# block 1

### src/rtl/dram_record_serializer.sv
// Splits one 256-bit accumulate-table record into eight {byte address, data word}
// entries for the DRAM write FIFO, stalling on FIFO full without dropping entries.
module dram_record_serializer #(
    parameter logic [31:0] DDR_LINE_BASE = 32'h0000_0000,
    parameter int          SLOT_WIDTH    = 20
) (
    input  logic                  clk,
    input  logic                  reset_n,
    input  logic                  rec_valid,
    output logic                  rec_ready,
    input  logic [SLOT_WIDTH-1:0] rec_slot,
    input  logic [255:0]          rec_data,
    output logic [63:0]           dram_fifo_writedata,
    output logic                  dram_fifo_write,
    input  logic                  dram_fifo_full,
    output logic                  busy,
    output logic [31:0]           rec_count
);

    typedef enum logic {IDLE, SEND} state_t;

    state_t                state_q;
    logic [2:0]            cnt_q;
    logic [255:0]          data_q;
    logic [SLOT_WIDTH-1:0] slot_q;
    logic [31:0]           recCount_q;

    logic                  sendOk;
    logic                  lastWrite;
    logic                  accept;
    logic [31:0]           addr;
    logic [31:0]           wordSel;

    // A word leaves only when the FIFO can take it in the same cycle.
    assign sendOk    = (state_q == SEND) && !dram_fifo_full;
    assign lastWrite = sendOk && (cnt_q == 3'd7);
    assign rec_ready = (state_q == IDLE) || lastWrite;
    assign accept    = rec_valid && rec_ready;

    always_comb begin
        wordSel = data_q[{cnt_q, 5'b00000} +: 32];
        addr    = DDR_LINE_BASE + (32'(slot_q) << 5) + {27'b0, cnt_q, 2'b00};
        dram_fifo_write     = sendOk;
        dram_fifo_writedata = (state_q == SEND) ? {addr, wordSel} : 64'd0;
    end

    assign busy      = (state_q == SEND);
    assign rec_count = recCount_q;

    // Acceptance wins over the return to IDLE so back-to-back records have no bubble.
    always_ff @(posedge clk or negedge reset_n) begin
        if (!reset_n) begin
            state_q    <= IDLE;
            cnt_q      <= 3'd0;
            data_q     <= '0;
            slot_q     <= '0;
            recCount_q <= 32'd0;
        end else begin
            if (accept) begin
                data_q  <= rec_data;
                slot_q  <= rec_slot;
                cnt_q   <= 3'd0;
                state_q <= SEND;
            end else if (lastWrite) begin
                cnt_q   <= 3'd0;
                state_q <= IDLE;
            end else if (sendOk) begin
                cnt_q <= cnt_q + 3'd1;
            end
            if (lastWrite) begin
                recCount_q <= recCount_q + 32'd1;
            end
        end
    end

endmodule

### config.mk
export PLATFORM = sky130hd
export DESIGN_NAME = dram_record_serializer
export DESIGN_NICKNAME = d
export VERILOG_FILES = /design/src/rtl/dram_record_serializer.sv
export SDC_FILE = /design/constraint.sdc
export NUM_CORES = 1
export LEC_CHECK = 0
export CAP_MARGIN = 20
export CORE_UTILIZATION = 50
export CTS_CLUSTER_SIZE = 25
export DETAILED_ROUTE_END_ITERATION = 10
export DONT_BUFFER_PORTS = 1
export GPL_TIMING_DRIVEN = 0
export PLACE_DENSITY = 0.65
export SKIP_LAST_GASP = 1
export SLEW_MARGIN = 40
export SYNTH_ARGS = -nofsm -noshare
export SYNTH_HDL_FRONTEND = slang
export SYNTH_SLANG_ARGS = --single-unit
### constraint.sdc
create_clock -name clk -period 4.96 [get_ports clk]
set_clock_uncertainty 0.05 [all_clocks]
set_input_delay 0.496 -clock clk [delete_from_list [all_inputs] [get_ports clk]]
set_output_delay 0.496 -clock clk [all_outputs]
set_load 0.05 [all_outputs]
# block 2

--- config.mk ---
export PLATFORM = sky130hd
export DESIGN_NAME = reload_timer
export DESIGN_NICKNAME = d
export VERILOG_FILES = /design/src/rtl/reload_timer.sv
export SDC_FILE = /design/constraint.sdc
export NUM_CORES = 1
export LEC_CHECK = 0
export CAP_MARGIN = 40
export CELL_PAD_IN_SITES_DETAIL_PLACEMENT = 2
export CELL_PAD_IN_SITES_GLOBAL_PLACEMENT = 2
export CORE_ASPECT_RATIO = 0.9
export CORE_MARGIN = 4
export CORE_UTILIZATION = 30
export CTS_CLUSTER_SIZE = 20
export DETAILED_ROUTE_END_ITERATION = 8
export GPL_TIMING_DRIVEN = 0
export PLACE_DENSITY = 0.82
export SKIP_LAST_GASP = 1
export SLEW_MARGIN = 15
export SYNTH_ARGS = -nofsm -noshare
export SYNTH_HDL_FRONTEND = slang
export SYNTH_SLANG_ARGS = --single-unit
--- constraint.sdc ---
create_clock -name clock -period 2.96 [get_ports clock]
set_input_delay 0.592 -clock clock [delete_from_list [all_inputs] [get_ports clock]]
set_output_delay 0.592 -clock clock [all_outputs]
set_load 0.01 [all_outputs]
--- src/rtl/reload_timer.sv ---
// reload_timer
//   Down-counting beat timer with a held period register. Counts qualified
//   count_en beats from the programmed period and emits a one-cycle out pulse
//   when the final beat is consumed. Supports one-shot and auto-reload modes,
//   explicit start/stop, a live count readout and a sticky done flag.
//
// Ports
//   clock       : single clock, all state updates on the rising edge
//   reset       : synchronous, active-high; clears all state
//   count_en    : beat qualifier, the counter only decrements on these cycles
//   load        : capture load_value into the period register
//   load_value  : new period in beats
//   start       : begin counting from the period (restarts if already running)
//   stop        : halt counting, count is held
//   auto_reload : 1 = periodic, 0 = one-shot
//   out         : registered expiry pulse
//   running     : high while counting
//   done        : sticky one-shot completion flag
//   count       : current counter value
//
// state | meaning
// ------+-------------------------------------------------------------
// IDLE  | not counting; load writes both period and count
// RUN   | decrementing on count_en beats; load only updates the period

module reload_timer #(
  parameter int WIDTH = 8
) (
  input  logic             clock,
  input  logic             reset,
  input  logic             count_en,
  input  logic             load,
  input  logic [WIDTH-1:0] load_value,
  input  logic             start,
  input  logic             stop,
  input  logic             auto_reload,
  output logic             out,
  output logic             running,
  output logic             done,
  output logic [WIDTH-1:0] count
);

  typedef enum logic {
    IDLE = 1'b0,
    RUN  = 1'b1
  } state_t;

  state_t           state;
  state_t           state_next;
  logic [WIDTH-1:0] period;
  logic [WIDTH-1:0] period_next;
  logic [WIDTH-1:0] count_next;
  logic             out_next;
  logic             done_next;

  logic [WIDTH-1:0] eff_period;
  logic             start_ok;
  logic             expiry;

  // A start in the same cycle as a load counts from the value being loaded.
  assign eff_period = load ? load_value : period;
  assign start_ok   = start && (eff_period != '0);
  assign expiry     = (state == RUN) && count_en && (count == WIDTH'(1));

  // State register
  always_ff @(posedge clock) begin
    if (reset) begin
      state  <= IDLE;
      period <= '0;
      count  <= '0;
      out    <= 1'b0;
      done   <= 1'b0;
    end else begin
      state  <= state_next;
      period <= period_next;
      count  <= count_next;
      out    <= out_next;
      done   <= done_next;
    end
  end

  // Next-state logic: stop > start > expiry beat; load is independent.
  always_comb begin
    state_next  = state;
    period_next = load ? load_value : period;
    count_next  = count;
    out_next    = 1'b0;
    done_next   = done;

    // In RUN the count in progress is left alone; the new period waits for
    // the next reload or start.
    if (state == IDLE && load) begin
      count_next = load_value;
    end

    if (stop) begin
      state_next = IDLE;
    end else if (start_ok) begin
      state_next = RUN;
      count_next = eff_period;
      done_next  = 1'b0;
    end else if (expiry) begin
      out_next = 1'b1;
      if (auto_reload) begin
        // Reload from the register as it stands before this edge's load.
        count_next = period;
      end else begin
        count_next = '0;
        state_next = IDLE;
        done_next  = 1'b1;
      end
    end else if (state == RUN && count_en && count > WIDTH'(1)) begin
      count_next = count - WIDTH'(1);
    end
  end

  // Output decode
  always_comb begin
    running = (state == RUN);
  end

endmodule

# block 3

**config.mk**
```make
export PLATFORM = sky130hd
export DESIGN_NAME = mega_regs
export DESIGN_NICKNAME = d
export VERILOG_FILES = /design/src/rtl/mega_regs.sv
export SDC_FILE = /design/constraint.sdc
export NUM_CORES = 1
export LEC_CHECK = 0
export CAP_MARGIN = 25
export CORE_MARGIN = 2
export CORE_UTILIZATION = 45
export CTS_BUF_LIST = sky130_fd_sc_hd__clkbuf_8 sky130_fd_sc_hd__clkbuf_16
export DETAILED_ROUTE_END_ITERATION = 16
export MAX_ROUTING_LAYER = met4
export PLACE_DENSITY = 0.63
export SYNTH_ARGS = -nofsm -noshare
export SYNTH_HDL_FRONTEND = slang
export SYNTH_SLANG_ARGS = --single-unit
```
**constraint.sdc**
```tcl
create_clock -name clk -period 12.36 [get_ports clk]
set_clock_uncertainty 0.1 [all_clocks]
set_input_delay 1.854 -clock clk [delete_from_list [all_inputs] [get_ports clk]]
set_output_delay 1.854 -clock clk [all_outputs]
set_load 0.02 [all_outputs]
```
**src/rtl/mega_regs.sv**
```systemverilog
// Register file: 32 x 8-bit GPRs, SREG and X/Y/Z pointer pairs with post-inc/pre-dec.
// Optional same-cycle write-through forwarding when MEGA_REGS_BYPASS_EN is defined.
module mega_regs #(
    parameter PLATFORM = "XILINX"
) (
    input  logic        rst,
    input  logic        clk,
    input  logic [4:0]  rda,
    input  logic        rd_16,
    output logic [15:0] rd,
    input  logic [4:0]  rra,
    input  logic        rr_16,
    output logic [15:0] rr,
    input  logic        wr_en,
    input  logic        wr_16,
    input  logic [4:0]  wra,
    input  logic [15:0] wr_data,
    input  logic        sreg_wr,
    input  logic [7:0]  sreg_in,
    output logic [7:0]  sreg,
    input  logic [1:0]  ptr_sel,
    input  logic        ptr_inc,
    input  logic        ptr_dec,
    output logic [15:0] ptr_addr,
    output logic [15:0] x,
    output logic [15:0] y,
    output logic [15:0] z
);

    // Technology selection has no functional effect on this block.
    if (PLATFORM != "") begin : g_platform
    end

    logic [7:0]  regs_reg [32];
    logic [7:0]  view [32];
    logic [7:0]  sreg_reg;
    logic [31:0] wr_hit;
    logic [4:0]  ptr_base_lo;
    logic [4:0]  ptr_base_hi;
    logic [15:0] ptr_val;
    logic [15:0] ptr_next;
    logic        ptr_hit;
    logic        ptr_upd;

    always_comb begin
        wr_hit = '0;
        if (wr_en) begin
            if (wr_16) begin
                wr_hit[{wra[4:1], 1'b0}] = 1'b1;
                wr_hit[{wra[4:1], 1'b1}] = 1'b1;
            end else begin
                wr_hit[wra] = 1'b1;
            end
        end
    end

    // X/Y/Z live at r26/r28/r30, i.e. base = 24 + 2*ptr_sel.
    assign ptr_base_lo = {2'b11, ptr_sel, 1'b0};
    assign ptr_base_hi = {2'b11, ptr_sel, 1'b1};
    assign ptr_val     = {regs_reg[ptr_base_hi], regs_reg[ptr_base_lo]};
    assign ptr_next    = ptr_inc ? ptr_val + 16'd1 : ptr_val - 16'd1;
    // A write-port hit on either pointer byte cancels the whole pointer update.
    assign ptr_hit     = wr_hit[ptr_base_lo] | wr_hit[ptr_base_hi];
    assign ptr_upd     = (ptr_sel != 2'b00) && (ptr_inc ^ ptr_dec) && !ptr_hit;

    always_comb begin
        ptr_addr = 16'h0000;
        if (ptr_sel != 2'b00) begin
            ptr_addr = (ptr_dec && !ptr_inc) ? ptr_val - 16'd1 : ptr_val;
        end
    end

    for (genvar gi = 0; gi < 32; gi++) begin : g_reg
        localparam logic [4:0] IDX = 5'(gi);
        logic [7:0] wdata_byte;
        logic [7:0] ptr_byte;
        logic       ptr_byte_en;

        assign wdata_byte  = (wr_16 && IDX[0]) ? wr_data[15:8] : wr_data[7:0];
        assign ptr_byte    = IDX[0] ? ptr_next[15:8] : ptr_next[7:0];
        assign ptr_byte_en = ptr_upd && (IDX[4:1] == ptr_base_lo[4:1]);

        always_ff @(posedge clk or posedge rst) begin
            if (rst) begin
                regs_reg[gi] <= 8'h00;
            end else if (wr_hit[gi]) begin
                regs_reg[gi] <= wdata_byte;
            end else if (ptr_byte_en) begin
                regs_reg[gi] <= ptr_byte;
            end
        end

`ifdef MEGA_REGS_BYPASS_EN
        assign view[gi] = (wr_hit[gi] && !rst) ? wdata_byte : regs_reg[gi];
`else
        assign view[gi] = regs_reg[gi];
`endif
    end

    always_ff @(posedge clk or posedge rst) begin
        if (rst) begin
            sreg_reg <= 8'h00;
        end else if (sreg_wr) begin
            sreg_reg <= sreg_in;
        end
    end

`ifdef MEGA_REGS_BYPASS_EN
    assign sreg = (sreg_wr && !rst) ? sreg_in : sreg_reg;
`else
    assign sreg = sreg_reg;
`endif

    assign rd = rd_16 ? {view[{rda[4:1], 1'b1}], view[{rda[4:1], 1'b0}]} : {8'h00, view[rda]};
    assign rr = rr_16 ? {view[{rra[4:1], 1'b1}], view[{rra[4:1], 1'b0}]} : {8'h00, view[rra]};
    assign x  = {view[27], view[26]};
    assign y  = {view[29], view[28]};
    assign z  = {view[31], view[30]};

endmodule

```
Fig. 1: block 3, clock distribution
Scale bar: 50 um.
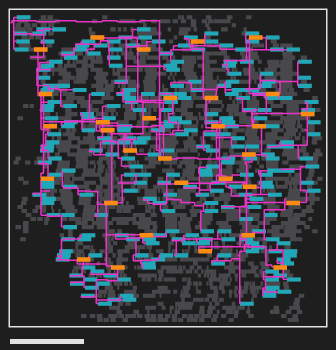
Key: magenta = clock wires [length 3820 um]; cyan = flip-flops [count 264]; orange = clock drivers [count 31]
There are 32 routed clock nets.

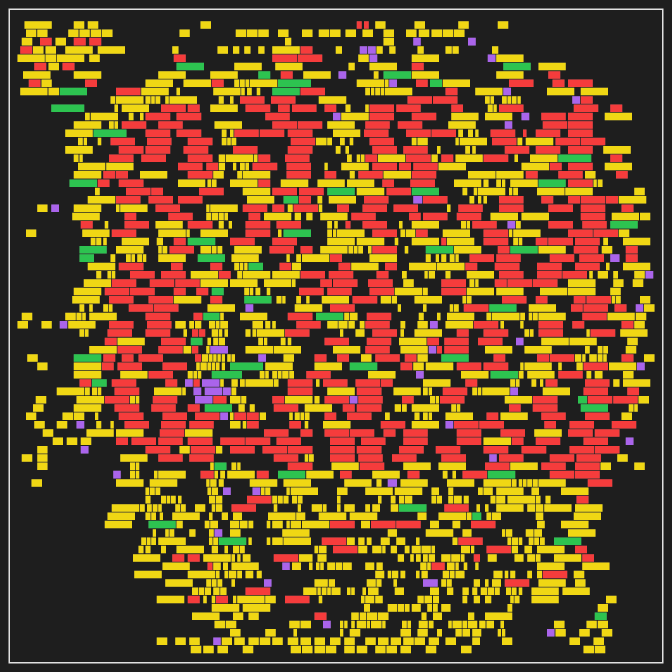
Fig. 2. Cells by drive strength (block 3).
Key: purple = _3 and _4 cells [cells 53, share 3.2%]; red = _2 cells [cells 452, share 28%]; green = _6 and larger [cells 50, share 3.1%]; yellow = _0 and _1 cells [cells 1078, share 66%]

==> GITHUB_STEP_SUMMARY, block 3 <==
## Synthesis and layout report

| Metric | Value |
|---|---|
| Mapped Cells | `around 1600` |
| PostCTS Resize Cnt | `0` |
| Peak Freq | `128.8 MHz` |
| GRT Total Usage | `0.3281` |
| DRT met1 WL | `roughly 27 mm` |
| Number of buffers added on ports | `153` |
| Yosys reg bits | `264` |
| Post-route ant nets | `0` |
| First-pass GRT wire length | `104.1 mm` |
| Global Route met2 Usage | `0.4878` |
| Layout cells sized above 1 | `0.3399` |
| CP arrival | `5810 ps` |
| DRC | `0` |
| DIE WIDTH | `213.0 um` |
| Synth Seq Share | `0.3362` |
| Xor and xnor area share after synthesis | `0.01248` |
| Clock Tree Root | `clkbuf_16` |
| Synth top cell by count | `mux4_2` |
| Adder share | `0.001910` |
| Uppermost layer routed | `met4` |
| Final Cell Area | `22490 sq um` |
| Starting DRT DRC Count | `a little over 2000` |
| Final period util | `0.6281` |
| Max-cap violation count | `0` |
| Hold Crit Depth | `1` |
| Fin nets | `1662` |
| Reg2reg end | `x[10]` |
| Mux share | `0.4376` |
| Via count | `around 15000` |
| Yosys Chip Area | `19650 sq um` |
| R2R Setup Slk | `9000 ps` |
| Most used cell, CP | `clkdlybuf4s50_1` |
| Grt total ovfl | `0` |
| Status | `finished, final reports clean` |
| Die Span Y | `213.0 um` |
| Switching Share | `0.3781` |
## block 3: per-stage QoR
stage | hold slack [ps] | utilization
floorplan | 391.1 | -
global placement | 391.4 | 0.4948
detailed placement | 394.6 | 0.4948
CTS | 407.6 | 0.5202
global route | 432.2 | 0.5220
finish | 404.0 | 0.5221
## block 3: area by class of cell
cell class	instances	area [sq um]
Antenna cell	3	7.507
Clock buffer	35	830.8
Inverter	9	41.29
Tap cell	585	732.0
Fill cell	3628	20580
Multi-Input combinational cell	1109	12150
Timing Repair Buffer	194	1861
Clock inverter	22	262.8
Sequential cell	264	6606
## block 3: power by group through the flow
stage	sequential (mW)	clock (mW)	combinational (mW)
after global routing	1.55	1.04	1.80
after CTS	1.50	0.995	1.70
after global placement	1.49	0	1.68
after detailed placement	1.52	0	1.70
after floorplan	1.32	0	1.27
final	1.52	0.987	1.71
## block 3: worst max path at each step
stage | to | slack [ps] | cells past startpoint
finish | ptr_addr[14] | 4600 | 9
global route | rd[0] | 4380 | 9
CTS | ptr_addr[14] | 4610 | 9
detailed placement | rd[0] | 4630 | 9
global placement | ptr_addr[14] | 4570 | 9
floorplan | regs_reg[100] | 3140 | 1
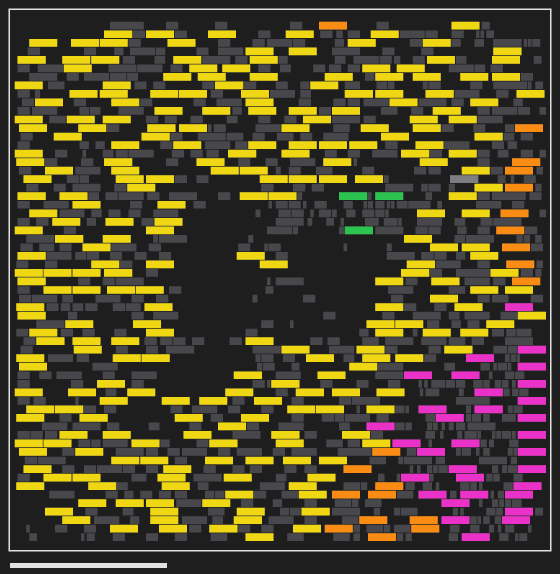
Fig. 3. Where the registers sit (block 1).
Scale bar: 50 um. Other sequential cells in the stronger gray, the rest of the logic in the fainter gray.
Key: orange = slot_q [sequential cells 20]; yellow = data_q [sequential cells 256, where widely spread]; green = cnt_q [sequential cells 3]; magenta = rec_count [sequential cells 32, where bottom right]
Another 1 sequential cells are not colored.

==> GITHUB_STEP_SUMMARY, block 1 <==
## Synthesis and layout report

| Metric | Value |
|---|---|
| Cell Area, Synth | `14500 sq um` |
| Setup WS pre-CTS | `about 2000 ps` |
| Number of enable flip-flop cells | `0` |
| Hpwl dp | `25.67 mm` |
| Setup bufs post-CTS | `0` |
| Die footprint | `between 20000 and 30000 sq um` |
| Worst slew pin tran | `835.6 ps` |
| Routed wl met2 | `17.93 mm` |
| Comb area leader | `multiplexers` |
| Final-layout clock buffer total | `46` |
| Hold Worst Slack | `-367.1 ps` |
| Status | `finished with violations` |
| Clock share of power | `0.238` |
| RSZ-0062 raised after global routing | `false` |
| Core Util, Final | `0.5804` |
| Routed len/inst | `26.27 um` |
| Final period util | `0.6905` |
| Fin. Hold Viols | `approximately 310` |
| Switching Share | `0.3635` |
| Failing checks | `negative hold slack` |
| Worst Path Required | `4410 ps` |
| Core Box Area | `28160 sq um` |
## block 1: cell usage in the layout (no fill, tap or decap), drive strengths merged
master	synthesis	layout
nand4	6	6
nor2b	33	33
mux2i	32	32
clkinv	0	8
xnor2	10	10
conb	1	9
ha	3	3
nor2	7	7
inv	7	7
nand3	10	10
nand3b	1	1
o21ai	1	1
mux4	64	64
clkbuf	14	60
and2	24	24
mux2	277	277
diode	0	11
nand2b	1	1
or4	1	1
nor3	9	9
and4	4	4
bufinv	0	6
nor4	13	13
buf	53	53
a22o	4	4
nand2	18	18
dfrtp	312	312
and3	6	6
and3b	1	1
xor2	21	21
## block 1: worst paths after layout
check                            from                 endpoint  slack, ps  depth (start not counted)
setup / recovery             cnt_q[1]  dram_fifo_writedata[16]       1540                          5
hold / removal                reset_n            rec_count[19]       -370                          0
setup reg to reg                 busy               data_q[28]       2280                          8
hold reg to reg            data_q[10]               data_q[10]        430                          1
max in group asynchronous     reset_n              data_q[118]       4680                          0
min in group clk            rec_valid                     busy         40                          1
## block 1: state kept, by name (all words and copies together), names as in the netlist
register,flops
rec_count,32
cnt_q,3
busy,1
slot_q,20
data_q,256
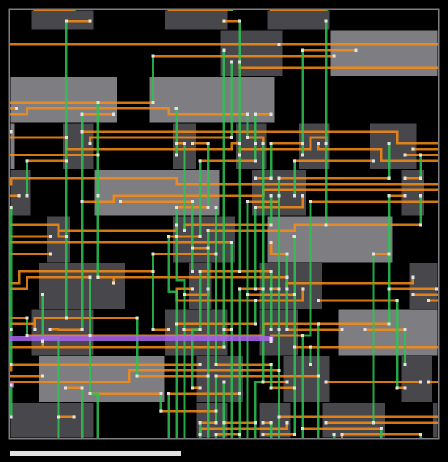
Fig. 4. A small window of the routed layout (block 2).
Scale bar: 10 um. Window x 25 to 50, y 36 to 61 um. Cells in gray, sequential cells in the stronger gray; small squares are vias.
Key: green = metal 2; purple = metal 3; orange = metal 1
Most frequent: a21oi_1 (8), dfxtp_1 (7), mux2i_1 (5). Sequential cells in the window: 7. Netlist names of flops here include count (4), period (3). 32 logic cells have their middle in the window.

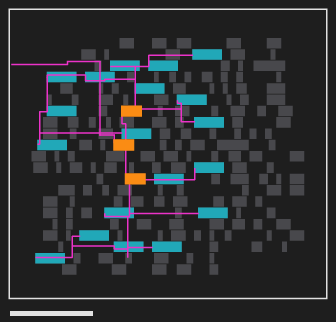
Fig. 5. Clock distribution (block 2).
Scale bar: 20 um.
Key: cyan = flip-flops [count 19]; orange = clock drivers [count 3]; magenta = clock wires [length 273 um]
There are 4 routed clock nets.

==> GITHUB_STEP_SUMMARY, block 2 <==
## Synthesis and layout report

| Metric | Value |
|---|---|
| Grt total ovfl | `0` |
| Largest net degree at the start of global routing | `12` |
| Cells in synth_stat.txt | `between 100 and 150` |
| Routed wl met2 | `between 2 and 2.5 mm` |
| Yosys reg bits | `19` |
| Met3 GRT Util | `0.02597` |
| Buffer and inverter count on the worst path | `1` |
| Commonest cells post-synth | `dfxtp_1 (19), mux2i_1 (17), nor2_1 (17)` |
| Crit start category | `input port` |
| Area growth syn-to-layout | `28.39%` |
| Clk buf depth | `2` |
| Die Span Y | `69.18 um` |
| Cell taking the most area after synthesis | `dfxtp_1` |
| NetSw | `233.5 uW` |
| Core Box Area | `3862 sq um` |
| Synth Seq Share | `0.3049` |
| Synth warnings | `0` |
| Global Route met2 Usage | `0.2795` |
| Slowest stage delay, CP | `590 ps` |
| Status | `finished, final reports clean` |
| Worst Path Required | `3100 ps` |
| First drt pass iteration count | `4` |
| Uppermost layer routed | `met4` |
| Filler cells | `428` |
| Worst-path maximum fanout | `8` |
| Mapped Nets | `165` |
| DRC | `0` |
| Final period util | `0.8372` |
| Post-synth top area share | `0.3049` |
| Fraction of registers with async set/reset | `0` |
==> block 2: metrics by stage <==
stage / cell area [sq um] / worst slack [ps] / hold slack, ps / power, mW
floorplan: 1247 / 939.0 / 440.3 / 0.4295
global placement: 1555 / 255.8 / 460.2 / 0.5109
detailed placement: 1555 / 186.3 / 479.4 / 0.5212
CTS: 1602 / 484.0 / 492.4 / 0.7042
global route: 1602 / 392.3 / 507.0 / 0.7424
finish: 1602 / 481.8 / 492.5 / 0.7014
==> block 2: worst paths after layout <==
path	startpoint	depth (start not counted)	end	slack (ps)
setup / recovery	load_value[3]	6	count[2]	480
hold / removal	period[1]	2	count[1]	490
setup reg to reg	count[0]	7	count[5]	560
hold reg to reg	period[1]	2	count[1]	490
==> block 2: state kept, by name (all words and copies together), names as in the netlist <==
register  count
period        8
out           1
done          1
count         8
running       1
==> block 2: power by group through the flow <==
stage / logic [mW] / clock network (mW) / registers [mW]
2_1_floorplan: 0.124 / 0 / 0.306
6_report: 0.214 / 0.184 / 0.303
3_5_place_dp: 0.212 / 0 / 0.309
5_1_grt: 0.232 / 0.203 / 0.307
4_1_cts: 0.214 / 0.187 / 0.303
3_3_place_gp: 0.204 / 0 / 0.307

# block 4

Fig. 6: block 4, cells by drive strength
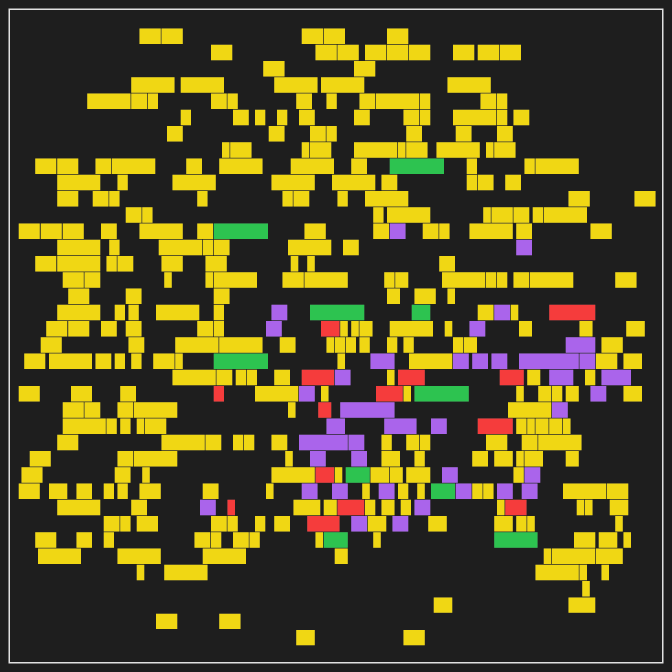

==> src/rtl/issue_bundler.sv <==
// Dual-issue bundle former: pairs an ALU instruction with a following mem/ctrl instruction.
// Optional macro PAIR_HAZARD_CHECK_EN refuses pairs with a register or flag dependency.
module issue_bundler #(
    parameter int unsigned HOLD_MAX = 4
) (
    input  logic        clk,
    input  logic        reset,
    input  logic        in_valid,
    input  logic [15:0] in_instr,
    output logic        in_ready,
    input  logic        flush,
    output logic        out_valid,
    output logic [15:0] out_slot1,
    output logic [15:0] out_slot2,
    input  logic        out_ready
);

    localparam int unsigned CNT_W = (HOLD_MAX < 1) ? 1 : $clog2(HOLD_MAX + 1);

    typedef enum logic [1:0] {EMPTY, HOLD_ALU, HOLD_SOLO} state_t;
    typedef enum logic [1:0] {CLS_NOP, CLS_ALU, CLS_MEM, CLS_INV} cls_t;

    // Major-opcode classification on bits [15:11].
    function automatic cls_t classify(input logic [4:0] op);
        cls_t c;
        case (op)
            5'b00100, 5'b00011, 5'b01000:           c = CLS_ALU;
            5'b10001, 5'b10000, 5'b11100, 5'b11010: c = CLS_MEM;
            5'b00000:                               c = CLS_NOP;
            default:                                c = CLS_INV;
        endcase
        return c;
    endfunction

    state_t             state_q, state_d;
    logic [15:0]        hold_q, hold_d;
    logic [CNT_W-1:0]   cnt_q, cnt_d;

    logic               out_free;
    logic               accept;
    cls_t               in_cls;
    cls_t               hold_cls;
    logic               pair_block;
    logic               cnt_at_max;
    logic               emit_c;
    logic [15:0]        slot1_c;
    logic [15:0]        slot2_c;

    assign out_free   = !out_valid || out_ready;
    assign in_ready   = out_free && (state_q != HOLD_SOLO) && !flush;
    assign accept     = in_valid && in_ready;
    assign in_cls     = classify(in_instr[15:11]);
    assign hold_cls   = classify(hold_q[15:11]);
    assign cnt_at_max = (cnt_q == CNT_W'(HOLD_MAX));

`ifdef PAIR_HAZARD_CHECK_EN
    // Held ALU result feeds an address/data source of the mem op, or a branch reads its flags.
    logic hold_writes_reg;
    assign hold_writes_reg = (hold_q[15:11] == 5'b00100) || (hold_q[15:11] == 5'b00011)
                          || ((hold_q[15:11] == 5'b01000) && (hold_q[10:9] == 2'b01));
    assign pair_block = (hold_writes_reg && ((hold_q[2:0] == in_instr[5:3])
                                          || (hold_q[2:0] == in_instr[8:6])))
                     || (in_instr[15:11] == 5'b11010);
`else
    assign pair_block = 1'b0;
`endif

    // Next-state and bundle formation.
    always_comb begin
        state_d = state_q;
        hold_d  = hold_q;
        cnt_d   = cnt_q;
        emit_c  = 1'b0;
        slot1_c = 16'h0000;
        slot2_c = 16'h0000;
        case (state_q)
            EMPTY: begin
                if (accept) begin
                    case (in_cls)
                        CLS_ALU: begin
                            hold_d  = in_instr;
                            cnt_d   = '0;
                            state_d = HOLD_ALU;
                        end
                        CLS_MEM: begin
                            emit_c  = 1'b1;
                            slot2_c = in_instr;
                        end
                        CLS_INV: begin
                            emit_c  = 1'b1;
                            slot1_c = in_instr;
                        end
                        default: ;
                    endcase
                end
            end
            HOLD_ALU: begin
                if (flush && out_free) begin
                    emit_c  = 1'b1;
                    slot1_c = hold_q;
                    state_d = EMPTY;
                end else if (accept && in_cls == CLS_MEM && !pair_block) begin
                    emit_c  = 1'b1;
                    slot1_c = hold_q;
                    slot2_c = in_instr;
                    state_d = EMPTY;
                end else if (accept && in_cls == CLS_ALU) begin
                    emit_c  = 1'b1;
                    slot1_c = hold_q;
                    hold_d  = in_instr;
                    cnt_d   = '0;
                end else if (accept && in_cls != CLS_NOP) begin
                    emit_c  = 1'b1;
                    slot1_c = hold_q;
                    hold_d  = in_instr;
                    state_d = HOLD_SOLO;
                end else if (accept) begin
                    cnt_d = cnt_q;
                end else if (cnt_at_max && out_free) begin
                    emit_c  = 1'b1;
                    slot1_c = hold_q;
                    state_d = EMPTY;
                end else if (!cnt_at_max) begin
                    cnt_d = cnt_q + CNT_W'(1);
                end
            end
            HOLD_SOLO: begin
                if (out_free) begin
                    emit_c  = 1'b1;
                    if (hold_cls == CLS_MEM) begin
                        slot2_c = hold_q;
                    end else begin
                        slot1_c = hold_q;
                    end
                    state_d = EMPTY;
                end
            end
            default: state_d = EMPTY;
        endcase
    end

    always_ff @(posedge clk) begin
        if (reset) begin
            state_q   <= EMPTY;
            hold_q    <= 16'h0000;
            cnt_q     <= '0;
            out_valid <= 1'b0;
            out_slot1 <= 16'h0000;
            out_slot2 <= 16'h0000;
        end else begin
            state_q <= state_d;
            hold_q  <= hold_d;
            cnt_q   <= cnt_d;
            if (out_free) begin
                out_valid <= emit_c;
                if (emit_c) begin
                    out_slot1 <= slot1_c;
                    out_slot2 <= slot2_c;
                end
            end
        end
    end

endmodule

==> config.mk <==
export PLATFORM = sky130hd
export DESIGN_NAME = issue_bundler
export DESIGN_NICKNAME = d
export VERILOG_FILES = /design/src/rtl/issue_bundler.sv
export SDC_FILE = /design/constraint.sdc
export NUM_CORES = 1
export LEC_CHECK = 0
export CAP_MARGIN = 20
export CELL_PAD_IN_SITES_DETAIL_PLACEMENT = 0
export CELL_PAD_IN_SITES_GLOBAL_PLACEMENT = 2
export CORE_UTILIZATION = 25
export DETAILED_ROUTE_END_ITERATION = 16
export PLACE_DENSITY = 0.66
export RECOVER_POWER = 25
export SETUP_SLACK_MARGIN = 0.5
export SYNTH_ARGS = -nofsm -noshare
export SYNTH_HDL_FRONTEND = slang
export SYNTH_SLANG_ARGS = --single-unit
==> constraint.sdc <==
create_clock -name clk -period 3 [get_ports clk]
set_clock_uncertainty 0.05 [all_clocks]
set_input_delay 0.3 -clock clk [delete_from_list [all_inputs] [get_ports clk]]
set_output_delay 0.3 -clock clk [all_outputs]
set_load 0.02 [all_outputs]
# block 5

### config.mk
export PLATFORM = sky130hd
export DESIGN_NAME = mux_operand_loader
export DESIGN_NICKNAME = d
export VERILOG_FILES = /design/src/rtl/mux_operand_loader.sv
export SDC_FILE = /design/constraint.sdc
export NUM_CORES = 1
export LEC_CHECK = 0
export ABC_AREA = 1
export ABC_CLOCK_PERIOD_IN_PS = 1800
export CORE_ASPECT_RATIO = 0.5
export CORE_MARGIN = 2
export CORE_UTILIZATION = 50
export CTS_CLUSTER_SIZE = 28
export DETAILED_ROUTE_END_ITERATION = 8
export GPL_ROUTABILITY_DRIVEN = 0
export GPL_TIMING_DRIVEN = 0
export HOLD_SLACK_MARGIN = 0.03
export PLACE_DENSITY = 0.75
export SLEW_MARGIN = 20
export SYNTH_ARGS = -nofsm -noshare
export SYNTH_HDL_FRONTEND = slang
export SYNTH_SLANG_ARGS = --single-unit
### constraint.sdc
create_clock -name clk -period 1.8 [get_ports clk]
set_clock_uncertainty 0.2 [all_clocks]
set_input_delay 0.27 -clock clk [delete_from_list [all_inputs] [get_ports clk]]
set_output_delay 0.27 -clock clk [all_outputs]
set_load 0.05 [all_outputs]
### src/rtl/mux_operand_loader.sv
// mux_operand_loader: debounced button-driven capture of mux operands x/y and select s
module mux_operand_btn #(
  parameter int DEBOUNCE_CYCLES = 500000
) (
  input  logic clk,
  input  logic rst,
  input  logic btn_i,
  output logic pulse_o
);
  localparam int CW = $clog2(DEBOUNCE_CYCLES + 1);
  localparam logic [CW-1:0] LAST = CW'(DEBOUNCE_CYCLES - 1);
  logic sync1_q, sync2_q, stable_q, stable_d, stable_dly_q;
  logic [CW-1:0] cnt_q, cnt_d;
  logic diff;
  always_comb begin
    diff     = sync2_q != stable_q;
    cnt_d    = (!diff || cnt_q == LAST) ? '0 : cnt_q + 1'b1;
    stable_d = (diff && cnt_q == LAST) ? sync2_q : stable_q;
  end
  always_ff @(posedge clk) begin
    if (rst) begin
      sync1_q      <= 1'b0;
      sync2_q      <= 1'b0;
      stable_q     <= 1'b0;
      stable_dly_q <= 1'b0;
      cnt_q        <= '0;
    end else begin
      sync1_q      <= btn_i;
      sync2_q      <= sync1_q;
      stable_q     <= stable_d;
      stable_dly_q <= stable_q;
      cnt_q        <= cnt_d;
    end
  end
  assign pulse_o = stable_q & ~stable_dly_q;
endmodule

module mux_operand_loader #(
  parameter int DEBOUNCE_CYCLES = 500000
) (
  input  logic       clk,
  input  logic       rst,
  input  logic [7:0] sw,
  input  logic       load_btn,
  input  logic       sel_btn,
  output logic [7:0] x,
  output logic [7:0] y,
  output logic       s,
  output logic       ready,
  output logic [1:0] load_state
);
  localparam logic [1:0] WAIT_X = 2'b00;
  localparam logic [1:0] WAIT_Y = 2'b01;
  localparam logic [1:0] READY  = 2'b10;
  logic load_p, sel_p;
  logic [1:0] state_q, state_d;
  logic [7:0] x_q, x_d, y_q, y_d;
  logic s_q, s_d;
  mux_operand_btn #(.DEBOUNCE_CYCLES(DEBOUNCE_CYCLES)) u_load (
    .clk(clk), .rst(rst), .btn_i(load_btn), .pulse_o(load_p)
  );
  mux_operand_btn #(.DEBOUNCE_CYCLES(DEBOUNCE_CYCLES)) u_sel (
    .clk(clk), .rst(rst), .btn_i(sel_btn), .pulse_o(sel_p)
  );
  // READY reloads x and reopens WAIT_Y, leaving y until the next press
  always_comb begin
    state_d = state_q;
    x_d     = x_q;
    y_d     = y_q;
    s_d     = s_q ^ sel_p;
    if (state_q == 2'b11) state_d = WAIT_X;
    else if (load_p) begin
      state_d = (state_q == WAIT_Y) ? READY : WAIT_Y;
      x_d     = (state_q == WAIT_Y) ? x_q : sw;
      y_d     = (state_q == WAIT_Y) ? sw : y_q;
    end
  end
  always_ff @(posedge clk) begin
    if (rst) begin
      state_q <= WAIT_X;
      x_q     <= '0;
      y_q     <= '0;
      s_q     <= 1'b0;
    end else begin
      state_q <= state_d;
      x_q     <= x_d;
      y_q     <= y_d;
      s_q     <= s_d;
    end
  end
  assign x          = x_q;
  assign y          = y_q;
  assign s          = s_q;
  assign ready      = state_q == READY;
  assign load_state = state_q;
endmodule

# block 6

===== config.mk =====
export PLATFORM = sky130hd
export DESIGN_NAME = phase_loop_filter
export DESIGN_NICKNAME = d
export VERILOG_FILES = /design/src/rtl/gpsdo_pkg.sv /design/src/rtl/phase_loop_filter_pwm_gen.sv /design/src/rtl/phase_loop_filter.sv
export SDC_FILE = /design/constraint.sdc
export NUM_CORES = 1
export LEC_CHECK = 0
export CAP_MARGIN = 10
export CORE_AREA = 2 2 119 207
export CTS_BUF_LIST = sky130_fd_sc_hd__clkbuf_8
export CTS_CLUSTER_DIAMETER = 100
export DETAILED_ROUTE_END_ITERATION = 10
export DIE_AREA = 0 0 121 209
export GPL_TIMING_DRIVEN = 0
export MAX_ROUTING_LAYER = met4
export PLACE_DENSITY = 0.66
export SYNTH_ARGS = -nofsm -noshare
export SYNTH_HDL_FRONTEND = slang
export SYNTH_HIERARCHICAL = 1
export SYNTH_SLANG_ARGS = --single-unit

===== constraint.sdc =====
create_clock -name CLK_Sys -period 11.22 [get_ports CLK_Sys]
set_clock_uncertainty 0.2 [all_clocks]
set_input_delay 1.683 -clock CLK_Sys [delete_from_list [all_inputs] [get_ports CLK_Sys]]
set_output_delay 1.683 -clock CLK_Sys [all_outputs]
set_load 0.1 [all_outputs]

===== src/rtl/gpsdo_pkg.sv =====
// gpsdo_pkg
//   Shared constants, FSM state type and saturation helpers for the GPSDO
//   phase loop filter and its PWM output stage.
//   PERIOD : sys clocks per second (10 MHz)
//   CENTER : mid-scale OCXO tuning duty
//   state_t: loop filter sequencing states
//   sat32  : clamp a 33-bit signed sum to +/-(2^31-1)
//   clamp16: clamp a 42-bit signed value to the unsigned range 0..65535
package gpsdo_pkg;

    localparam int PERIOD = 10_000_000;
    localparam int CENTER = 32768;

    typedef enum logic [1:0] {
        S_ACC = 2'd0,
        S_AVG = 2'd1,
        S_INT = 2'd2,
        S_OUT = 2'd3
    } state_t;

    localparam logic signed [32:0] SAT32_HI = 33'sd2147483647;
    localparam logic signed [32:0] SAT32_LO = -33'sd2147483647;

    // Symmetric clamp: the most negative code -2^31 is never produced.
    function automatic logic signed [31:0] sat32(input logic signed [32:0] x);
        logic signed [31:0] r;
        if (x > SAT32_HI)
            r = SAT32_HI[31:0];
        else if (x < SAT32_LO)
            r = SAT32_LO[31:0];
        else
            r = x[31:0];
        return r;
    endfunction

    function automatic logic [15:0] clamp16(input logic signed [41:0] x);
        logic [15:0] r;
        if (x < 42'sd0)
            r = 16'h0000;
        else if (x > 42'sd65535)
            r = 16'hFFFF;
        else
            r = x[15:0];
        return r;
    endfunction

endpackage


===== src/rtl/phase_loop_filter_pwm_gen.sv =====
// pwm_gen
//   Drives the OCXO tuning PWM pin. A free-running 16-bit counter sets a
//   65536-clock period; the duty is latched into a shadow register only on
//   the wrap cycle so a duty change never produces a runt pulse.
//   CLK_Sys : system clock
//   CLK_Rst : synchronous active-low reset
//   duty    : requested duty (high clocks per 65536)
//   pwm_out : registered PWM pin, high while cnt < shadow
module pwm_gen #(
    parameter logic [15:0] RESET_DUTY = 16'd32768
) (
    input  logic        CLK_Sys,
    input  logic        CLK_Rst,
    input  logic [15:0] duty,
    output logic        pwm_out
);

    logic [15:0] cnt;
    logic [15:0] shadow;

    always_ff @(posedge CLK_Sys) begin
        if (!CLK_Rst) begin
            cnt     <= 16'd0;
            shadow  <= RESET_DUTY;
            pwm_out <= 1'b0;
        end else begin
            cnt     <= cnt + 16'd1;
            pwm_out <= (cnt < shadow);
            if (cnt == 16'hFFFF)
                shadow <= duty;
        end
    end

endmodule


===== src/rtl/phase_loop_filter.sv =====
// phase_loop_filter
//   Converts one 1PPS phase-count sample per second into a signed phase
//   error, averages 2^AVG_SHIFT samples and runs a saturating PI controller
//   that sets the 16-bit OCXO tuning duty. The duty also drives the PWM pin.
//   CLK_Sys     : 10 MHz system clock
//   CLK_Rst     : synchronous active-low reset
//   GPS_Exist   : 1 = GPS present, 0 = holdover (samples ignored)
//   phase_valid : one-cycle strobe qualifying phase_cnt
//   phase_cnt   : clocks from GPS 1PPS edge to local 1PPS edge
//   PWM_Duty    : current tuning duty
//   duty_valid  : one-cycle pulse when PWM_Duty is updated
//   pwm_out     : PWM pin
//
//   state | meaning
//   S_ACC | accept samples, accumulate error sum until 2^AVG_SHIFT taken
//   S_AVG | average = sum >>> AVG_SHIFT, clear accumulator
//   S_INT | integrator += average, saturating
//   S_OUT | PI output -> PWM_Duty, pulse duty_valid
module phase_loop_filter #(
    parameter int                 PERIOD    = gpsdo_pkg::PERIOD,
    parameter int                 CENTER    = gpsdo_pkg::CENTER,
    parameter int                 AVG_SHIFT = 2,
    parameter logic signed [7:0]  KP        = 8'sd16,
    parameter int                 KI_SHIFT  = 4
) (
    input  logic        CLK_Sys,
    input  logic        CLK_Rst,
    input  logic        GPS_Exist,
    input  logic        phase_valid,
    input  logic [23:0] phase_cnt,
    output logic [15:0] PWM_Duty,
    output logic        duty_valid,
    output logic        pwm_out
);

    import gpsdo_pkg::*;

    localparam logic [24:0]          PERIOD_25 = 25'(PERIOD);
    localparam logic [24:0]          HALF_25   = 25'(PERIOD / 2);
    localparam logic [AVG_SHIFT:0]   N_LAST    = (AVG_SHIFT+1)'((1 << AVG_SHIFT) - 1);
    localparam logic signed [41:0]   CENTER_42 = 42'(CENTER);
    localparam logic [15:0]          CENTER_16 = 16'(CENTER);

    state_t                 state;
    logic signed [27:0]     sum;
    logic [AVG_SHIFT:0]     n;
    logic signed [27:0]     avg;
    logic signed [31:0]     integ;

    logic [24:0]            cnt_ext;
    logic signed [24:0]     err;
    logic signed [27:0]     err_ext;
    logic signed [27:0]     sum_next;
    logic                   sample_ok;
    logic signed [32:0]     integ_sum;
    logic signed [41:0]     avg_x;
    logic signed [41:0]     kp_x;
    logic signed [41:0]     integ_x;
    logic signed [41:0]     acc;

    // Counts past the half period are the local edge leading GPS, so they
    // wrap to a negative error.
    always_comb begin
        cnt_ext   = {1'b0, phase_cnt};
        err       = (cnt_ext < HALF_25) ? cnt_ext : (cnt_ext - PERIOD_25);
        err_ext   = {{3{err[24]}}, err};
        sum_next  = sum + err_ext;
        sample_ok = (state == S_ACC) && GPS_Exist && phase_valid &&
                    (cnt_ext < PERIOD_25);
    end

    always_comb begin
        integ_sum = {integ[31], integ} + {{5{avg[27]}}, avg};
        avg_x     = {{14{avg[27]}}, avg};
        kp_x      = {{34{KP[7]}}, KP};
        integ_x   = {{10{integ[31]}}, integ};
        acc       = CENTER_42 + (avg_x * kp_x) + (integ_x >>> KI_SHIFT);
    end

    always_ff @(posedge CLK_Sys) begin
        if (!CLK_Rst) begin
            state      <= S_ACC;
            sum        <= '0;
            n          <= '0;
            avg        <= '0;
            integ      <= '0;
            PWM_Duty   <= CENTER_16;
            duty_valid <= 1'b0;
        end else begin
            duty_valid <= 1'b0;
            case (state)
                S_ACC: begin
                    // Holdover discards any partial average so recovery
                    // always starts from a full fresh set.
                    if (!GPS_Exist) begin
                        sum <= '0;
                        n   <= '0;
                    end else if (sample_ok) begin
                        sum <= sum_next;
                        n   <= n + 1'b1;
                        if (n == N_LAST)
                            state <= S_AVG;
                    end
                end
                S_AVG: begin
                    avg   <= sum >>> AVG_SHIFT;
                    sum   <= '0;
                    n     <= '0;
                    state <= S_INT;
                end
                S_INT: begin
                    integ <= sat32(integ_sum);
                    state <= S_OUT;
                end
                S_OUT: begin
                    PWM_Duty   <= clamp16(acc);
                    duty_valid <= 1'b1;
                    state      <= S_ACC;
                end
                default: state <= S_ACC;
            endcase
        end
    end

    pwm_gen #(
        .RESET_DUTY (CENTER_16)
    ) u_pwm_gen (
        .CLK_Sys (CLK_Sys),
        .CLK_Rst (CLK_Rst),
        .duty    (PWM_Duty),
        .pwm_out (pwm_out)
    );

endmodule

# block 7

==> src/rtl/wdt_apb_servicer.sv <==
// Autonomous APB initiator that initialises a watchdog (TORR, CR), then kicks CRR
// on a fixed period while a heartbeat keeps it armed, and clears interrupts via EOI.
module wdt_apb_servicer #(
  parameter int                ADDR_W      = 8,
  parameter logic [ADDR_W-1:0] BASE_ADDR   = '0,
  parameter logic [7:0]        TORR_VAL    = 8'h00,
  parameter logic [5:0]        CR_VAL      = 6'h01,
  parameter logic [31:0]       KICK_PERIOD = 32'd1000
) (
  input  logic              pclk,
  input  logic              prst,
  input  logic              heartbeat,
  input  logic              wdt_int,
  output logic              psel,
  output logic              penable,
  output logic              pwrite,
  output logic [ADDR_W-1:0] paddr,
  output logic [31:0]       pwdata,
  input  logic [31:0]       prdata,
  input  logic              pready,
  input  logic              pslverr,
  output logic              init_done,
  output logic              kick_pulse,
  output logic              eoi_pulse,
  output logic [7:0]        missed_cnt,
  output logic              err
);

  localparam logic [ADDR_W-1:0] A_CR    = BASE_ADDR;
  localparam logic [ADDR_W-1:0] A_TORR  = BASE_ADDR + ADDR_W'(4);
  localparam logic [ADDR_W-1:0] A_CRR   = BASE_ADDR + ADDR_W'(12);
  localparam logic [ADDR_W-1:0] A_EOI   = BASE_ADDR + ADDR_W'(20);
  localparam logic [31:0]       CRR_KEY = 32'h0000_0076;
  localparam logic [31:0]       RELOAD  = KICK_PERIOD - 32'd1;

  typedef enum logic [2:0] {INIT_TORR, INIT_CR, IDLE, SETUP, ACCESS} state_t;
  typedef enum logic [1:0] {X_TORR, X_CR, X_CRR, X_EOI} xfer_t;

  state_t            state_q, state_d;
  xfer_t             xfer_q, xfer_d;
  logic              psel_q, psel_d;
  logic              penable_q, penable_d;
  logic              pwrite_q, pwrite_d;
  logic [ADDR_W-1:0] paddr_q, paddr_d;
  logic [31:0]       pwdata_q, pwdata_d;
  logic              init_done_q, init_done_d;
  logic              kick_pulse_q, kick_pulse_d;
  logic              eoi_pulse_q, eoi_pulse_d;
  logic [7:0]        missed_q, missed_d;
  logic              err_q, err_d;
  logic              armed_q, armed_d;
  logic              kick_req_q, kick_req_d;
  logic [31:0]       cnt_q, cnt_d;
  logic [1:0]        holdoff_q, holdoff_d;

  logic              crr_start;
  logic              crr_done;
  logic              eoi_done;
  logic              expiry;

  // Read data carries nothing this block needs; the read only has to complete.
  logic              unused_prdata;
  assign unused_prdata = ^prdata;

  function automatic logic [7:0] sat_inc8(input logic [7:0] v);
    return (v == 8'hFF) ? v : v + 8'd1;
  endfunction

  // Bus sequencer. INIT_CR doubles as the setup phase of the CR write so the two
  // init transfers run back to back without an idle cycle between them.
  always_comb begin
    state_d      = state_q;
    xfer_d       = xfer_q;
    psel_d       = psel_q;
    penable_d    = penable_q;
    pwrite_d     = pwrite_q;
    paddr_d      = paddr_q;
    pwdata_d     = pwdata_q;
    init_done_d  = init_done_q;
    kick_pulse_d = 1'b0;
    eoi_pulse_d  = 1'b0;
    err_d        = err_q;
    crr_start    = 1'b0;
    crr_done     = 1'b0;
    eoi_done     = 1'b0;
    case (state_q)
      INIT_TORR: begin
        state_d   = SETUP;
        xfer_d    = X_TORR;
        psel_d    = 1'b1;
        penable_d = 1'b0;
        pwrite_d  = 1'b1;
        paddr_d   = A_TORR;
        pwdata_d  = {24'h0, TORR_VAL};
      end
      INIT_CR, SETUP: begin
        state_d   = ACCESS;
        penable_d = 1'b1;
      end
      ACCESS: begin
        if (pready) begin
          if (pslverr) err_d = 1'b1;
          if (xfer_q == X_TORR) begin
            state_d   = INIT_CR;
            xfer_d    = X_CR;
            psel_d    = 1'b1;
            penable_d = 1'b0;
            pwrite_d  = 1'b1;
            paddr_d   = A_CR;
            pwdata_d  = {26'h0, CR_VAL};
          end else begin
            state_d   = IDLE;
            psel_d    = 1'b0;
            penable_d = 1'b0;
          end
          case (xfer_q)
            X_CR:    init_done_d  = 1'b1;
            X_CRR:   begin kick_pulse_d = 1'b1; crr_done = 1'b1; end
            X_EOI:   begin eoi_pulse_d  = 1'b1; eoi_done = 1'b1; end
            default: ;
          endcase
        end
      end
      IDLE: begin
        // Interrupt clearing outranks a pending kick.
        if (wdt_int && (holdoff_q == 2'd0)) begin
          state_d   = SETUP;
          xfer_d    = X_EOI;
          psel_d    = 1'b1;
          penable_d = 1'b0;
          pwrite_d  = 1'b0;
          paddr_d   = A_EOI;
          pwdata_d  = 32'h0;
        end else if (kick_req_q) begin
          state_d   = SETUP;
          xfer_d    = X_CRR;
          psel_d    = 1'b1;
          penable_d = 1'b0;
          pwrite_d  = 1'b1;
          paddr_d   = A_CRR;
          pwdata_d  = CRR_KEY;
          crr_start = 1'b1;
        end
      end
      default: begin
        state_d   = IDLE;
        psel_d    = 1'b0;
        penable_d = 1'b0;
      end
    endcase
  end

  // Kick scheduling: period counter, arming, pending request, miss count, holdoff.
  always_comb begin
    expiry     = init_done_q && (cnt_q == 32'd0);
    cnt_d      = cnt_q;
    if (init_done_q) cnt_d = (cnt_q == 32'd0) ? RELOAD : cnt_q - 32'd1;
    armed_d    = heartbeat | (armed_q & ~crr_done);
    // A kick entering SETUP consumes the request; an expiry in that same cycle
    // is covered by the kick already on its way.
    kick_req_d = crr_start ? 1'b0 : (kick_req_q | (expiry & armed_q));
    missed_d   = (expiry && !armed_q) ? sat_inc8(missed_q) : missed_q;
    holdoff_d  = (holdoff_q != 2'd0) ? holdoff_q - 2'd1 : 2'd0;
    if (eoi_done) holdoff_d = 2'd2;
  end

  always_ff @(posedge pclk) begin
    if (prst) begin
      state_q      <= INIT_TORR;
      xfer_q       <= X_TORR;
      psel_q       <= 1'b0;
      penable_q    <= 1'b0;
      pwrite_q     <= 1'b0;
      paddr_q      <= '0;
      pwdata_q     <= 32'h0;
      init_done_q  <= 1'b0;
      kick_pulse_q <= 1'b0;
      eoi_pulse_q  <= 1'b0;
      missed_q     <= 8'h0;
      err_q        <= 1'b0;
      armed_q      <= 1'b0;
      kick_req_q   <= 1'b0;
      cnt_q        <= RELOAD;
      holdoff_q    <= 2'd0;
    end else begin
      state_q      <= state_d;
      xfer_q       <= xfer_d;
      psel_q       <= psel_d;
      penable_q    <= penable_d;
      pwrite_q     <= pwrite_d;
      paddr_q      <= paddr_d;
      pwdata_q     <= pwdata_d;
      init_done_q  <= init_done_d;
      kick_pulse_q <= kick_pulse_d;
      eoi_pulse_q  <= eoi_pulse_d;
      missed_q     <= missed_d;
      err_q        <= err_d;
      armed_q      <= armed_d;
      kick_req_q   <= kick_req_d;
      cnt_q        <= cnt_d;
      holdoff_q    <= holdoff_d;
    end
  end

  assign psel       = psel_q;
  assign penable    = penable_q;
  assign pwrite     = pwrite_q;
  assign paddr      = paddr_q;
  assign pwdata     = pwdata_q;
  assign init_done  = init_done_q;
  assign kick_pulse = kick_pulse_q;
  assign eoi_pulse  = eoi_pulse_q;
  assign missed_cnt = missed_q;
  assign err        = err_q;

endmodule

==> config.mk <==
export PLATFORM = sky130hd
export DESIGN_NAME = wdt_apb_servicer
export DESIGN_NICKNAME = d
export VERILOG_FILES = /design/src/rtl/wdt_apb_servicer.sv
export SDC_FILE = /design/constraint.sdc
export NUM_CORES = 1
export LEC_CHECK = 0
export CAP_MARGIN = 10
export CORE_ASPECT_RATIO = 1.75
export CORE_MARGIN = 3
export CORE_UTILIZATION = 40
export CTS_CLUSTER_SIZE = 20
export DETAILED_ROUTE_END_ITERATION = 8
export PLACE_DENSITY = 0.82
export SLEW_MARGIN = 20
export SYNTH_ARGS = -nofsm -noshare
export SYNTH_HDL_FRONTEND = slang
export SYNTH_SLANG_ARGS = --single-unit
==> constraint.sdc <==
create_clock -name pclk -period 2.6 [get_ports pclk]
set_clock_uncertainty 0.1 [all_clocks]
set_input_delay 0.39 -clock pclk [delete_from_list [all_inputs] [get_ports pclk]]
set_output_delay 0.39 -clock pclk [all_outputs]
set_load 0.1 [all_outputs]
Fig. 7: block 4, cell placement
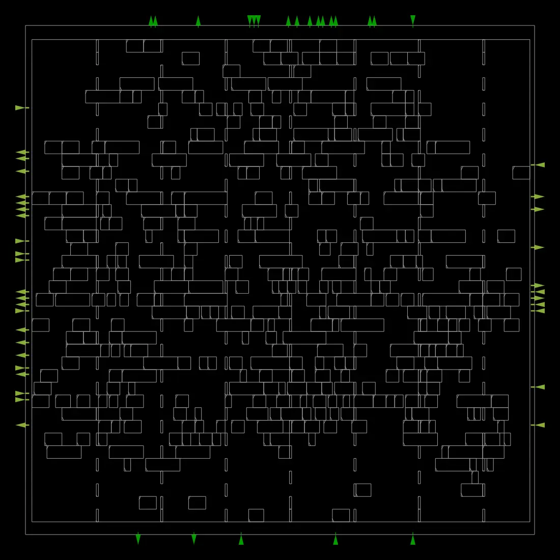
Core Util, Final: 0.3553
fraction of area in registers: 0.2864
Tap Cells: 140

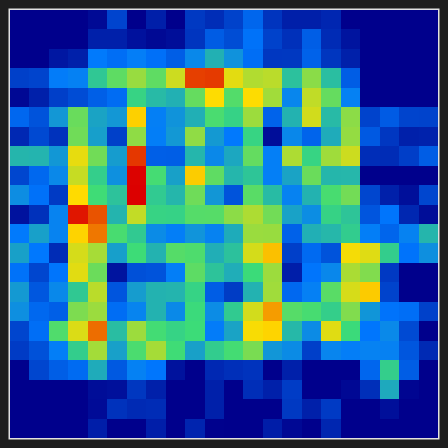
Fig. 8. Routed metal per tile (block 4).
The die is cut into 22 by 22 equal tiles; dark blue is low, red is high, scaled to the fullest tile. Values are wire area over tile area, all layers added.
The mean over all tiles is 0.12. 21% of the tiles are over half the peak. 19% of the tiles are nearly empty.

Notes on Fig. 6 above:
Key: purple = _3 and _4 cells [cells 39, share 9.8%]; green = _6 and larger [cells 10, share 2.5%]; yellow = _0 and _1 cells [cells 333, share 84%]; red = _2 cells [cells 14, share 3.5%]

==> GITHUB_STEP_SUMMARY, block 4 <==
## Synthesis and layout report

| Metric | Value |
|---|---|
| Die Span Y | `between 100 and 150 um` |
| Cell depth of the worst setup path | `12` |
| Top logic cell by instance count in the layout | `dfxtp_1` |
| FF-to-FF path depth | `12` |
| CP arrival | `2550 ps` |
| Commonest flop | `dfxtp_1` |
| Adder share | `0.02618` |
| Met3 Wirelength | `383 um` |
| Hold Path Class | `flop to flop` |
| Post-route setup slack | `~580 ps` |
| Status | `finished, final reports clean` |
| Combinational share of power | `0.194` |
| DIE WIDTH | `109.1 um` |
| Crit start category | `flop` |
| DP Area | `~3700 sq um` |
| First drt pass iteration count | `5` |
## block 4: repair_timing
action | 4_1_cts | 5_1_grt
gates cloned | 0 | 0
hold endpoints to repair | 0 | 0
endpoints found under the setup margin | 33 | 25
setup buffers | 1 | 0
pin swaps | 4 | 6
resized | 16 | 7
## block 4: layout make-up
class | instances | area [sq um] | share of cell area
clock buffer | 5 | 125.1 | 0.03193
tap | 140 | 175.2 | 0.04470
multi-input combinational | 237 | 1642 | 0.4189
clock inverter | 3 | 21.27 | 0.005428
timing repair buffer | 87 | 803.3 | 0.2050
inverter | 8 | 30.03 | 0.007663
sequential | 56 | 1122 | 0.2864
## block 4: path summary, 6_finish.rpt
check / to / from
worst max-delay path: hold_cls[0] / out_valid
worst min-delay path: state_q[0] / state_q[1]
worst max register to register: hold_cls[0] / out_valid
worst min register to register: state_q[0] / state_q[1]
## block 4: flip-flops by register name, indices dropped and copies added, names as in the netlist
signal and flops:
out_slot2 16, out_slot1 16, out_valid 1, state_q 2, hold_cls 2, hold_q 16
cnt_q 3
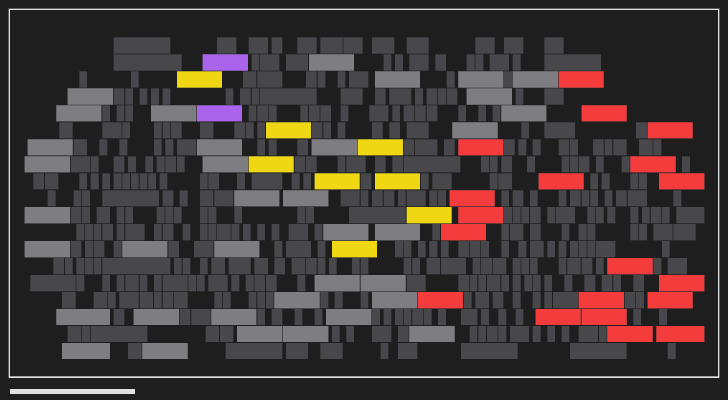
Fig. 9. Where the registers sit (block 5).
Scale bar: 20 um. Other sequential cells in the stronger gray, the rest of the logic in the fainter gray.
Key: red = u_sel.cnt_q [sequential cells 19]; purple = load_state [sequential cells 2]; yellow = x [sequential cells 8, where middle]
Another 36 sequential cells are not colored.

==> GITHUB_STEP_SUMMARY, block 5 <==
## Synthesis and layout report

| Metric | Value |
|---|---|
| CP arrival | `between 1000 and 1500 ps` |
| Diode count | `0` |
| Family with the most delay on the worst path | `buffers and inverters` |
| Slowest stage delay, CP | `between 500 and 600 ps` |
| Post-route setup slack | `87.10 ps` |
| Post-Synth AOI/OAI Area | `0.06349` |
| Post-route ant nets | `0` |
| First drt pass iteration count | `5` |
| DIE WIDTH | `113.5 um` |
| Max-cap violation count | `0` |
| Initial antenna violation count | `0` |
| Busiest metal layer after global routing | `met2` |
| Clk buf depth | `2` |
| Mean number of vias per cell | `4.933` |
| Cell Count, Final, Fillers Out | `551` |
| Routed len/inst | `about 12 um` |
| Largest net degree at the start of global routing | `12` |
| Pins Over Slew Limit | `0` |
| Status | `finished, final reports clean` |
| Met3 GRT Util | `0.06488` |
| Worst setup path end | `load_state[0]` |
| NetSw | `between 600 and 700 uW` |
| Cell depth of the worst setup path | `1` |
| Mapped Nets | `447` |
| Hpwl dp | `4.668 mm` |
| Tool Warnings | `26` |
| Buffer and inverter count on the worst path | `1` |
| Setup bufs post-CTS | `0` |
| Via count | `roughly 2700` |
| Worst Path Required | `roughly 1300 ps` |
| FF-to-FF path depth | `9` |
-- block 5: registers in the layout, indices dropped and copies added, names as in the netlist, 2 cells and up --
signal,cells
x,8
load_state,2
u_sel.cnt_q,19
u_load.cnt_q,19
y,8
-- block 5: power by group through the flow --
stage / logic (mW) / clock network (mW) / registers [mW]
after CTS: 0.0667 / 1.95 / 1.45
after floorplan: 0.0311 / 0 / 1.48
after detailed placement: 0.0656 / 0 / 1.48
final: 0.0649 / 1.90 / 1.45
after global routing: 0.0712 / 2.01 / 1.45
after global placement: 0.0644 / 0 / 1.48
-- block 5: per-layer routing --
metal / vias to the layer above / wire length, um / share of wire
met1: 1240 / 2949 / 0.46
met4: 0 / 87 / 0.014
li1: 1434 / - / -
met2: 34 / 3141 / 0.49
met5: - / 0 / 0
met3: 10 / 254 / 0.039
-- block 5: layout make-up --
cell class              count  area, sq um
repair buffers             30        277.8
multi-input cells         314         1505
flip-flops and latches     65         1308
clock inverters             5        77.57
clock buffers              11        252.7
plain buffers               5        36.28
fillers                   506         1906
well taps                  73        91.34
inverters                  48        180.2
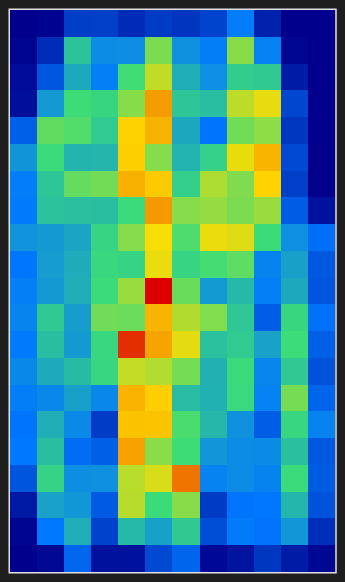
Fig. 10. Routed metal per tile (block 6).
The die is cut into 12 by 21 equal tiles; dark blue is low, red is high, scaled to the fullest tile. Values are wire area over tile area, all layers added.
The fullest tile reaches 0.60. The emptiest ninth of the die: bottom left. The densest ninth of the die: middle. 6.7% of the tiles are nearly empty. 27% of the tiles are over half the peak. The mean over all tiles is 0.23.

==> GITHUB_STEP_SUMMARY, block 6 <==
## Synthesis and layout report

| Metric | Value |
|---|---|
| Status | `finished, final reports clean` |
| First drt pass iteration count | `6` |
| Cell Count, Final, Fillers Out | `about 1800` |
| Largest net degree at the start of global routing | `17` |
| Cell taking the most area after synthesis | `dfxtp_1` |
| Area-dominant class | `multi-input combinational cells` |
| Worst Setup SP | `phase_cnt[7]` |
| Hold Path Class | `flop to flop` |
| Core Util, Final | `0.5383` |
| Most used cell, CP | `o21ai_0` |
| Sequential cells | `~140` |
| Hold endpoint | `n[2]` |
| Cells in synth_stat.txt | `1452` |
| Placed Cells | `1805` |
| Seq. cell area | `2823 sq um` |
| Comb area leader | `AND-OR/OR-AND gates` |
| Xor and xnor area share after synthesis | `0.06196` |
| Grt total ovfl | `0` |
| Starting Density | `0.4882` |
| Post-route ant nets | `0` |
| Clk power | `about 400 uW` |
| Clk buf depth | `2` |
| Crit start category | `input port` |
| Fraction of registers with async set/reset | `0` |
| Worst Path Required | `11420 ps` |
| Routed len/inst | `slightly below 20 um` |
| RSZ-0062 raised after global routing | `false` |
| Tool Warnings | `30` |
| Sink Count | `approximately 140` |
| Mean number of vias per cell | `roughly 6.1` |
| Final Cell Area | `12780 sq um` |
| Post-Synth AOI/OAI Area | `0.2341` |
| Setup CP Type | `input port to flop` |
| Hold path start | `n[2]` |
| Synth top cell by count | `dfxtp_1` |
==> block 6: flip-flops by register name (all words and copies together), names as in the netlist <==
register,cells
PWM_Duty,16
n,3
u_pwm_gen/shadow,16
integ,32
sum,28
u_pwm_gen/cnt,16
duty_valid,1
u_pwm_gen/pwm_out,1
state,2
avg,26
==> block 6: placed cells by master, fill, tap and decap left out, types with 34 or more instances in the layout <==
cell type and n:
xnor2_1 43, dfxtp_1 141, clkbuf_1 55, ha_1 133, mux2i_1 53, nor2_1 130
o21ai_0 73, a21o_1 37, xor2_1 39, a21oi_1 116, nor3_1 34, inv_1 56
clkdlybuf4s50_1 45, nand2_1 134
==> block 6: per-layer routing <==
| metal | GRT usage | up-vias | routed length, um |
|---|---|---|---|
| met4 | 0.1957 | 0 | 2605 |
| met1 | 0.2626 | 5225 | 12370 |
| met3 | 0.03275 | 165 | 958 |
| met2 | 0.5581 | 313 | 19550 |
| met5 | - | - | 0 |
| li1 | - | 5470 | - |
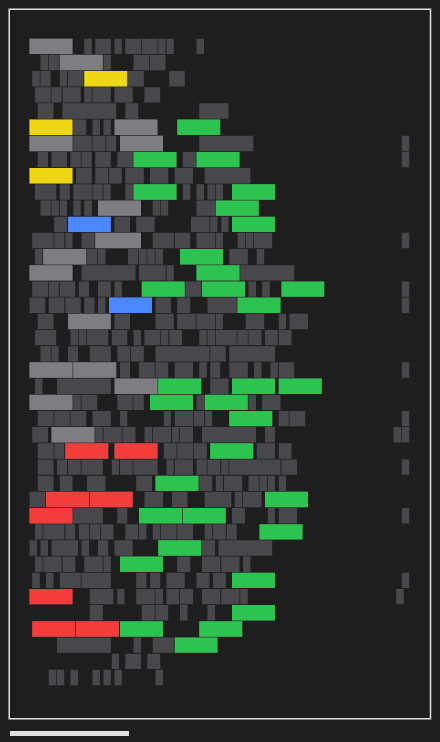
Fig. 11. Where the registers sit (block 7).
Scale bar: 20 um. Other sequential cells in the stronger gray, the rest of the logic in the fainter gray.
Key: yellow = state_q [sequential cells 3]; green = cnt_q [sequential cells 32]; red = missed_cnt [sequential cells 8]; blue = holdoff_q [sequential cells 2]
Another 15 sequential cells are not colored.

==> GITHUB_STEP_SUMMARY, block 7 <==
## Synthesis and layout report

| Metric | Value |
|---|---|
| Die footprint | `8396 sq um` |
| Grt total ovfl | `0` |
| Clock network share of area | `0.08418` |
| Htree depth | `3` |
| Starting Density | `0.4194` |
| Comb area leader | `simple AND/OR/NAND/NOR gates` |
| Routed len/inst | `12.78 um` |
| Routed wl met2 | `about 3.2 mm` |
| Number of non-clock inverters | `6` |
| Power Dens Cells | `718.3 nW/um^2` |
| Worst setup path end | `missed_cnt[5]` |
| Layout cells sized above 1 | `0.1631` |
| Diode count | `0` |
| Final-report setup violation count | `0` |
| Clk latency late pin | `~330 ps` |
| Clock Tree Root | `clkbuf_16` |
| Starting DRT DRC Count | `approximately 61` |
| Cell taking the most area after synthesis | `dfxtp_1` |
| Total wire length | `a little under 6 mm` |
| First drt pass iteration count | `4` |
| Hold_buf cts | `0` |
| Critical R2R Launch | `cnt_q[0]` |
| Number of buffers added on ports | `29` |
| Status | `finished, final reports clean` |
| Final period util | `0.9288` |
| Cts bufs inserted | `9` |
| MI comb area | `1486 sq um` |
| R2R Setup Slk | `190 ps` |
| Uppermost layer routed | `met4` |
| Sink Count | `60` |
| Worst Path Required | `2720 ps` |
| Non-clock buffering overhead | `0.09548` |
| Worst Setup SP | `cnt_q[0]` |
==> block 7: cell families (layout without fill, tap and decap cells) <==
logic type               after synthesis  after routing
AND-OR/OR-AND                         32             32
XOR/XNOR                              32             32
adder cells (fa/ha/maj)                2              2
buffers and inverters                 53             63
flip-flops                            60             60
multiplexers                           3              3
other                                  1             31
AND/OR/NAND/NOR                      151            151
==> block 7: power breakdown <==
group / leakage, nW / internal [mW] / switching, mW
Combinational: 0.791 / 0.0524 / 0.332
Clock: 0.145 / 0.739 / 0.375
Sequential: 0.487 / 0.943 / 0.0237
Total: 1.42 / 1.74 / 0.731
==> block 7: cells in the mapped netlist (2+ instances only) <==
cell type	count
nor2b_1	3
a31oi_1	2
mux2i_1	2
xnor2_1	24
nor3b_1	5
nand4_1	5
clkbuf_1	9
nor4_4	2
nor2_1	52
xor2_1	8
nand2b_1	6
o21ai_0	6
dfxtp_1	60
inv_1	6
a21oi_1	13
nand3_1	8
and4_1	2
or3_1	7
ha_1	2
nor3_1	9
nor4_1	15
nand3b_1	3
buf_4	36
nand2_1	21

# block 8

[src/rtl/pc_next_logic_pkg.sv]
// rtl/pc_next_logic_pkg.sv - shared constants and path-select encoding for next-PC logic
//
// Purpose: common widths, increment and JALR alignment mask, plus the
//          enum naming which source feeds pc_next.
package pc_next_logic_pkg;

  localparam int unsigned XLEN = 32;

  localparam logic [XLEN-1:0] PC_INCR         = 32'd4;
  localparam logic [XLEN-1:0] JALR_ALIGN_MASK = 32'hFFFF_FFFE;

  typedef enum logic [1:0] {
    SEL_PLUS4  = 2'd0,
    SEL_BRANCH = 2'd1,
    SEL_JAL    = 2'd2,
    SEL_JALR   = 2'd3
  } pc_sel_e;

endpackage

[src/rtl/pc_next_logic.sv]
// rtl/pc_next_logic.sv - RV32I next-PC selection with registered PC copy
//
// Purpose: computes pc_plus4 and pc_next (JALR > JAL > taken branch > PC+4),
//          flags redirects and misaligned targets, and keeps a stallable,
//          synchronously reset copy of the selected PC.
//
// Ports:
//   clk               in   system clock, pc_q updates on rising edge
//   rst_n             in   synchronous active-low reset (pc_q only)
//   pc_current        in   PC of the executing instruction
//   rs1_val           in   JALR base register value
//   imm_i/imm_b/imm_j in   pre-sign-extended I/B/J immediates
//   branch            in   conditional branch instruction
//   take_branch       in   branch comparator result
//   jump              in   JAL instruction
//   jalr              in   JALR instruction
//   pc_en             in   pc_q write enable (0 = stall)
//   pc_next           out  selected next PC (combinational)
//   pc_plus4          out  pc_current + 4 (combinational, link value)
//   redirect          out  non-sequential path selected (combinational)
//   target_misaligned out  pc_next not word aligned (combinational)
//   pc_q              out  registered PC
module pc_next_logic
  import pc_next_logic_pkg::*;
#(
  parameter logic [XLEN-1:0] RESET_PC = 32'h0000_0000
) (
  input  logic            clk,
  input  logic            rst_n,
  input  logic [XLEN-1:0] pc_current,
  input  logic [XLEN-1:0] rs1_val,
  input  logic [XLEN-1:0] imm_i,
  input  logic [XLEN-1:0] imm_b,
  input  logic [XLEN-1:0] imm_j,
  input  logic            branch,
  input  logic            take_branch,
  input  logic            jump,
  input  logic            jalr,
  input  logic            pc_en,
  output logic [XLEN-1:0] pc_next,
  output logic [XLEN-1:0] pc_plus4,
  output logic            redirect,
  output logic            target_misaligned,
  output logic [XLEN-1:0] pc_q
);

  pc_sel_e         pc_sel;
  logic [XLEN-1:0] jalr_target;
  logic [XLEN-1:0] jal_target;
  logic [XLEN-1:0] branch_target;
  logic [XLEN-1:0] pc_d;

  // All adds wrap modulo 2^32; carry-out is intentionally dropped.
  assign pc_plus4      = pc_current + PC_INCR;
  // Only bit0 is cleared for JALR; bit1 survives so misalignment stays visible.
  assign jalr_target   = (rs1_val + imm_i) & JALR_ALIGN_MASK;
  assign jal_target    = pc_current + imm_j;
  assign branch_target = pc_current + imm_b;

  // Priority encoder; a comparator result without a branch opcode is ignored.
  always_comb begin
    pc_sel = SEL_PLUS4;
    if (jalr) begin
      pc_sel = SEL_JALR;
    end else if (jump) begin
      pc_sel = SEL_JAL;
    end else if (branch && take_branch) begin
      pc_sel = SEL_BRANCH;
    end
  end

  always_comb begin
    pc_next = pc_plus4;
    unique case (pc_sel)
      SEL_JALR:   pc_next = jalr_target;
      SEL_JAL:    pc_next = jal_target;
      SEL_BRANCH: pc_next = branch_target;
      default:    pc_next = pc_plus4;
    endcase
  end

  // Reflects the chosen path, even if its target happens to equal PC+4.
  assign redirect          = (pc_sel != SEL_PLUS4);
  assign target_misaligned = |pc_next[1:0];

  always_comb begin
    pc_d = pc_q;
    if (pc_en) begin
      pc_d = pc_next;
    end
  end

  // Reset wins over pc_en.
  always_ff @(posedge clk) begin
    if (!rst_n) begin
      pc_q <= RESET_PC;
    end else begin
      pc_q <= pc_d;
    end
  end

endmodule

[config.mk]
export PLATFORM = sky130hd
export DESIGN_NAME = pc_next_logic
export DESIGN_NICKNAME = d
export VERILOG_FILES = /design/src/rtl/pc_next_logic_pkg.sv /design/src/rtl/pc_next_logic.sv
export SDC_FILE = /design/constraint.sdc
export NUM_CORES = 1
export LEC_CHECK = 0
export ABC_AREA = 1
export CAP_MARGIN = 20
export CORE_ASPECT_RATIO = 0.6
export CORE_MARGIN = 2
export CORE_UTILIZATION = 48
export CTS_CLUSTER_DIAMETER = 80
export DETAILED_ROUTE_END_ITERATION = 10
export PLACE_DENSITY = 0.86
export SLEW_MARGIN = 20
export SYNTH_ARGS = -nofsm -noshare
export SYNTH_HDL_FRONTEND = slang
export SYNTH_SLANG_ARGS = --single-unit
[constraint.sdc]
create_clock -name clk -period 5.35 [get_ports clk]
set_input_delay 0.8025 -clock clk [delete_from_list [all_inputs] [get_ports clk]]
set_output_delay 0.8025 -clock clk [all_outputs]
set_load 0.01 [all_outputs]
# block 9

**src/rtl/reg_wb_arbiter_if.sv**
```systemverilog
`default_nettype none
// ============================================================================
// reg_wb_arbiter_if : writeback/MDU/scoreboard bus for reg_wb_arbiter
// Revision: 1.0
// ============================================================================
interface reg_wb_arbiter_if;
   logic        i_pipe_we;
   logic [4:0]  i_pipe_rd;
   logic [31:0] i_pipe_data;
   logic        i_mdu_valid;
   logic        o_mdu_ready;
   logic [4:0]  i_mdu_rd;
   logic [31:0] i_mdu_data;
   logic        i_issue_valid;
   logic [4:0]  i_issue_rd;
   logic [4:0]  i_read_rs1;
   logic [4:0]  i_read_rs2;
   logic        o_stall;
   logic [31:0] o_busy;
   logic        o_reg_write;
   logic [4:0]  o_write_rd;
   logic [31:0] o_write_data;

   modport slave (
      input  i_pipe_we, i_pipe_rd, i_pipe_data,
      input  i_mdu_valid, i_mdu_rd, i_mdu_data,
      input  i_issue_valid, i_issue_rd, i_read_rs1, i_read_rs2,
      output o_mdu_ready, o_stall, o_busy,
      output o_reg_write, o_write_rd, o_write_data
   );

   modport master (
      output i_pipe_we, i_pipe_rd, i_pipe_data,
      output i_mdu_valid, i_mdu_rd, i_mdu_data,
      output i_issue_valid, i_issue_rd, i_read_rs1, i_read_rs2,
      input  o_mdu_ready, o_stall, o_busy,
      input  o_reg_write, o_write_rd, o_write_data
   );
endinterface
`default_nettype wire

```
**src/rtl/reg_wb_arbiter.sv**
```systemverilog
`default_nettype none
// ============================================================================
// reg_wb_arbiter : single-port register-file writeback arbiter (pipe vs. MDU)
// Revision: 1.0
// ============================================================================
module reg_wb_arbiter #(
   parameter int STARVE_LIMIT = 4
) (
   input  logic            i_clk,
   input  logic            i_rst_n,
   reg_wb_arbiter_if.slave bus
);

   localparam logic [2:0] c_LIMIT = 3'(STARVE_LIMIT);

   logic [4:0]  r_fifo_rd   [2];
   logic [31:0] r_fifo_data [2];
   logic        r_head;
   logic [1:0]  r_count;
   logic [2:0]  r_starve;
   logic [31:0] r_busy;
   logic        r_reg_write;
   logic [4:0]  r_write_rd;
   logic [31:0] r_write_data;

   logic        w_pipe_req;
   logic        w_fifo_ne;
   logic        w_ready;
   logic        w_push;
   logic        w_force;
   logic        w_gnt_fifo;
   logic        w_gnt_pipe;
   logic        w_tail;
   logic [4:0]  w_head_rd;
   logic [31:0] w_head_data;
   logic        w_haz1;
   logic        w_haz2;
   logic [2:0]  w_starve_nxt;
   logic [31:0] w_busy_set;
   logic [31:0] w_busy_clr;

   assign w_pipe_req  = bus.i_pipe_we && (bus.i_pipe_rd != 5'd0);
   assign w_fifo_ne   = (r_count != 2'd0);
   assign w_ready     = (r_count != 2'd2);
   assign w_push      = bus.i_mdu_valid && w_ready && (bus.i_mdu_rd != 5'd0);
   assign w_force     = w_fifo_ne && (r_starve == c_LIMIT);
   assign w_gnt_fifo  = w_force || (w_fifo_ne && !w_pipe_req);
   assign w_gnt_pipe  = w_pipe_req && !w_force;
   assign w_tail      = r_head ^ r_count[0];
   assign w_head_rd   = r_fifo_rd[r_head];
   assign w_head_data = r_fifo_data[r_head];

   assign w_haz1 = (bus.i_read_rs1 != 5'd0) && r_busy[bus.i_read_rs1];
   assign w_haz2 = (bus.i_read_rs2 != 5'd0) && r_busy[bus.i_read_rs2];

   // Counter only advances while an MDU result is waiting behind the pipe
   always_comb begin
      w_starve_nxt = r_starve;
      if (!w_fifo_ne || w_gnt_fifo) begin
         w_starve_nxt = 3'd0;
      end else if (w_gnt_pipe) begin
         w_starve_nxt = r_starve + 3'd1;
      end
   end

   // Set is applied after clear so a re-issue to the retiring rd keeps the bit
   always_comb begin
      w_busy_set = 32'd0;
      w_busy_clr = 32'd0;
      if (bus.i_issue_valid && (bus.i_issue_rd != 5'd0)) begin
         w_busy_set = 32'd1 << bus.i_issue_rd;
      end
      if (w_gnt_fifo) begin
         w_busy_clr = 32'd1 << w_head_rd;
      end
   end

   always_ff @(posedge i_clk) begin
      if (w_push) begin
         r_fifo_rd[w_tail]   <= bus.i_mdu_rd;
         r_fifo_data[w_tail] <= bus.i_mdu_data;
      end
   end

   always_ff @(posedge i_clk or negedge i_rst_n) begin
      if (!i_rst_n) begin
         r_head       <= 1'b0;
         r_count      <= 2'd0;
         r_starve     <= 3'd0;
         r_busy       <= 32'd0;
         r_reg_write  <= 1'b0;
         r_write_rd   <= 5'd0;
         r_write_data <= 32'd0;
      end else begin
         r_count  <= r_count + 2'(w_push) - 2'(w_gnt_fifo);
         r_starve <= w_starve_nxt;
         r_busy   <= ((r_busy & ~w_busy_clr) | w_busy_set) & ~32'd1;
         if (w_gnt_fifo) begin
            r_head <= ~r_head;
         end
         if (w_gnt_fifo) begin
            r_reg_write  <= 1'b1;
            r_write_rd   <= w_head_rd;
            r_write_data <= w_head_data;
         end else if (w_gnt_pipe) begin
            r_reg_write  <= 1'b1;
            r_write_rd   <= bus.i_pipe_rd;
            r_write_data <= bus.i_pipe_data;
         end else begin
            r_reg_write  <= 1'b0;
         end
      end
   end

   assign bus.o_mdu_ready  = w_ready;
   assign bus.o_stall      = w_haz1 || w_haz2 || w_force;
   assign bus.o_busy       = r_busy;
   assign bus.o_reg_write  = r_reg_write;
   assign bus.o_write_rd   = r_write_rd;
   assign bus.o_write_data = r_write_data;

endmodule
`default_nettype wire

```
**src/flat_wrapper.sv**
```systemverilog
// flat-port wrapper written by rule: the top's interface ports become plain ports
module reg_wb_arbiter_flat 
#(
   parameter int STARVE_LIMIT = 4
)
  (i_clk, i_rst_n, bus_i_pipe_we, bus_i_pipe_rd, bus_i_pipe_data, bus_i_mdu_valid, bus_i_mdu_rd, bus_i_mdu_data, bus_i_issue_valid, bus_i_issue_rd, bus_i_read_rs1, bus_i_read_rs2, bus_o_mdu_ready, bus_o_stall, bus_o_busy, bus_o_reg_write, bus_o_write_rd, bus_o_write_data);
  reg_wb_arbiter_if bus_i ();
  input  logic i_clk;
  input  logic i_rst_n;
  input wire logic [$bits(bus_i.i_pipe_we)-1:0] bus_i_pipe_we;
  input wire logic [$bits(bus_i.i_pipe_rd)-1:0] bus_i_pipe_rd;
  input wire logic [$bits(bus_i.i_pipe_data)-1:0] bus_i_pipe_data;
  input wire logic [$bits(bus_i.i_mdu_valid)-1:0] bus_i_mdu_valid;
  input wire logic [$bits(bus_i.i_mdu_rd)-1:0] bus_i_mdu_rd;
  input wire logic [$bits(bus_i.i_mdu_data)-1:0] bus_i_mdu_data;
  input wire logic [$bits(bus_i.i_issue_valid)-1:0] bus_i_issue_valid;
  input wire logic [$bits(bus_i.i_issue_rd)-1:0] bus_i_issue_rd;
  input wire logic [$bits(bus_i.i_read_rs1)-1:0] bus_i_read_rs1;
  input wire logic [$bits(bus_i.i_read_rs2)-1:0] bus_i_read_rs2;
  output wire logic [$bits(bus_i.o_mdu_ready)-1:0] bus_o_mdu_ready;
  output wire logic [$bits(bus_i.o_stall)-1:0] bus_o_stall;
  output wire logic [$bits(bus_i.o_busy)-1:0] bus_o_busy;
  output wire logic [$bits(bus_i.o_reg_write)-1:0] bus_o_reg_write;
  output wire logic [$bits(bus_i.o_write_rd)-1:0] bus_o_write_rd;
  output wire logic [$bits(bus_i.o_write_data)-1:0] bus_o_write_data;
  assign bus_i.i_pipe_we = bus_i_pipe_we;
  assign bus_i.i_pipe_rd = bus_i_pipe_rd;
  assign bus_i.i_pipe_data = bus_i_pipe_data;
  assign bus_i.i_mdu_valid = bus_i_mdu_valid;
  assign bus_i.i_mdu_rd = bus_i_mdu_rd;
  assign bus_i.i_mdu_data = bus_i_mdu_data;
  assign bus_i.i_issue_valid = bus_i_issue_valid;
  assign bus_i.i_issue_rd = bus_i_issue_rd;
  assign bus_i.i_read_rs1 = bus_i_read_rs1;
  assign bus_i.i_read_rs2 = bus_i_read_rs2;
  assign bus_o_mdu_ready = bus_i.o_mdu_ready;
  assign bus_o_stall = bus_i.o_stall;
  assign bus_o_busy = bus_i.o_busy;
  assign bus_o_reg_write = bus_i.o_reg_write;
  assign bus_o_write_rd = bus_i.o_write_rd;
  assign bus_o_write_data = bus_i.o_write_data;
  reg_wb_arbiter #(.STARVE_LIMIT(STARVE_LIMIT)) u_core (.i_clk(i_clk), .i_rst_n(i_rst_n), .bus(bus_i));
endmodule
```
**config.mk**
```make
export PLATFORM = sky130hd
export DESIGN_NAME = reg_wb_arbiter_flat
export DESIGN_NICKNAME = d
export VERILOG_FILES = /design/src/rtl/reg_wb_arbiter_if.sv /design/src/rtl/reg_wb_arbiter.sv /design/src/flat_wrapper.sv
export SDC_FILE = /design/constraint.sdc
export NUM_CORES = 1
export LEC_CHECK = 0
export ABC_AREA = 1
export CORE_AREA = 3 3 122 124
export DETAILED_ROUTE_END_ITERATION = 8
export DIE_AREA = 0 0 125 127
export PLACE_DENSITY = 0.79
export SETUP_SLACK_MARGIN = 0.5
export SLEW_MARGIN = 20
export SYNTH_ARGS = -nofsm -noshare
export SYNTH_HDL_FRONTEND = slang
export SYNTH_SLANG_ARGS = --single-unit
export TNS_END_PERCENT = 100
```
**constraint.sdc**
```tcl
create_clock -name i_clk -period 3.39 [get_ports i_clk]
set_input_delay 0.8475 -clock i_clk [delete_from_list [all_inputs] [get_ports i_clk]]
set_output_delay 0.8475 -clock i_clk [all_outputs]
set_load 0.1 [all_outputs]
```
# block 10

$ cat src/rtl/br_pkg.sv
// br_pkg: opcodes, function codes and 2-bit saturating counter helpers for branch resolution
package br_pkg;

    localparam logic [4:0] OPC_JUMP   = 5'b00011;
    localparam logic [4:0] OPC_BRANCH = 5'b00100;

    localparam logic [3:0] FUNC_JMP  = 4'b0000;
    localparam logic [3:0] FUNC_CALL = 4'b0001;
    localparam logic [3:0] FUNC_BZ   = 4'b0000;
    localparam logic [3:0] FUNC_BLTZ = 4'b0001;
    localparam logic [3:0] FUNC_BGTZ = 4'b0010;

    typedef logic [1:0] ctr_t;

    localparam ctr_t CTR_WNT = 2'b01;

    function automatic ctr_t ctrInc(input ctr_t c);
        return (c == 2'b11) ? c : c + 2'd1;
    endfunction

    function automatic ctr_t ctrDec(input ctr_t c);
        return (c == 2'b00) ? c : c - 2'd1;
    endfunction

endpackage

$ cat src/rtl/br_pred_table.sv
// br_pred_table: table of 2-bit saturating direction counters, async read, sync train, async reset
module br_pred_table
    import br_pkg::*;
#(
    parameter int DEPTH = 16,
    parameter int IDX_W = $clog2(DEPTH)
) (
    input  logic             clk,
    input  logic             rst_n,
    input  logic [IDX_W-1:0] rdIdx,
    output ctr_t             rdCtr,
    input  logic             wrEn,
    input  logic [IDX_W-1:0] wrIdx,
    input  logic             wrTaken
);

    ctr_t table_q [DEPTH];

    // read returns the stored value, so a same-cycle update is seen only next cycle
    assign rdCtr = table_q[rdIdx];

    // every counter starts weakly not-taken; training nudges one counter toward the outcome
    always_ff @(posedge clk or negedge rst_n) begin
        if (!rst_n) begin
            for (int i = 0; i < DEPTH; i++) table_q[i] <= CTR_WNT;
        end else if (wrEn) begin
            table_q[wrIdx] <= wrTaken ? ctrInc(table_q[wrIdx]) : ctrDec(table_q[wrIdx]);
        end
    end

endmodule

$ cat src/rtl/branch_resolve_unit.sv
// branch_resolve_unit: one-stage registered jump/call/branch resolver with predictor table
// Optional BRU_STATS_EN adds saturating branch and mispredict counters with sync clear.
module branch_resolve_unit
    import br_pkg::*;
#(
    parameter int DATA_W     = 32,
    parameter int PC_W       = 32,
    parameter int PRED_DEPTH = 16
) (
    input  logic              clk,
    input  logic              rst_n,
    input  logic              in_valid,
    output logic              in_ready,
    input  logic [4:0]        in_opcode,
    input  logic [3:0]        in_func,
    input  logic [DATA_W-1:0] in_reg1,
    input  logic [PC_W-1:0]   in_pc,
    input  logic              in_pred_taken,
    output logic              out_valid,
    input  logic              out_ready,
    output logic              out_taken,
    output logic              out_link,
    output logic              out_mispredict,
    output logic              out_illegal,
    input  logic [PC_W-1:0]   pred_pc,
    output logic              pred_taken
`ifdef BRU_STATS_EN
    ,
    input  logic              stat_clr,
    output logic [31:0]       stat_branches,
    output logic [31:0]       stat_mispredicts
`endif
);

    localparam int IDX_W = $clog2(PRED_DEPTH);

    logic accept, jmpOk, brOk, legal, regZero, regNeg, brTaken, taken, link, mispredict;
    ctr_t predCtr;

    assign in_ready   = !out_valid || out_ready;
    assign accept     = in_valid && in_ready;
    assign jmpOk      = in_opcode == OPC_JUMP && (in_func == FUNC_JMP || in_func == FUNC_CALL);
    assign brOk       = in_opcode == OPC_BRANCH &&
                        (in_func == FUNC_BZ || in_func == FUNC_BLTZ || in_func == FUNC_BGTZ);
    assign legal      = jmpOk || brOk;
    assign regZero    = in_reg1 == '0;
    assign regNeg     = in_reg1[DATA_W-1];
    assign brTaken    = (in_func == FUNC_BZ)   ? regZero :
                        (in_func == FUNC_BLTZ) ? regNeg  : !regNeg && !regZero;
    assign taken      = jmpOk || (brOk && brTaken);
    assign link       = jmpOk && in_func == FUNC_CALL;
    assign mispredict = legal && (taken != in_pred_taken);
    assign pred_taken = predCtr[1];

    br_pred_table #(.DEPTH(PRED_DEPTH), .IDX_W(IDX_W)) uTable (
        .clk     (clk),
        .rst_n   (rst_n),
        .rdIdx   (pred_pc[IDX_W+1:2]),
        .rdCtr   (predCtr),
        .wrEn    (accept && brOk),
        .wrIdx   (in_pc[IDX_W+1:2]),
        .wrTaken (taken)
    );

    // result registers load on accept; valid drops only when drained with nothing new arriving
    always_ff @(posedge clk or negedge rst_n) begin
        if (!rst_n) begin
            out_valid      <= 1'b0;
            out_taken      <= 1'b0;
            out_link       <= 1'b0;
            out_mispredict <= 1'b0;
            out_illegal    <= 1'b0;
        end else if (accept) begin
            out_valid      <= 1'b1;
            out_taken      <= taken;
            out_link       <= link;
            out_mispredict <= mispredict;
            out_illegal    <= !legal;
        end else if (out_ready) begin
            out_valid      <= 1'b0;
        end
    end

`ifdef BRU_STATS_EN
    // saturating event counters; clear takes priority over a same-cycle increment
    always_ff @(posedge clk or negedge rst_n) begin
        if (!rst_n) begin
            stat_branches    <= '0;
            stat_mispredicts <= '0;
        end else if (stat_clr) begin
            stat_branches    <= '0;
            stat_mispredicts <= '0;
        end else begin
            if (accept && legal && !(&stat_branches)) stat_branches <= stat_branches + 32'd1;
            if (accept && mispredict && !(&stat_mispredicts)) stat_mispredicts <= stat_mispredicts + 32'd1;
        end
    end
`endif

endmodule

$ cat config.mk
export PLATFORM = sky130hd
export DESIGN_NAME = branch_resolve_unit
export DESIGN_NICKNAME = d
export VERILOG_FILES = /design/src/rtl/br_pkg.sv /design/src/rtl/br_pred_table.sv /design/src/rtl/branch_resolve_unit.sv
export SDC_FILE = /design/constraint.sdc
export NUM_CORES = 1
export LEC_CHECK = 0
export CORE_ASPECT_RATIO = 1.2
export CORE_UTILIZATION = 39
export DETAILED_ROUTE_END_ITERATION = 10
export PLACE_DENSITY = 0.84
export SETUP_SLACK_MARGIN = 0.1
export SYNTH_ARGS = -nofsm -noshare
export SYNTH_HDL_FRONTEND = slang
export SYNTH_SLANG_ARGS = --single-unit
$ cat constraint.sdc
create_clock -name clk -period 2.4 [get_ports clk]
set_input_delay 0.24 -clock clk [delete_from_list [all_inputs] [get_ports clk]]
set_output_delay 0.24 -clock clk [all_outputs]
set_load 0.01 [all_outputs]
# block 11

==> config.mk <==
export PLATFORM = sky130hd
export DESIGN_NAME = fg_config_loader
export DESIGN_NICKNAME = d
export VERILOG_FILES = /design/src/rtl/fg_pkg.sv /design/src/rtl/fg_timeout_counter.sv /design/src/rtl/fg_config_loader.sv
export SDC_FILE = /design/constraint.sdc
export NUM_CORES = 1
export LEC_CHECK = 0
export ABC_AREA = 1
export CAP_MARGIN = 20
export CORE_UTILIZATION = 48
export CTS_CLUSTER_SIZE = 20
export DETAILED_ROUTE_END_ITERATION = 6
export HOLD_SLACK_MARGIN = 0.02
export PLACE_DENSITY = 0.75
export RECOVER_POWER = 25
export SLEW_MARGIN = 15
export SYNTH_ARGS = -nofsm -noshare
export SYNTH_HDL_FRONTEND = slang
export SYNTH_SLANG_ARGS = --single-unit
==> constraint.sdc <==
create_clock -name clk_i -period 1.45 [get_ports clk_i]
set_input_delay 0.29 -clock clk_i [delete_from_list [all_inputs] [get_ports clk_i]]
set_output_delay 0.29 -clock clk_i [all_outputs]
set_load 0.1 [all_outputs]
==> src/rtl/fg_pkg.sv <==
// Shared definitions for the function generator configuration loader:
// state encoding, bus width and configuration field layout.
package fg_pkg;

   localparam int CONFIG_REG_BITWIDTH = 56;

   typedef enum logic [1:0] {
      ST_IDLE    = 2'd0,
      ST_RECEIVE = 2'd1,
      ST_PENDING = 2'd2,
      ST_COMMIT  = 2'd3
   } fg_state_e;

   // Field LSB positions inside the 56-bit configuration word.
   localparam int CS_MODE_POS     = 55;
   localparam int WAVE_MODE_POS   = 48;
   localparam int WAVE_MODE_W     = 7;
   localparam int PRESCALER_POS   = 32;
   localparam int PRESCALER_W     = 16;
   localparam int AMPLITUDE_POS   = 16;
   localparam int AMPLITUDE_W     = 16;
   localparam int OFFSET_POS      = 0;
   localparam int OFFSET_W        = 16;

   function automatic logic [CONFIG_REG_BITWIDTH-1:0] pack_cr(
      input logic                   cs_mode,
      input logic [WAVE_MODE_W-1:0] wave_mode,
      input logic [PRESCALER_W-1:0] prescaler,
      input logic [AMPLITUDE_W-1:0] amplitude,
      input logic [OFFSET_W-1:0]    offset
   );
      logic [CONFIG_REG_BITWIDTH-1:0] w;
      w = '0;
      w[CS_MODE_POS]                    = cs_mode;
      w[WAVE_MODE_POS +: WAVE_MODE_W]   = wave_mode;
      w[PRESCALER_POS +: PRESCALER_W]   = prescaler;
      w[AMPLITUDE_POS +: AMPLITUDE_W]   = amplitude;
      w[OFFSET_POS +: OFFSET_W]         = offset;
      return w;
   endfunction

endpackage

==> src/rtl/fg_timeout_counter.sv <==
// Inter-byte idle counter; expire_o is asserted during the enabled cycle
// that completes TIMEOUT_CYCLES consecutive idle clocks.
module fg_timeout_counter #(
   parameter int TIMEOUT_CYCLES = 255
) (
   input  logic clk_i,
   input  logic rst_i,
   input  logic clear_i,
   input  logic enable_i,
   output logic expire_o
);

   localparam int CW = $clog2(TIMEOUT_CYCLES + 1);

   logic [CW-1:0] cnt_q, cnt_d;

   always_comb begin
      cnt_d = cnt_q;
      if (clear_i) begin
         cnt_d = '0;
      end else if (enable_i) begin
         cnt_d = cnt_q + CW'(1);
      end
   end

   always_ff @(posedge clk_i) begin
      if (rst_i) begin
         cnt_q <= '0;
      end else begin
         cnt_q <= cnt_d;
      end
   end

   assign expire_o = enable_i && (cnt_q == CW'(TIMEOUT_CYCLES - 1));

endmodule

==> src/rtl/fg_config_loader.sv <==
// Byte-serial loader for the function generator configuration bus: assembles
// an MSB-first frame into a shadow register and commits it atomically.
//
// state   | meaning
// IDLE    | waiting for frameStart_i
// RECEIVE | collecting frame bytes, idle timeout armed
// PENDING | full frame held, waiting for the generator sample strobe
// COMMIT  | one cycle: shadow copied to CR_bus_o
module fg_config_loader #(
   parameter int                             CONFIG_REG_BITWIDTH = fg_pkg::CONFIG_REG_BITWIDTH,
   parameter int                             TIMEOUT_CYCLES      = 255,
   parameter bit                             SYNC_COMMIT         = 1'b1,
   parameter logic [CONFIG_REG_BITWIDTH-1:0] RESET_VALUE         = '0
) (
   input  logic                           clk_i,
   input  logic                           rst_i,
   input  logic [7:0]                     data_i,
   input  logic                           dataValid_STRB_i,
   input  logic                           frameStart_i,
   input  logic                           sampleStrb_i,
   input  logic                           clearErr_i,
   output logic [CONFIG_REG_BITWIDTH-1:0] CR_bus_o,
   output logic                           crUpdate_STRB_o,
   output logic                           busy_o,
   output logic                           error_o
);

   import fg_pkg::*;

   localparam int NBYTES = CONFIG_REG_BITWIDTH / 8;
   localparam int IDXW   = (NBYTES > 1) ? $clog2(NBYTES) : 1;

   fg_state_e                      state_q, state_d;
   logic [IDXW-1:0]                idx_q, idx_d, wr_idx;
   logic [CONFIG_REG_BITWIDTH-1:0] shadow_q, shadow_d;
   logic [CONFIG_REG_BITWIDTH-1:0] cr_q, cr_d;
   logic                           upd_q, upd_d;
   logic                           err_q, err_d;
   logic                           err_set, start_frame, do_write;
   logic                           tmo_clr, tmo_en, tmo_expire;

   fg_timeout_counter #(
      .TIMEOUT_CYCLES(TIMEOUT_CYCLES)
   ) u_timeout (
      .clk_i   (clk_i),
      .rst_i   (rst_i),
      .clear_i (tmo_clr),
      .enable_i(tmo_en),
      .expire_o(tmo_expire)
   );

   always_comb begin
      state_d     = state_q;
      idx_d       = idx_q;
      shadow_d    = shadow_q;
      cr_d        = cr_q;
      upd_d       = 1'b0;
      err_set     = 1'b0;
      start_frame = 1'b0;
      do_write    = 1'b0;
      wr_idx      = idx_q;
      tmo_clr     = 1'b1;
      tmo_en      = 1'b0;

      case (state_q)
         ST_IDLE: begin
            if (frameStart_i) begin
               start_frame = 1'b1;
            end else if (dataValid_STRB_i) begin
               err_set = 1'b1;
            end
         end
         ST_RECEIVE: begin
            if (frameStart_i) begin
               start_frame = 1'b1;
            end else if (dataValid_STRB_i) begin
               do_write = 1'b1;
            end else begin
               tmo_clr = 1'b0;
               tmo_en  = 1'b1;
               if (tmo_expire) begin
                  state_d  = ST_IDLE;
                  shadow_d = '0;
                  idx_d    = '0;
                  err_set  = 1'b1;
               end
            end
         end
         ST_PENDING: begin
            if (frameStart_i) begin
               start_frame = 1'b1;
            end else begin
               if (dataValid_STRB_i) begin
                  err_set = 1'b1;
               end
               if (sampleStrb_i) begin
                  state_d = ST_COMMIT;
               end
            end
         end
         ST_COMMIT: begin
            // The commit uses shadow_q, so a frame starting this cycle may
            // overwrite the shadow without disturbing the committed word.
            cr_d    = shadow_q;
            upd_d   = 1'b1;
            state_d = ST_IDLE;
            if (frameStart_i) begin
               start_frame = 1'b1;
            end else if (dataValid_STRB_i) begin
               err_set = 1'b1;
            end
         end
         default: begin
            state_d = ST_IDLE;
         end
      endcase

      if (start_frame) begin
         state_d  = ST_RECEIVE;
         shadow_d = '0;
         idx_d    = '0;
         wr_idx   = '0;
         do_write = dataValid_STRB_i;
      end

      if (do_write) begin
         for (int k = 0; k < NBYTES; k++) begin
            if (wr_idx == IDXW'(k)) begin
               shadow_d[CONFIG_REG_BITWIDTH-1-8*k -: 8] = data_i;
            end
         end
         if (wr_idx == IDXW'(NBYTES - 1)) begin
            idx_d = '0;
            if (SYNC_COMMIT) begin
               state_d = ST_PENDING;
            end else begin
               state_d = ST_COMMIT;
            end
         end else begin
            idx_d = wr_idx + IDXW'(1);
         end
      end

      err_d = err_set | (err_q & ~clearErr_i);
   end

   always_ff @(posedge clk_i) begin
      if (rst_i) begin
         state_q  <= ST_IDLE;
         idx_q    <= '0;
         shadow_q <= '0;
         cr_q     <= RESET_VALUE;
         upd_q    <= 1'b0;
         err_q    <= 1'b0;
      end else begin
         state_q  <= state_d;
         idx_q    <= idx_d;
         shadow_q <= shadow_d;
         cr_q     <= cr_d;
         upd_q    <= upd_d;
         err_q    <= err_d;
      end
   end

   assign CR_bus_o        = cr_q;
   assign crUpdate_STRB_o = upd_q;
   assign error_o         = err_q;
   assign busy_o          = (state_q == ST_RECEIVE) || (state_q == ST_PENDING);

endmodule


==> screenshots <==
Cell placement.
panel A
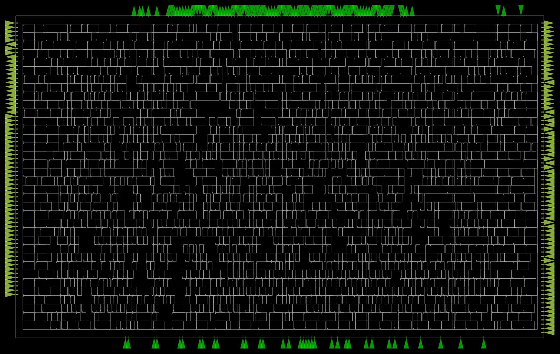
panel B
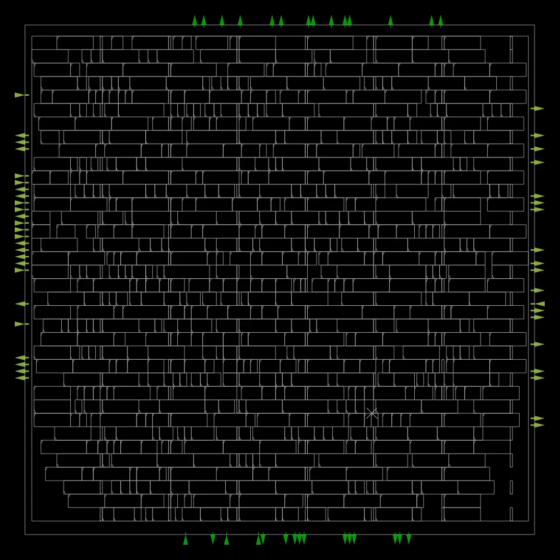
panel C
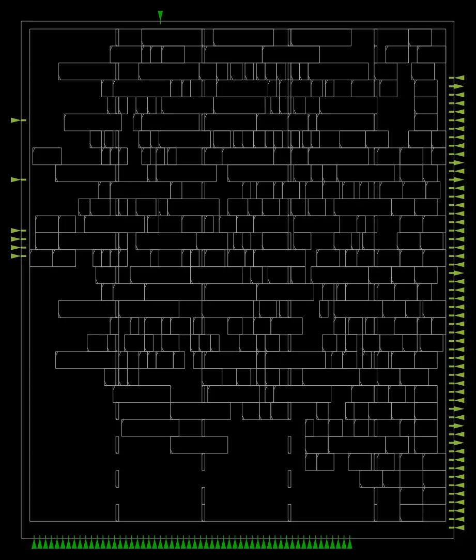
panel D
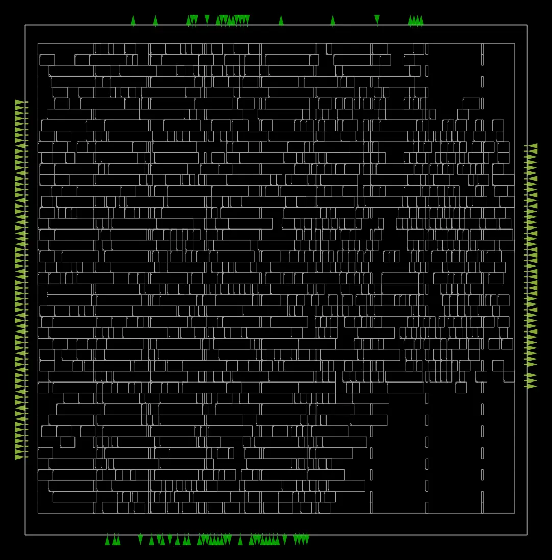
Panel C is block 10.
Panel A is block 8.
Panel D is block 9.
Panel B is block 11.

Fig. 12: block 8, cells by drive strength
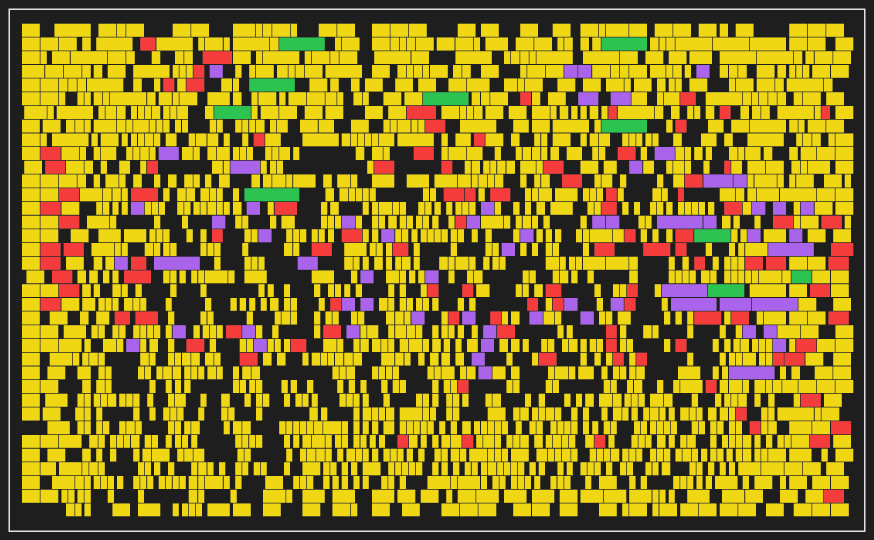
Key: red = _2 cells [cells 105, share 5.8%]; yellow = _0 and _1 cells [cells 1624, share 90%]; green = _6 and larger [cells 10, share 0.56%]; purple = _3 and _4 cells [cells 62, share 3.4%]

==> GITHUB_STEP_SUMMARY, block 8 <==
## Synthesis and layout report

| Metric | Value |
|---|---|
| Yosys reg bits | `32` |
| GRT Total Usage | `0.3505` |
| DP Area | `11060 sq um` |
| Max-cap violation count | `0` |
| Final Cell Area | `11530 sq um` |
| Commonest flop | `dfxtp_1` |
| Cell Area, Synth | `around 8000 sq um` |
| Setup CP Type | `input port to output port` |
| Die footprint | `17510 sq um` |
| DIE WIDTH | `169.5 um` |
| FF-to-FF path depth | `2` |
| Adder share | `0.1161` |
| RSZ-0062 raised after global routing | `true` |
| Final clock skew | `0 ps` |
| Sink Count | `32` |
| PostCTS Resize Cnt | `10` |
| Critical R2R Launch | `pc_q[25]` |
| Diode count | `0` |
| GR met1 Demand/Resource | `0.4916` |
| Cell taking the most area after synthesis | `nand2_1` |
| Reg2reg end | `pc_q[25]` |
| Mapped Nets | `1746` |
| Synth Seq Share | `0.08122` |
| Cells in synth_stat.txt | `1507` |
| Mapped Cells | `roughly 1500` |
| Top reg by flops | `pc_q` |
| Filler cells | `about 1500` |
| Hold Worst Slack | `527.1 ps` |
| Commonest cells post-synth | `nand2_1 (563), inv_1 (290), nand3_1 (121)` |
| Core Util, Final | `0.7132` |
| Starting DRT DRC Count | `997` |
| Number of buffers added on ports | `264` |
| Via count | `roughly 11000` |
| MI comb area | `6306 sq um` |
| Routed wl met2 | `around 13 mm` |
| Worst Path Required | `about 4600 ps` |
| Slowest stage delay, CP | `between 500 and 600 ps` |
| Worst-path maximum fanout | `10` |
| Status | `finished, final reports clean` |
| Layout cells sized above 1 | `0.09828` |
| Hold endpoint | `pc_q[15]` |
block 8: layout make-up:
cell class              instances  area share
multi-input cells            1155      0.5468
repair buffers                314      0.2657
flip-flops and latches         32     0.05555
inverters                     292     0.09504
clock buffers                   6     0.01118
well taps                     209     0.02268
clock inverters                 2    0.003038
block 8: stage by stage:
stage                     worst slack (ps)  cells  TNS, ps
after floorplan                      744.0   1507        0
after global placement               21.48   2002        0
after detailed placement            -93.30   2002   -491.4
after CTS                            23.03   2010        0
after global routing                -32.49   2010   -111.1
final                                121.4   2010        0
block 8: cell usage in the layout (no fill, tap or decap), types with 6 or more instances in the layout:
cell,synthesis,final
buf_4,2,47
clkdlybuf4s50_1,0,254
nand3b_1,14,14
dfxtp_1,32,32
nor3_1,20,20
dlymetal6s2s_1,0,9
or2_2,16,16
nand2_2,2,11
nand4_1,19,19
inv_1,290,290
o21ai_1,1,9
a21oi_2,1,8
nor2_1,98,87
nand3_1,121,112
o21ai_0,57,48
nand3_2,4,12
a21oi_1,69,61
ha_4,0,7
a21boi_0,7,6
xor2_1,17,17
mux2_2,32,32
ha_1,70,59
nor2_2,1,11
nand2_1,563,554
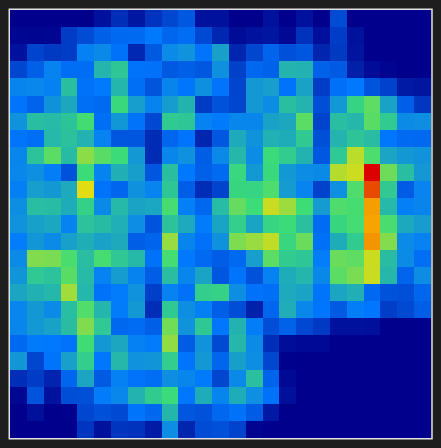
Fig. 13. Routed metal per tile (block 9).
The die is cut into 25 by 25 equal tiles; dark blue is low, red is high, scaled to the fullest tile. Values are wire area over tile area, all layers added.
15% of the tiles are nearly empty. The fullest tile reaches 0.75. The emptiest ninth of the die: bottom right. The densest ninth of the die: right middle. 8.6% of the tiles are over half the peak. The mean over all tiles is 0.19.

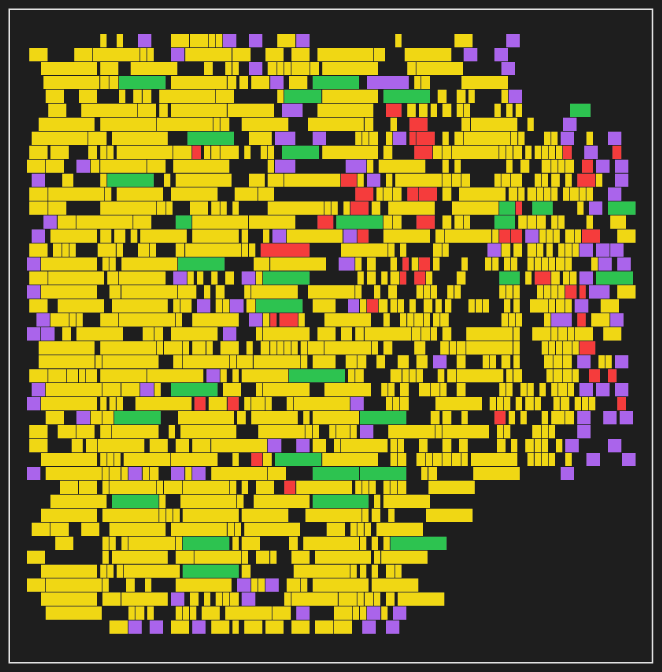
Fig. 14. Cells by drive strength (block 9).
Key: purple = _3 and _4 cells [cells 100, share 11%]; yellow = _0 and _1 cells [cells 767, share 82%]; green = _6 and larger [cells 31, share 3.3%]; red = _2 cells [cells 43, share 4.6%]

==> GITHUB_STEP_SUMMARY, block 9 <==
## Synthesis and layout report

| Metric | Value |
|---|---|
| Global Route met2 Usage | `0.4040` |
| MI comb area | `2466 sq um` |
| Hold_buf cts | `0` |
| First-pass GRT wire length | `between 20 and 30 mm` |
| Worst Setup End Kind | `output port` |
| Tap Cells | `180` |
| Hold Worst Slack | `480.4 ps` |
| Filler cells | `1082` |
| DP Area | `8648 sq um` |
| CP arrival | `2010 ps` |
| Non-clk bufs | `approximately 190` |
| Mean number of vias per cell | `5.361` |
| Core Util, Final | `0.6710` |
| Status | `finished, final reports clean` |
| Cts bufs inserted | `17` |
| Met3 GRT Util | `0.07232` |
| IO Pins | `166` |
| Post-synth cell types | `39` |
[block 9: synthesized netlist by cell type, types with 5 or more instances]
library cell / instances
a21oi_1: 7
a31oi_1: 8
buf_2: 11
clkbuf_1: 14
dfrtp_1: 75
edfxtp_1: 74
inv_1: 59
mux2i_1: 6
nand2_1: 249
nand3_1: 73
nand4_1: 8
nor2_1: 45
nor3_1: 7
nor3_2: 7
o211ai_1: 7
o21ai_0: 47
o21ai_1: 7
o22ai_1: 8
or2_2: 5
[block 9: layer usage]
metal	up-vias	wire length, um
met2	271	9084
met4	0	317
met3	29	1802
met5	-	0
li1	2847	-
met1	2863	7408
[block 9: worst max-delay path by stage]
stage / end / cells past startpoint / startpoint
after floorplan: u_core.r_fifo_data[0][0] / 4 / u_core.r_count[0]
after global placement: bus_o_stall / 12 / bus_i_read_rs1[0]
after detailed placement: bus_o_stall / 12 / bus_i_read_rs1[0]
after CTS: bus_o_stall / 11 / bus_i_read_rs1[2]
after global routing: bus_o_stall / 12 / bus_i_read_rs1[0]
final: bus_o_stall / 11 / bus_i_read_rs1[0]
[block 9: what timing repair did]
item	4_1_cts	5_1_grt
endpoints found under the setup margin	1	1
pin swaps	3	7
setup buffers	0	1
gates cloned	1	0
resized	32	23
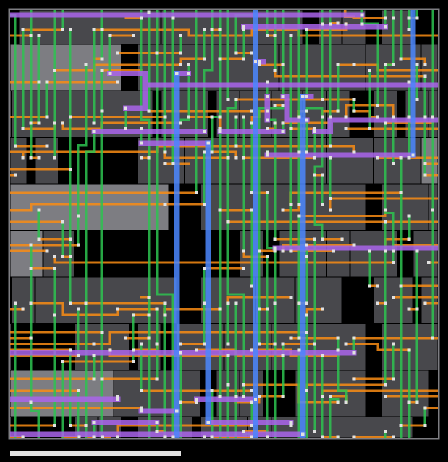
Fig. 15. A small window of the routed layout (block 10).
Scale bar: 10 um. Window x 22 to 47, y 45 to 70 um. Cells in gray, sequential cells in the stronger gray; small squares are vias.
Key: orange = metal 1; blue = metal 4; purple = metal 3; green = metal 2
Most frequent: nand2_1 (13), buf_4 (10), mux4_2 (6). 51 logic cells have their middle in the window. Netlist names of flops here include uTable.table_q (3). Sequential cells in the window: 3.

==> GITHUB_STEP_SUMMARY, block 10 <==
## Synthesis and layout report

| Metric | Value |
|---|---|
| Seq. cell area | `around 950 sq um` |
| Comb_multi_in | `167` |
| Xor and xnor area share after synthesis | `0` |
| Final min period | `2234 ps` |
| Mux share | `0.1431` |
| Final period util | `0.9308` |
| Initial antenna violation count | `0` |
| Total wire length | `6.208 mm` |
| Adder share | `0.005300` |
| Fin. Hold Viols | `0` |
| Peak Freq | `447.7 MHz` |
| Post-route ant nets | `0` |
| Mapped Nets | `325` |
| Max-cap violation count | `0` |
| Status | `finished, final reports clean` |
| Hold Worst Slack | `368.8 ps` |
| First drt pass iteration count | `4` |
| Cells in synth_stat.txt | `between 200 and 250` |
-- block 10: final timing paths --
kind                                         start            endpoint  slack [ps]  cells past startpoint
worst min register to register  uTable.table_q[18]  uTable.table_q[18]         480                      2
max in group asynchronous                    rst_n  uTable.table_q[20]        1680                      2
min in group clk                uTable.table_q[18]  uTable.table_q[18]         480                      2
worst max register to register  uTable.table_q[16]  uTable.table_q[10]         280                      7
worst min-delay path                         rst_n  uTable.table_q[13]         370                      2
worst max-delay path                    pred_pc[2]          pred_taken         170                      5
-- block 10: registers in the layout (all words and copies together) (netlist names) --
name and count:
out_illegal 1, out_valid 1, out_mispredict 1, uTable.table_q 32
out_link 1, out_taken 1
-- block 10: repair_timing --
action | CTS | global route
hold buffers | 0 | 0
endpoints found under the setup margin | 33 | 22
pin swaps | 0 | 1
gates resized | 2 | 10
-- block 10: per-layer routing --
metal | vias to the layer above | routed length (um) | track usage
met5 | - | 0 | 0
met4 | 0 | 152 | 0.1113
met3 | 19 | 667 | 0.05704
met2 | 120 | 3153 | 0.3945
met1 | 959 | 2234 | 0.2500
li1 | 961 | - | -
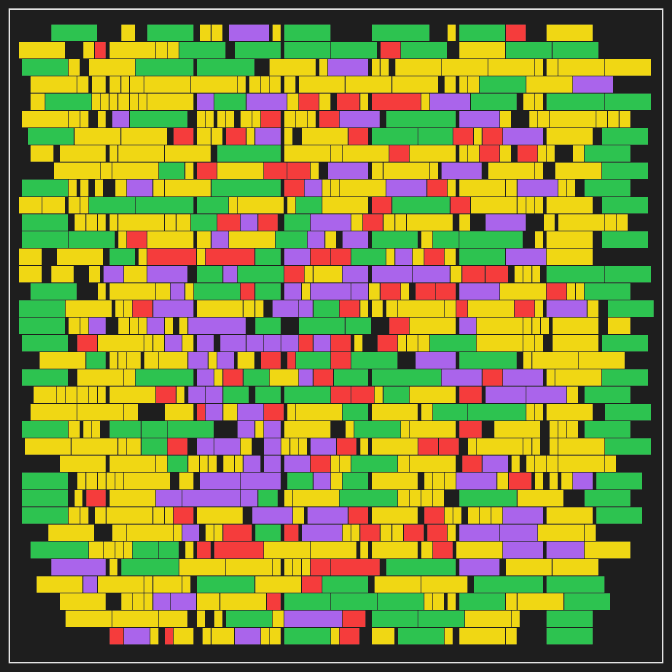
Fig. 16. Cells by drive strength (block 11).
Key: yellow = _0 and _1 cells [cells 432, share 57%]; green = _6 and larger [cells 134, share 18%]; red = _2 cells [cells 89, share 12%]; purple = _3 and _4 cells [cells 100, share 13%]

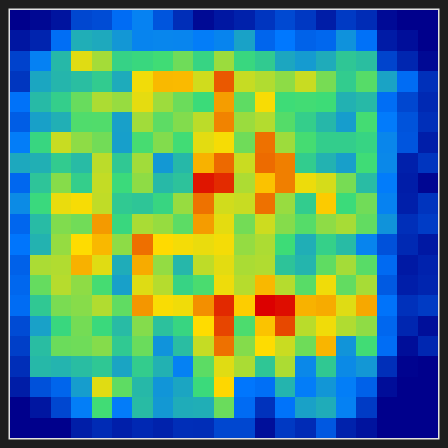
Fig. 17. Routed metal per tile (block 11).
The die is cut into 21 by 21 equal tiles; dark blue is low, red is high, scaled to the fullest tile. Values are wire area over tile area, all layers added.
4.8% of the tiles are nearly empty. The densest ninth of the die: middle. The mean over all tiles is 0.43. The fullest tile reaches 1.0.

==> GITHUB_STEP_SUMMARY, block 11 <==
## Synthesis and layout report

| Metric | Value |
|---|---|
| DRC | `1` |
| Starting DRT DRC Count | `897` |
| Largest net degree at the start of global routing | `45` |
| CP arrival | `2310 ps` |
| Hold Path Class | `input port to flop` |
| Core Util, Final | `0.8857` |
| Hold path start | `frameStart_i` |
| Status | `finished with violations` |
| DP Area | `between 6000 and 7000 sq um` |
| IO Pins | `73` |
| Sum of negative setup slack | `-20270 ps` |
| First-pass GRT wire length | `27.19 mm` |
| Placed Cells | `approximately 820` |
| Met3 Wirelength | `3.226 mm` |
| Setup CP Type | `flop to flop` |
| Mapped Cells | `approximately 610` |
| Cells in synth_stat.txt | `about 610` |
| Failing checks | `design-rule violations, negative setup slack` |
| Post-route setup slack | `-404.3 ps` |
| Uppermost layer routed | `met4` |
| Final-report setup violation count | `around 140` |
| Clk buf depth | `2` |
| Clock Tree Root | `clkbuf_8` |
| RSZ-0062 raised after global routing | `true` |
| Via count | `6084` |
| Placer Congestion | `approximately 0.91` |
| Tool Warnings | `34` |
| Worst Path Required | `1910 ps` |
| Cell Count, Final, Fillers Out | `889` |
| MI comb area | `2983 sq um` |
| Core Box Area | `roughly 9800 sq um` |
| Post-route ant nets | `0` |
| Yosys Chip Area | `between 4000 and 5000 sq um` |
| Fin nets | `764` |
| Crit start category | `flop` |
| Number of enable flip-flop cells | `0` |
| Busiest metal layer after global routing | `met2` |
| Die Span Y | `102.9 um` |
| Synth warnings | `0` |
| Hold Worst Slack | `323.6 ps` |
| Worst-path maximum fanout | `5` |
| Pins Over Slew Limit | `0` |
block 11: flip-flops by register name, indices dropped and copies added (netlist names):
signal           cells
CR_bus_o            56
error_o              1
shadow_q            56
crUpdate_STRB_o      1
idx_q                3
state_q              2
u_timeout.cnt_q      8
block 11: area by class of cell:
cell class	count	share of cell area
Clock inverter	12	0.02359
Timing Repair inverter	1	0.0005755
Sequential cell	127	0.2935
Clock buffer	20	0.05237
Multi-Input combinational cell	427	0.3430
Inverter	21	0.01223
Timing Repair Buffer	147	0.2554
Tap cell	133	0.01913
Antenna cell	1	0.0002877
block 11: worst max-delay path: stages (launching register included):
cell and delay (ps):
dfxtp_2 350, inv_2 70, ha_4 170, buf_6 120
inv_4 70, nor2_4 50, buf_6 130, nand3_4 150
buf_6 160, nand2_4 50, inv_4 100, nand2_4 80
a21oi_2 240
block 11: cell families (layout without fill, tap and decap cells):
family,count (synthesis),in the layout,share of synthesized area
AOI/OAI and AO/OA,167,167,0.1718
xor gates and xnor gates,1,1,0.001793
adders and majority gates,8,8,0.02049
buffers and inverters,63,201,0.05967
DFF,127,127,0.5204
other,0,1,0
and+or+nand+nor,246,251,0.2259


==> gallery <==
Where the registers sit.
image #1
Scale bar: 20 um. Other sequential cells in the stronger gray, the rest of the logic in the fainter gray.
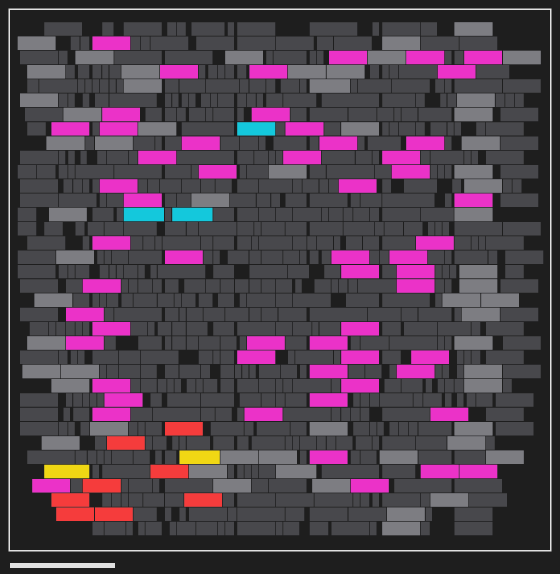
image #2
Scale bar: 50 um. Other sequential cells in the stronger gray, the rest of the logic in the fainter gray.
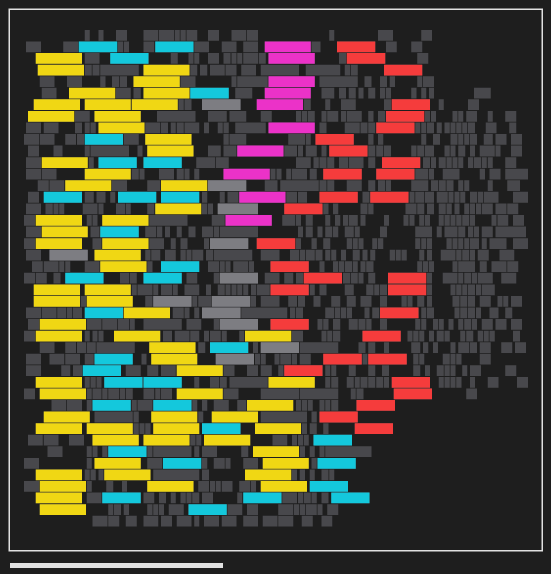
image #3
Scale bar: 20 um. Other sequential cells in the stronger gray, the rest of the logic in the fainter gray.
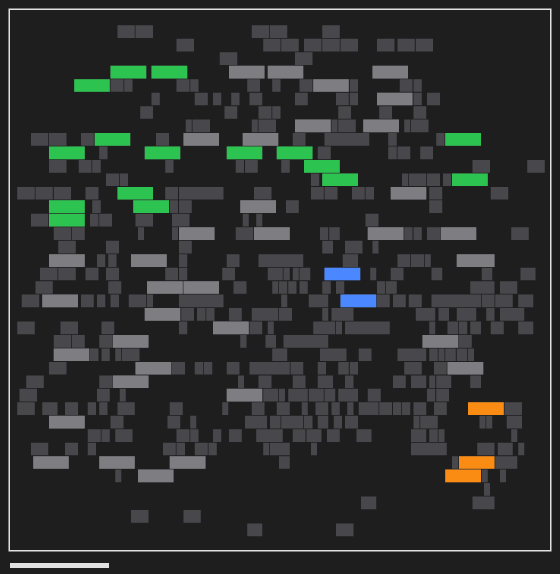
image #4
Scale bar: 50 um. Other sequential cells in the stronger gray, the rest of the logic in the fainter gray.
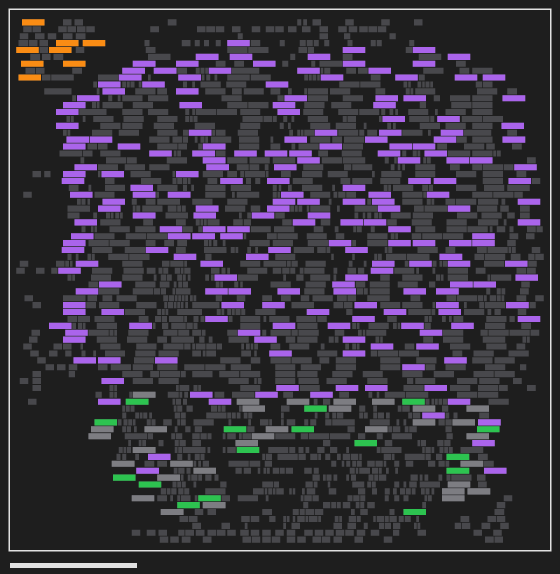
image #5
Scale bar: 20 um. Other sequential cells in the stronger gray, the rest of the logic in the fainter gray.
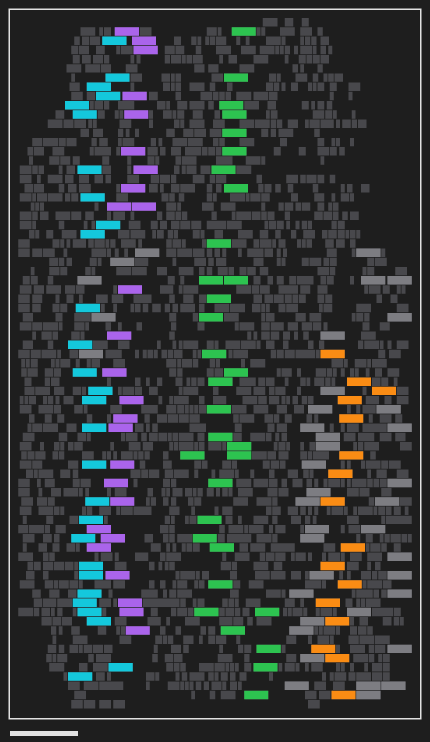
block 9: image #2
block 11: image #1
block 4: image #3
block 3: image #4
block 6: image #5
Of these, fewest cells: image #3

Key to image #3:
Key: blue = hold_cls [sequential cells 2]; green = out_slot2 [sequential cells 16]; orange = cnt_q [sequential cells 3]
Another 35 sequential cells are not colored.


==> notes/layouts.md <==
Pictures saved along the way, in no particular order.

Cells by drive strength.
picture 1
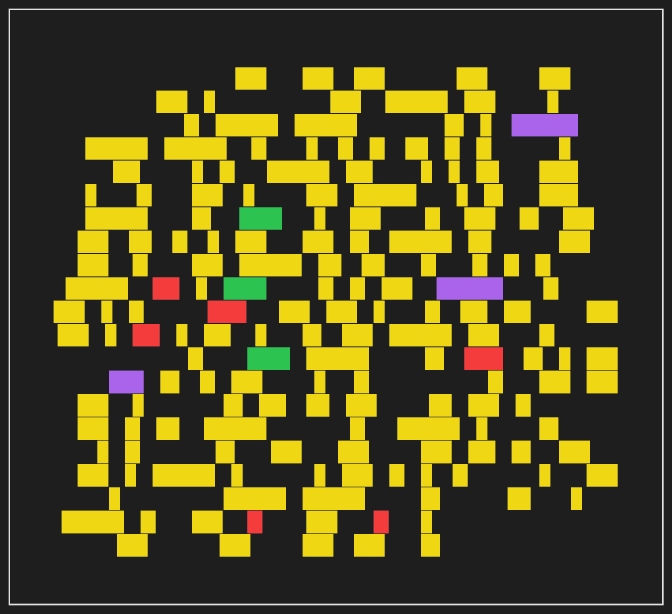
picture 2
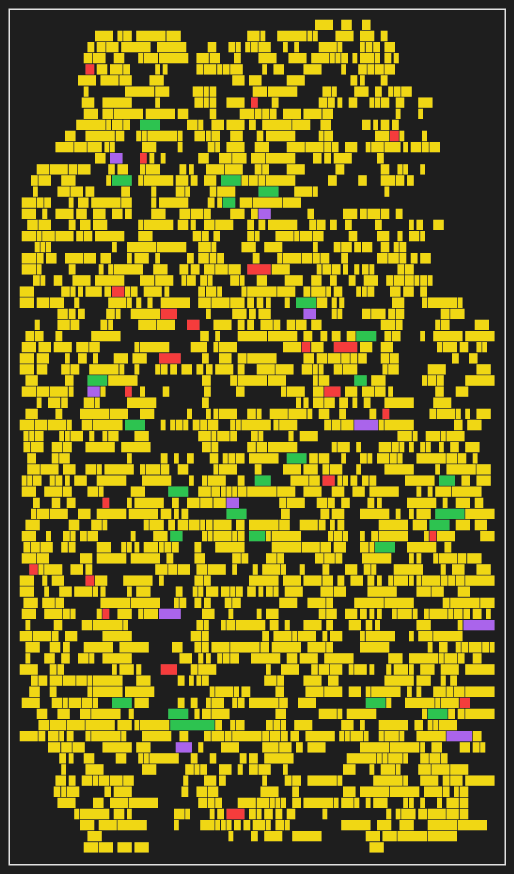
picture 3
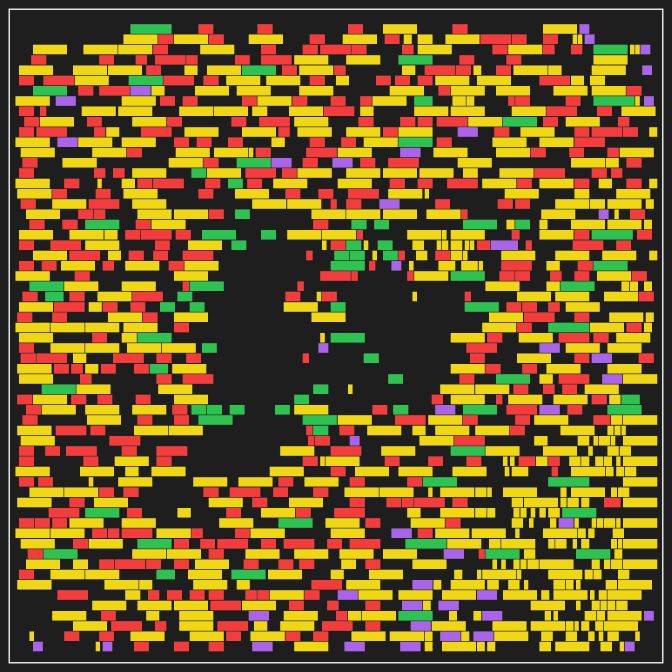
picture 4
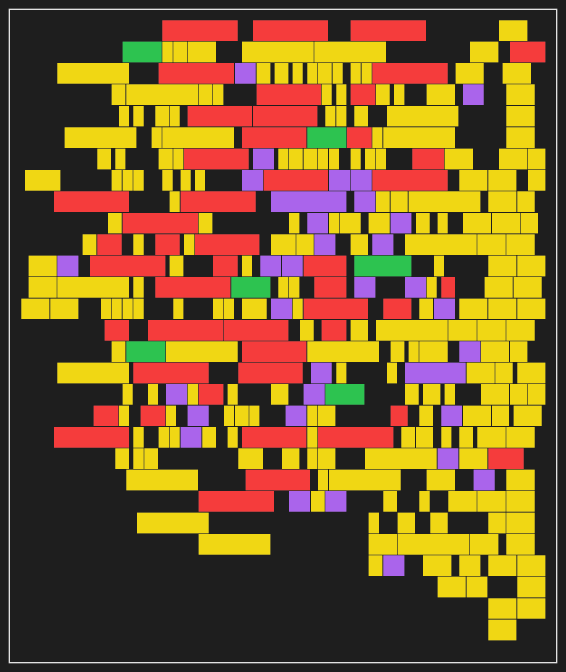
picture 5
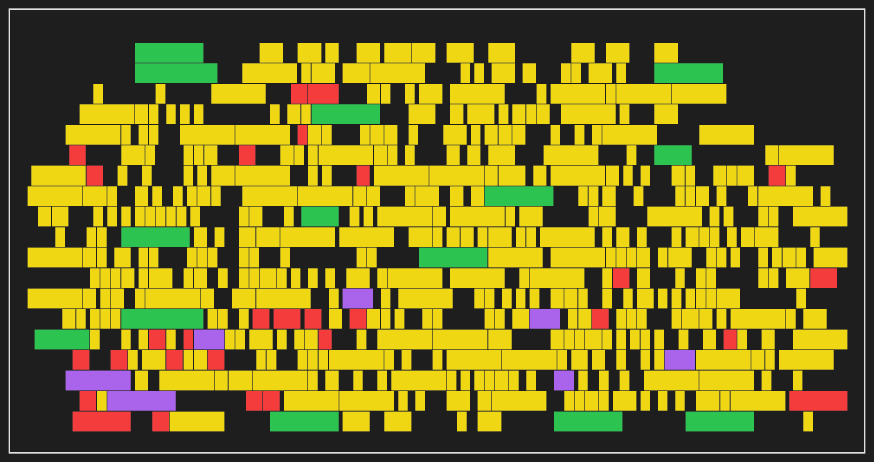
picture 6
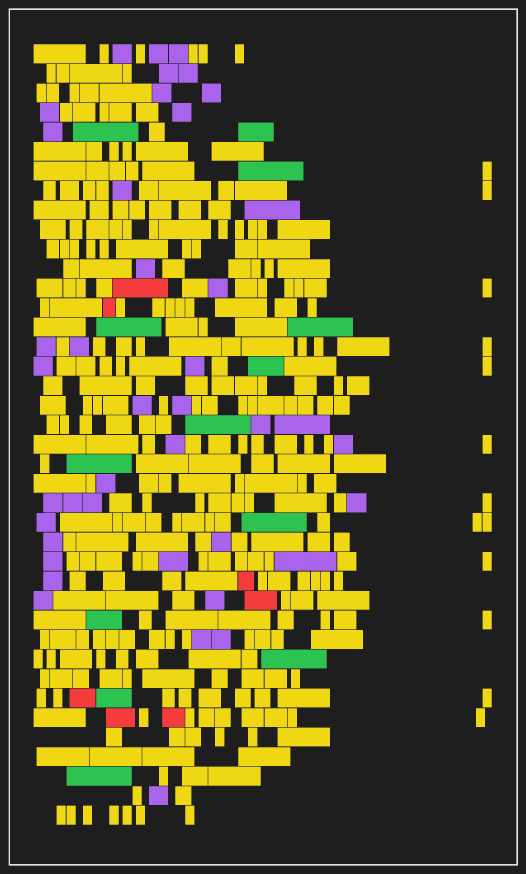
- most cells: picture 2
- block 10 = picture 4
- block 5 = picture 5
- block 6 = picture 2
- block 7 = picture 6
- block 2 = picture 1
- block 1 = picture 3

Power figures rest on the tool's default switching activity, not on a simulated workload.
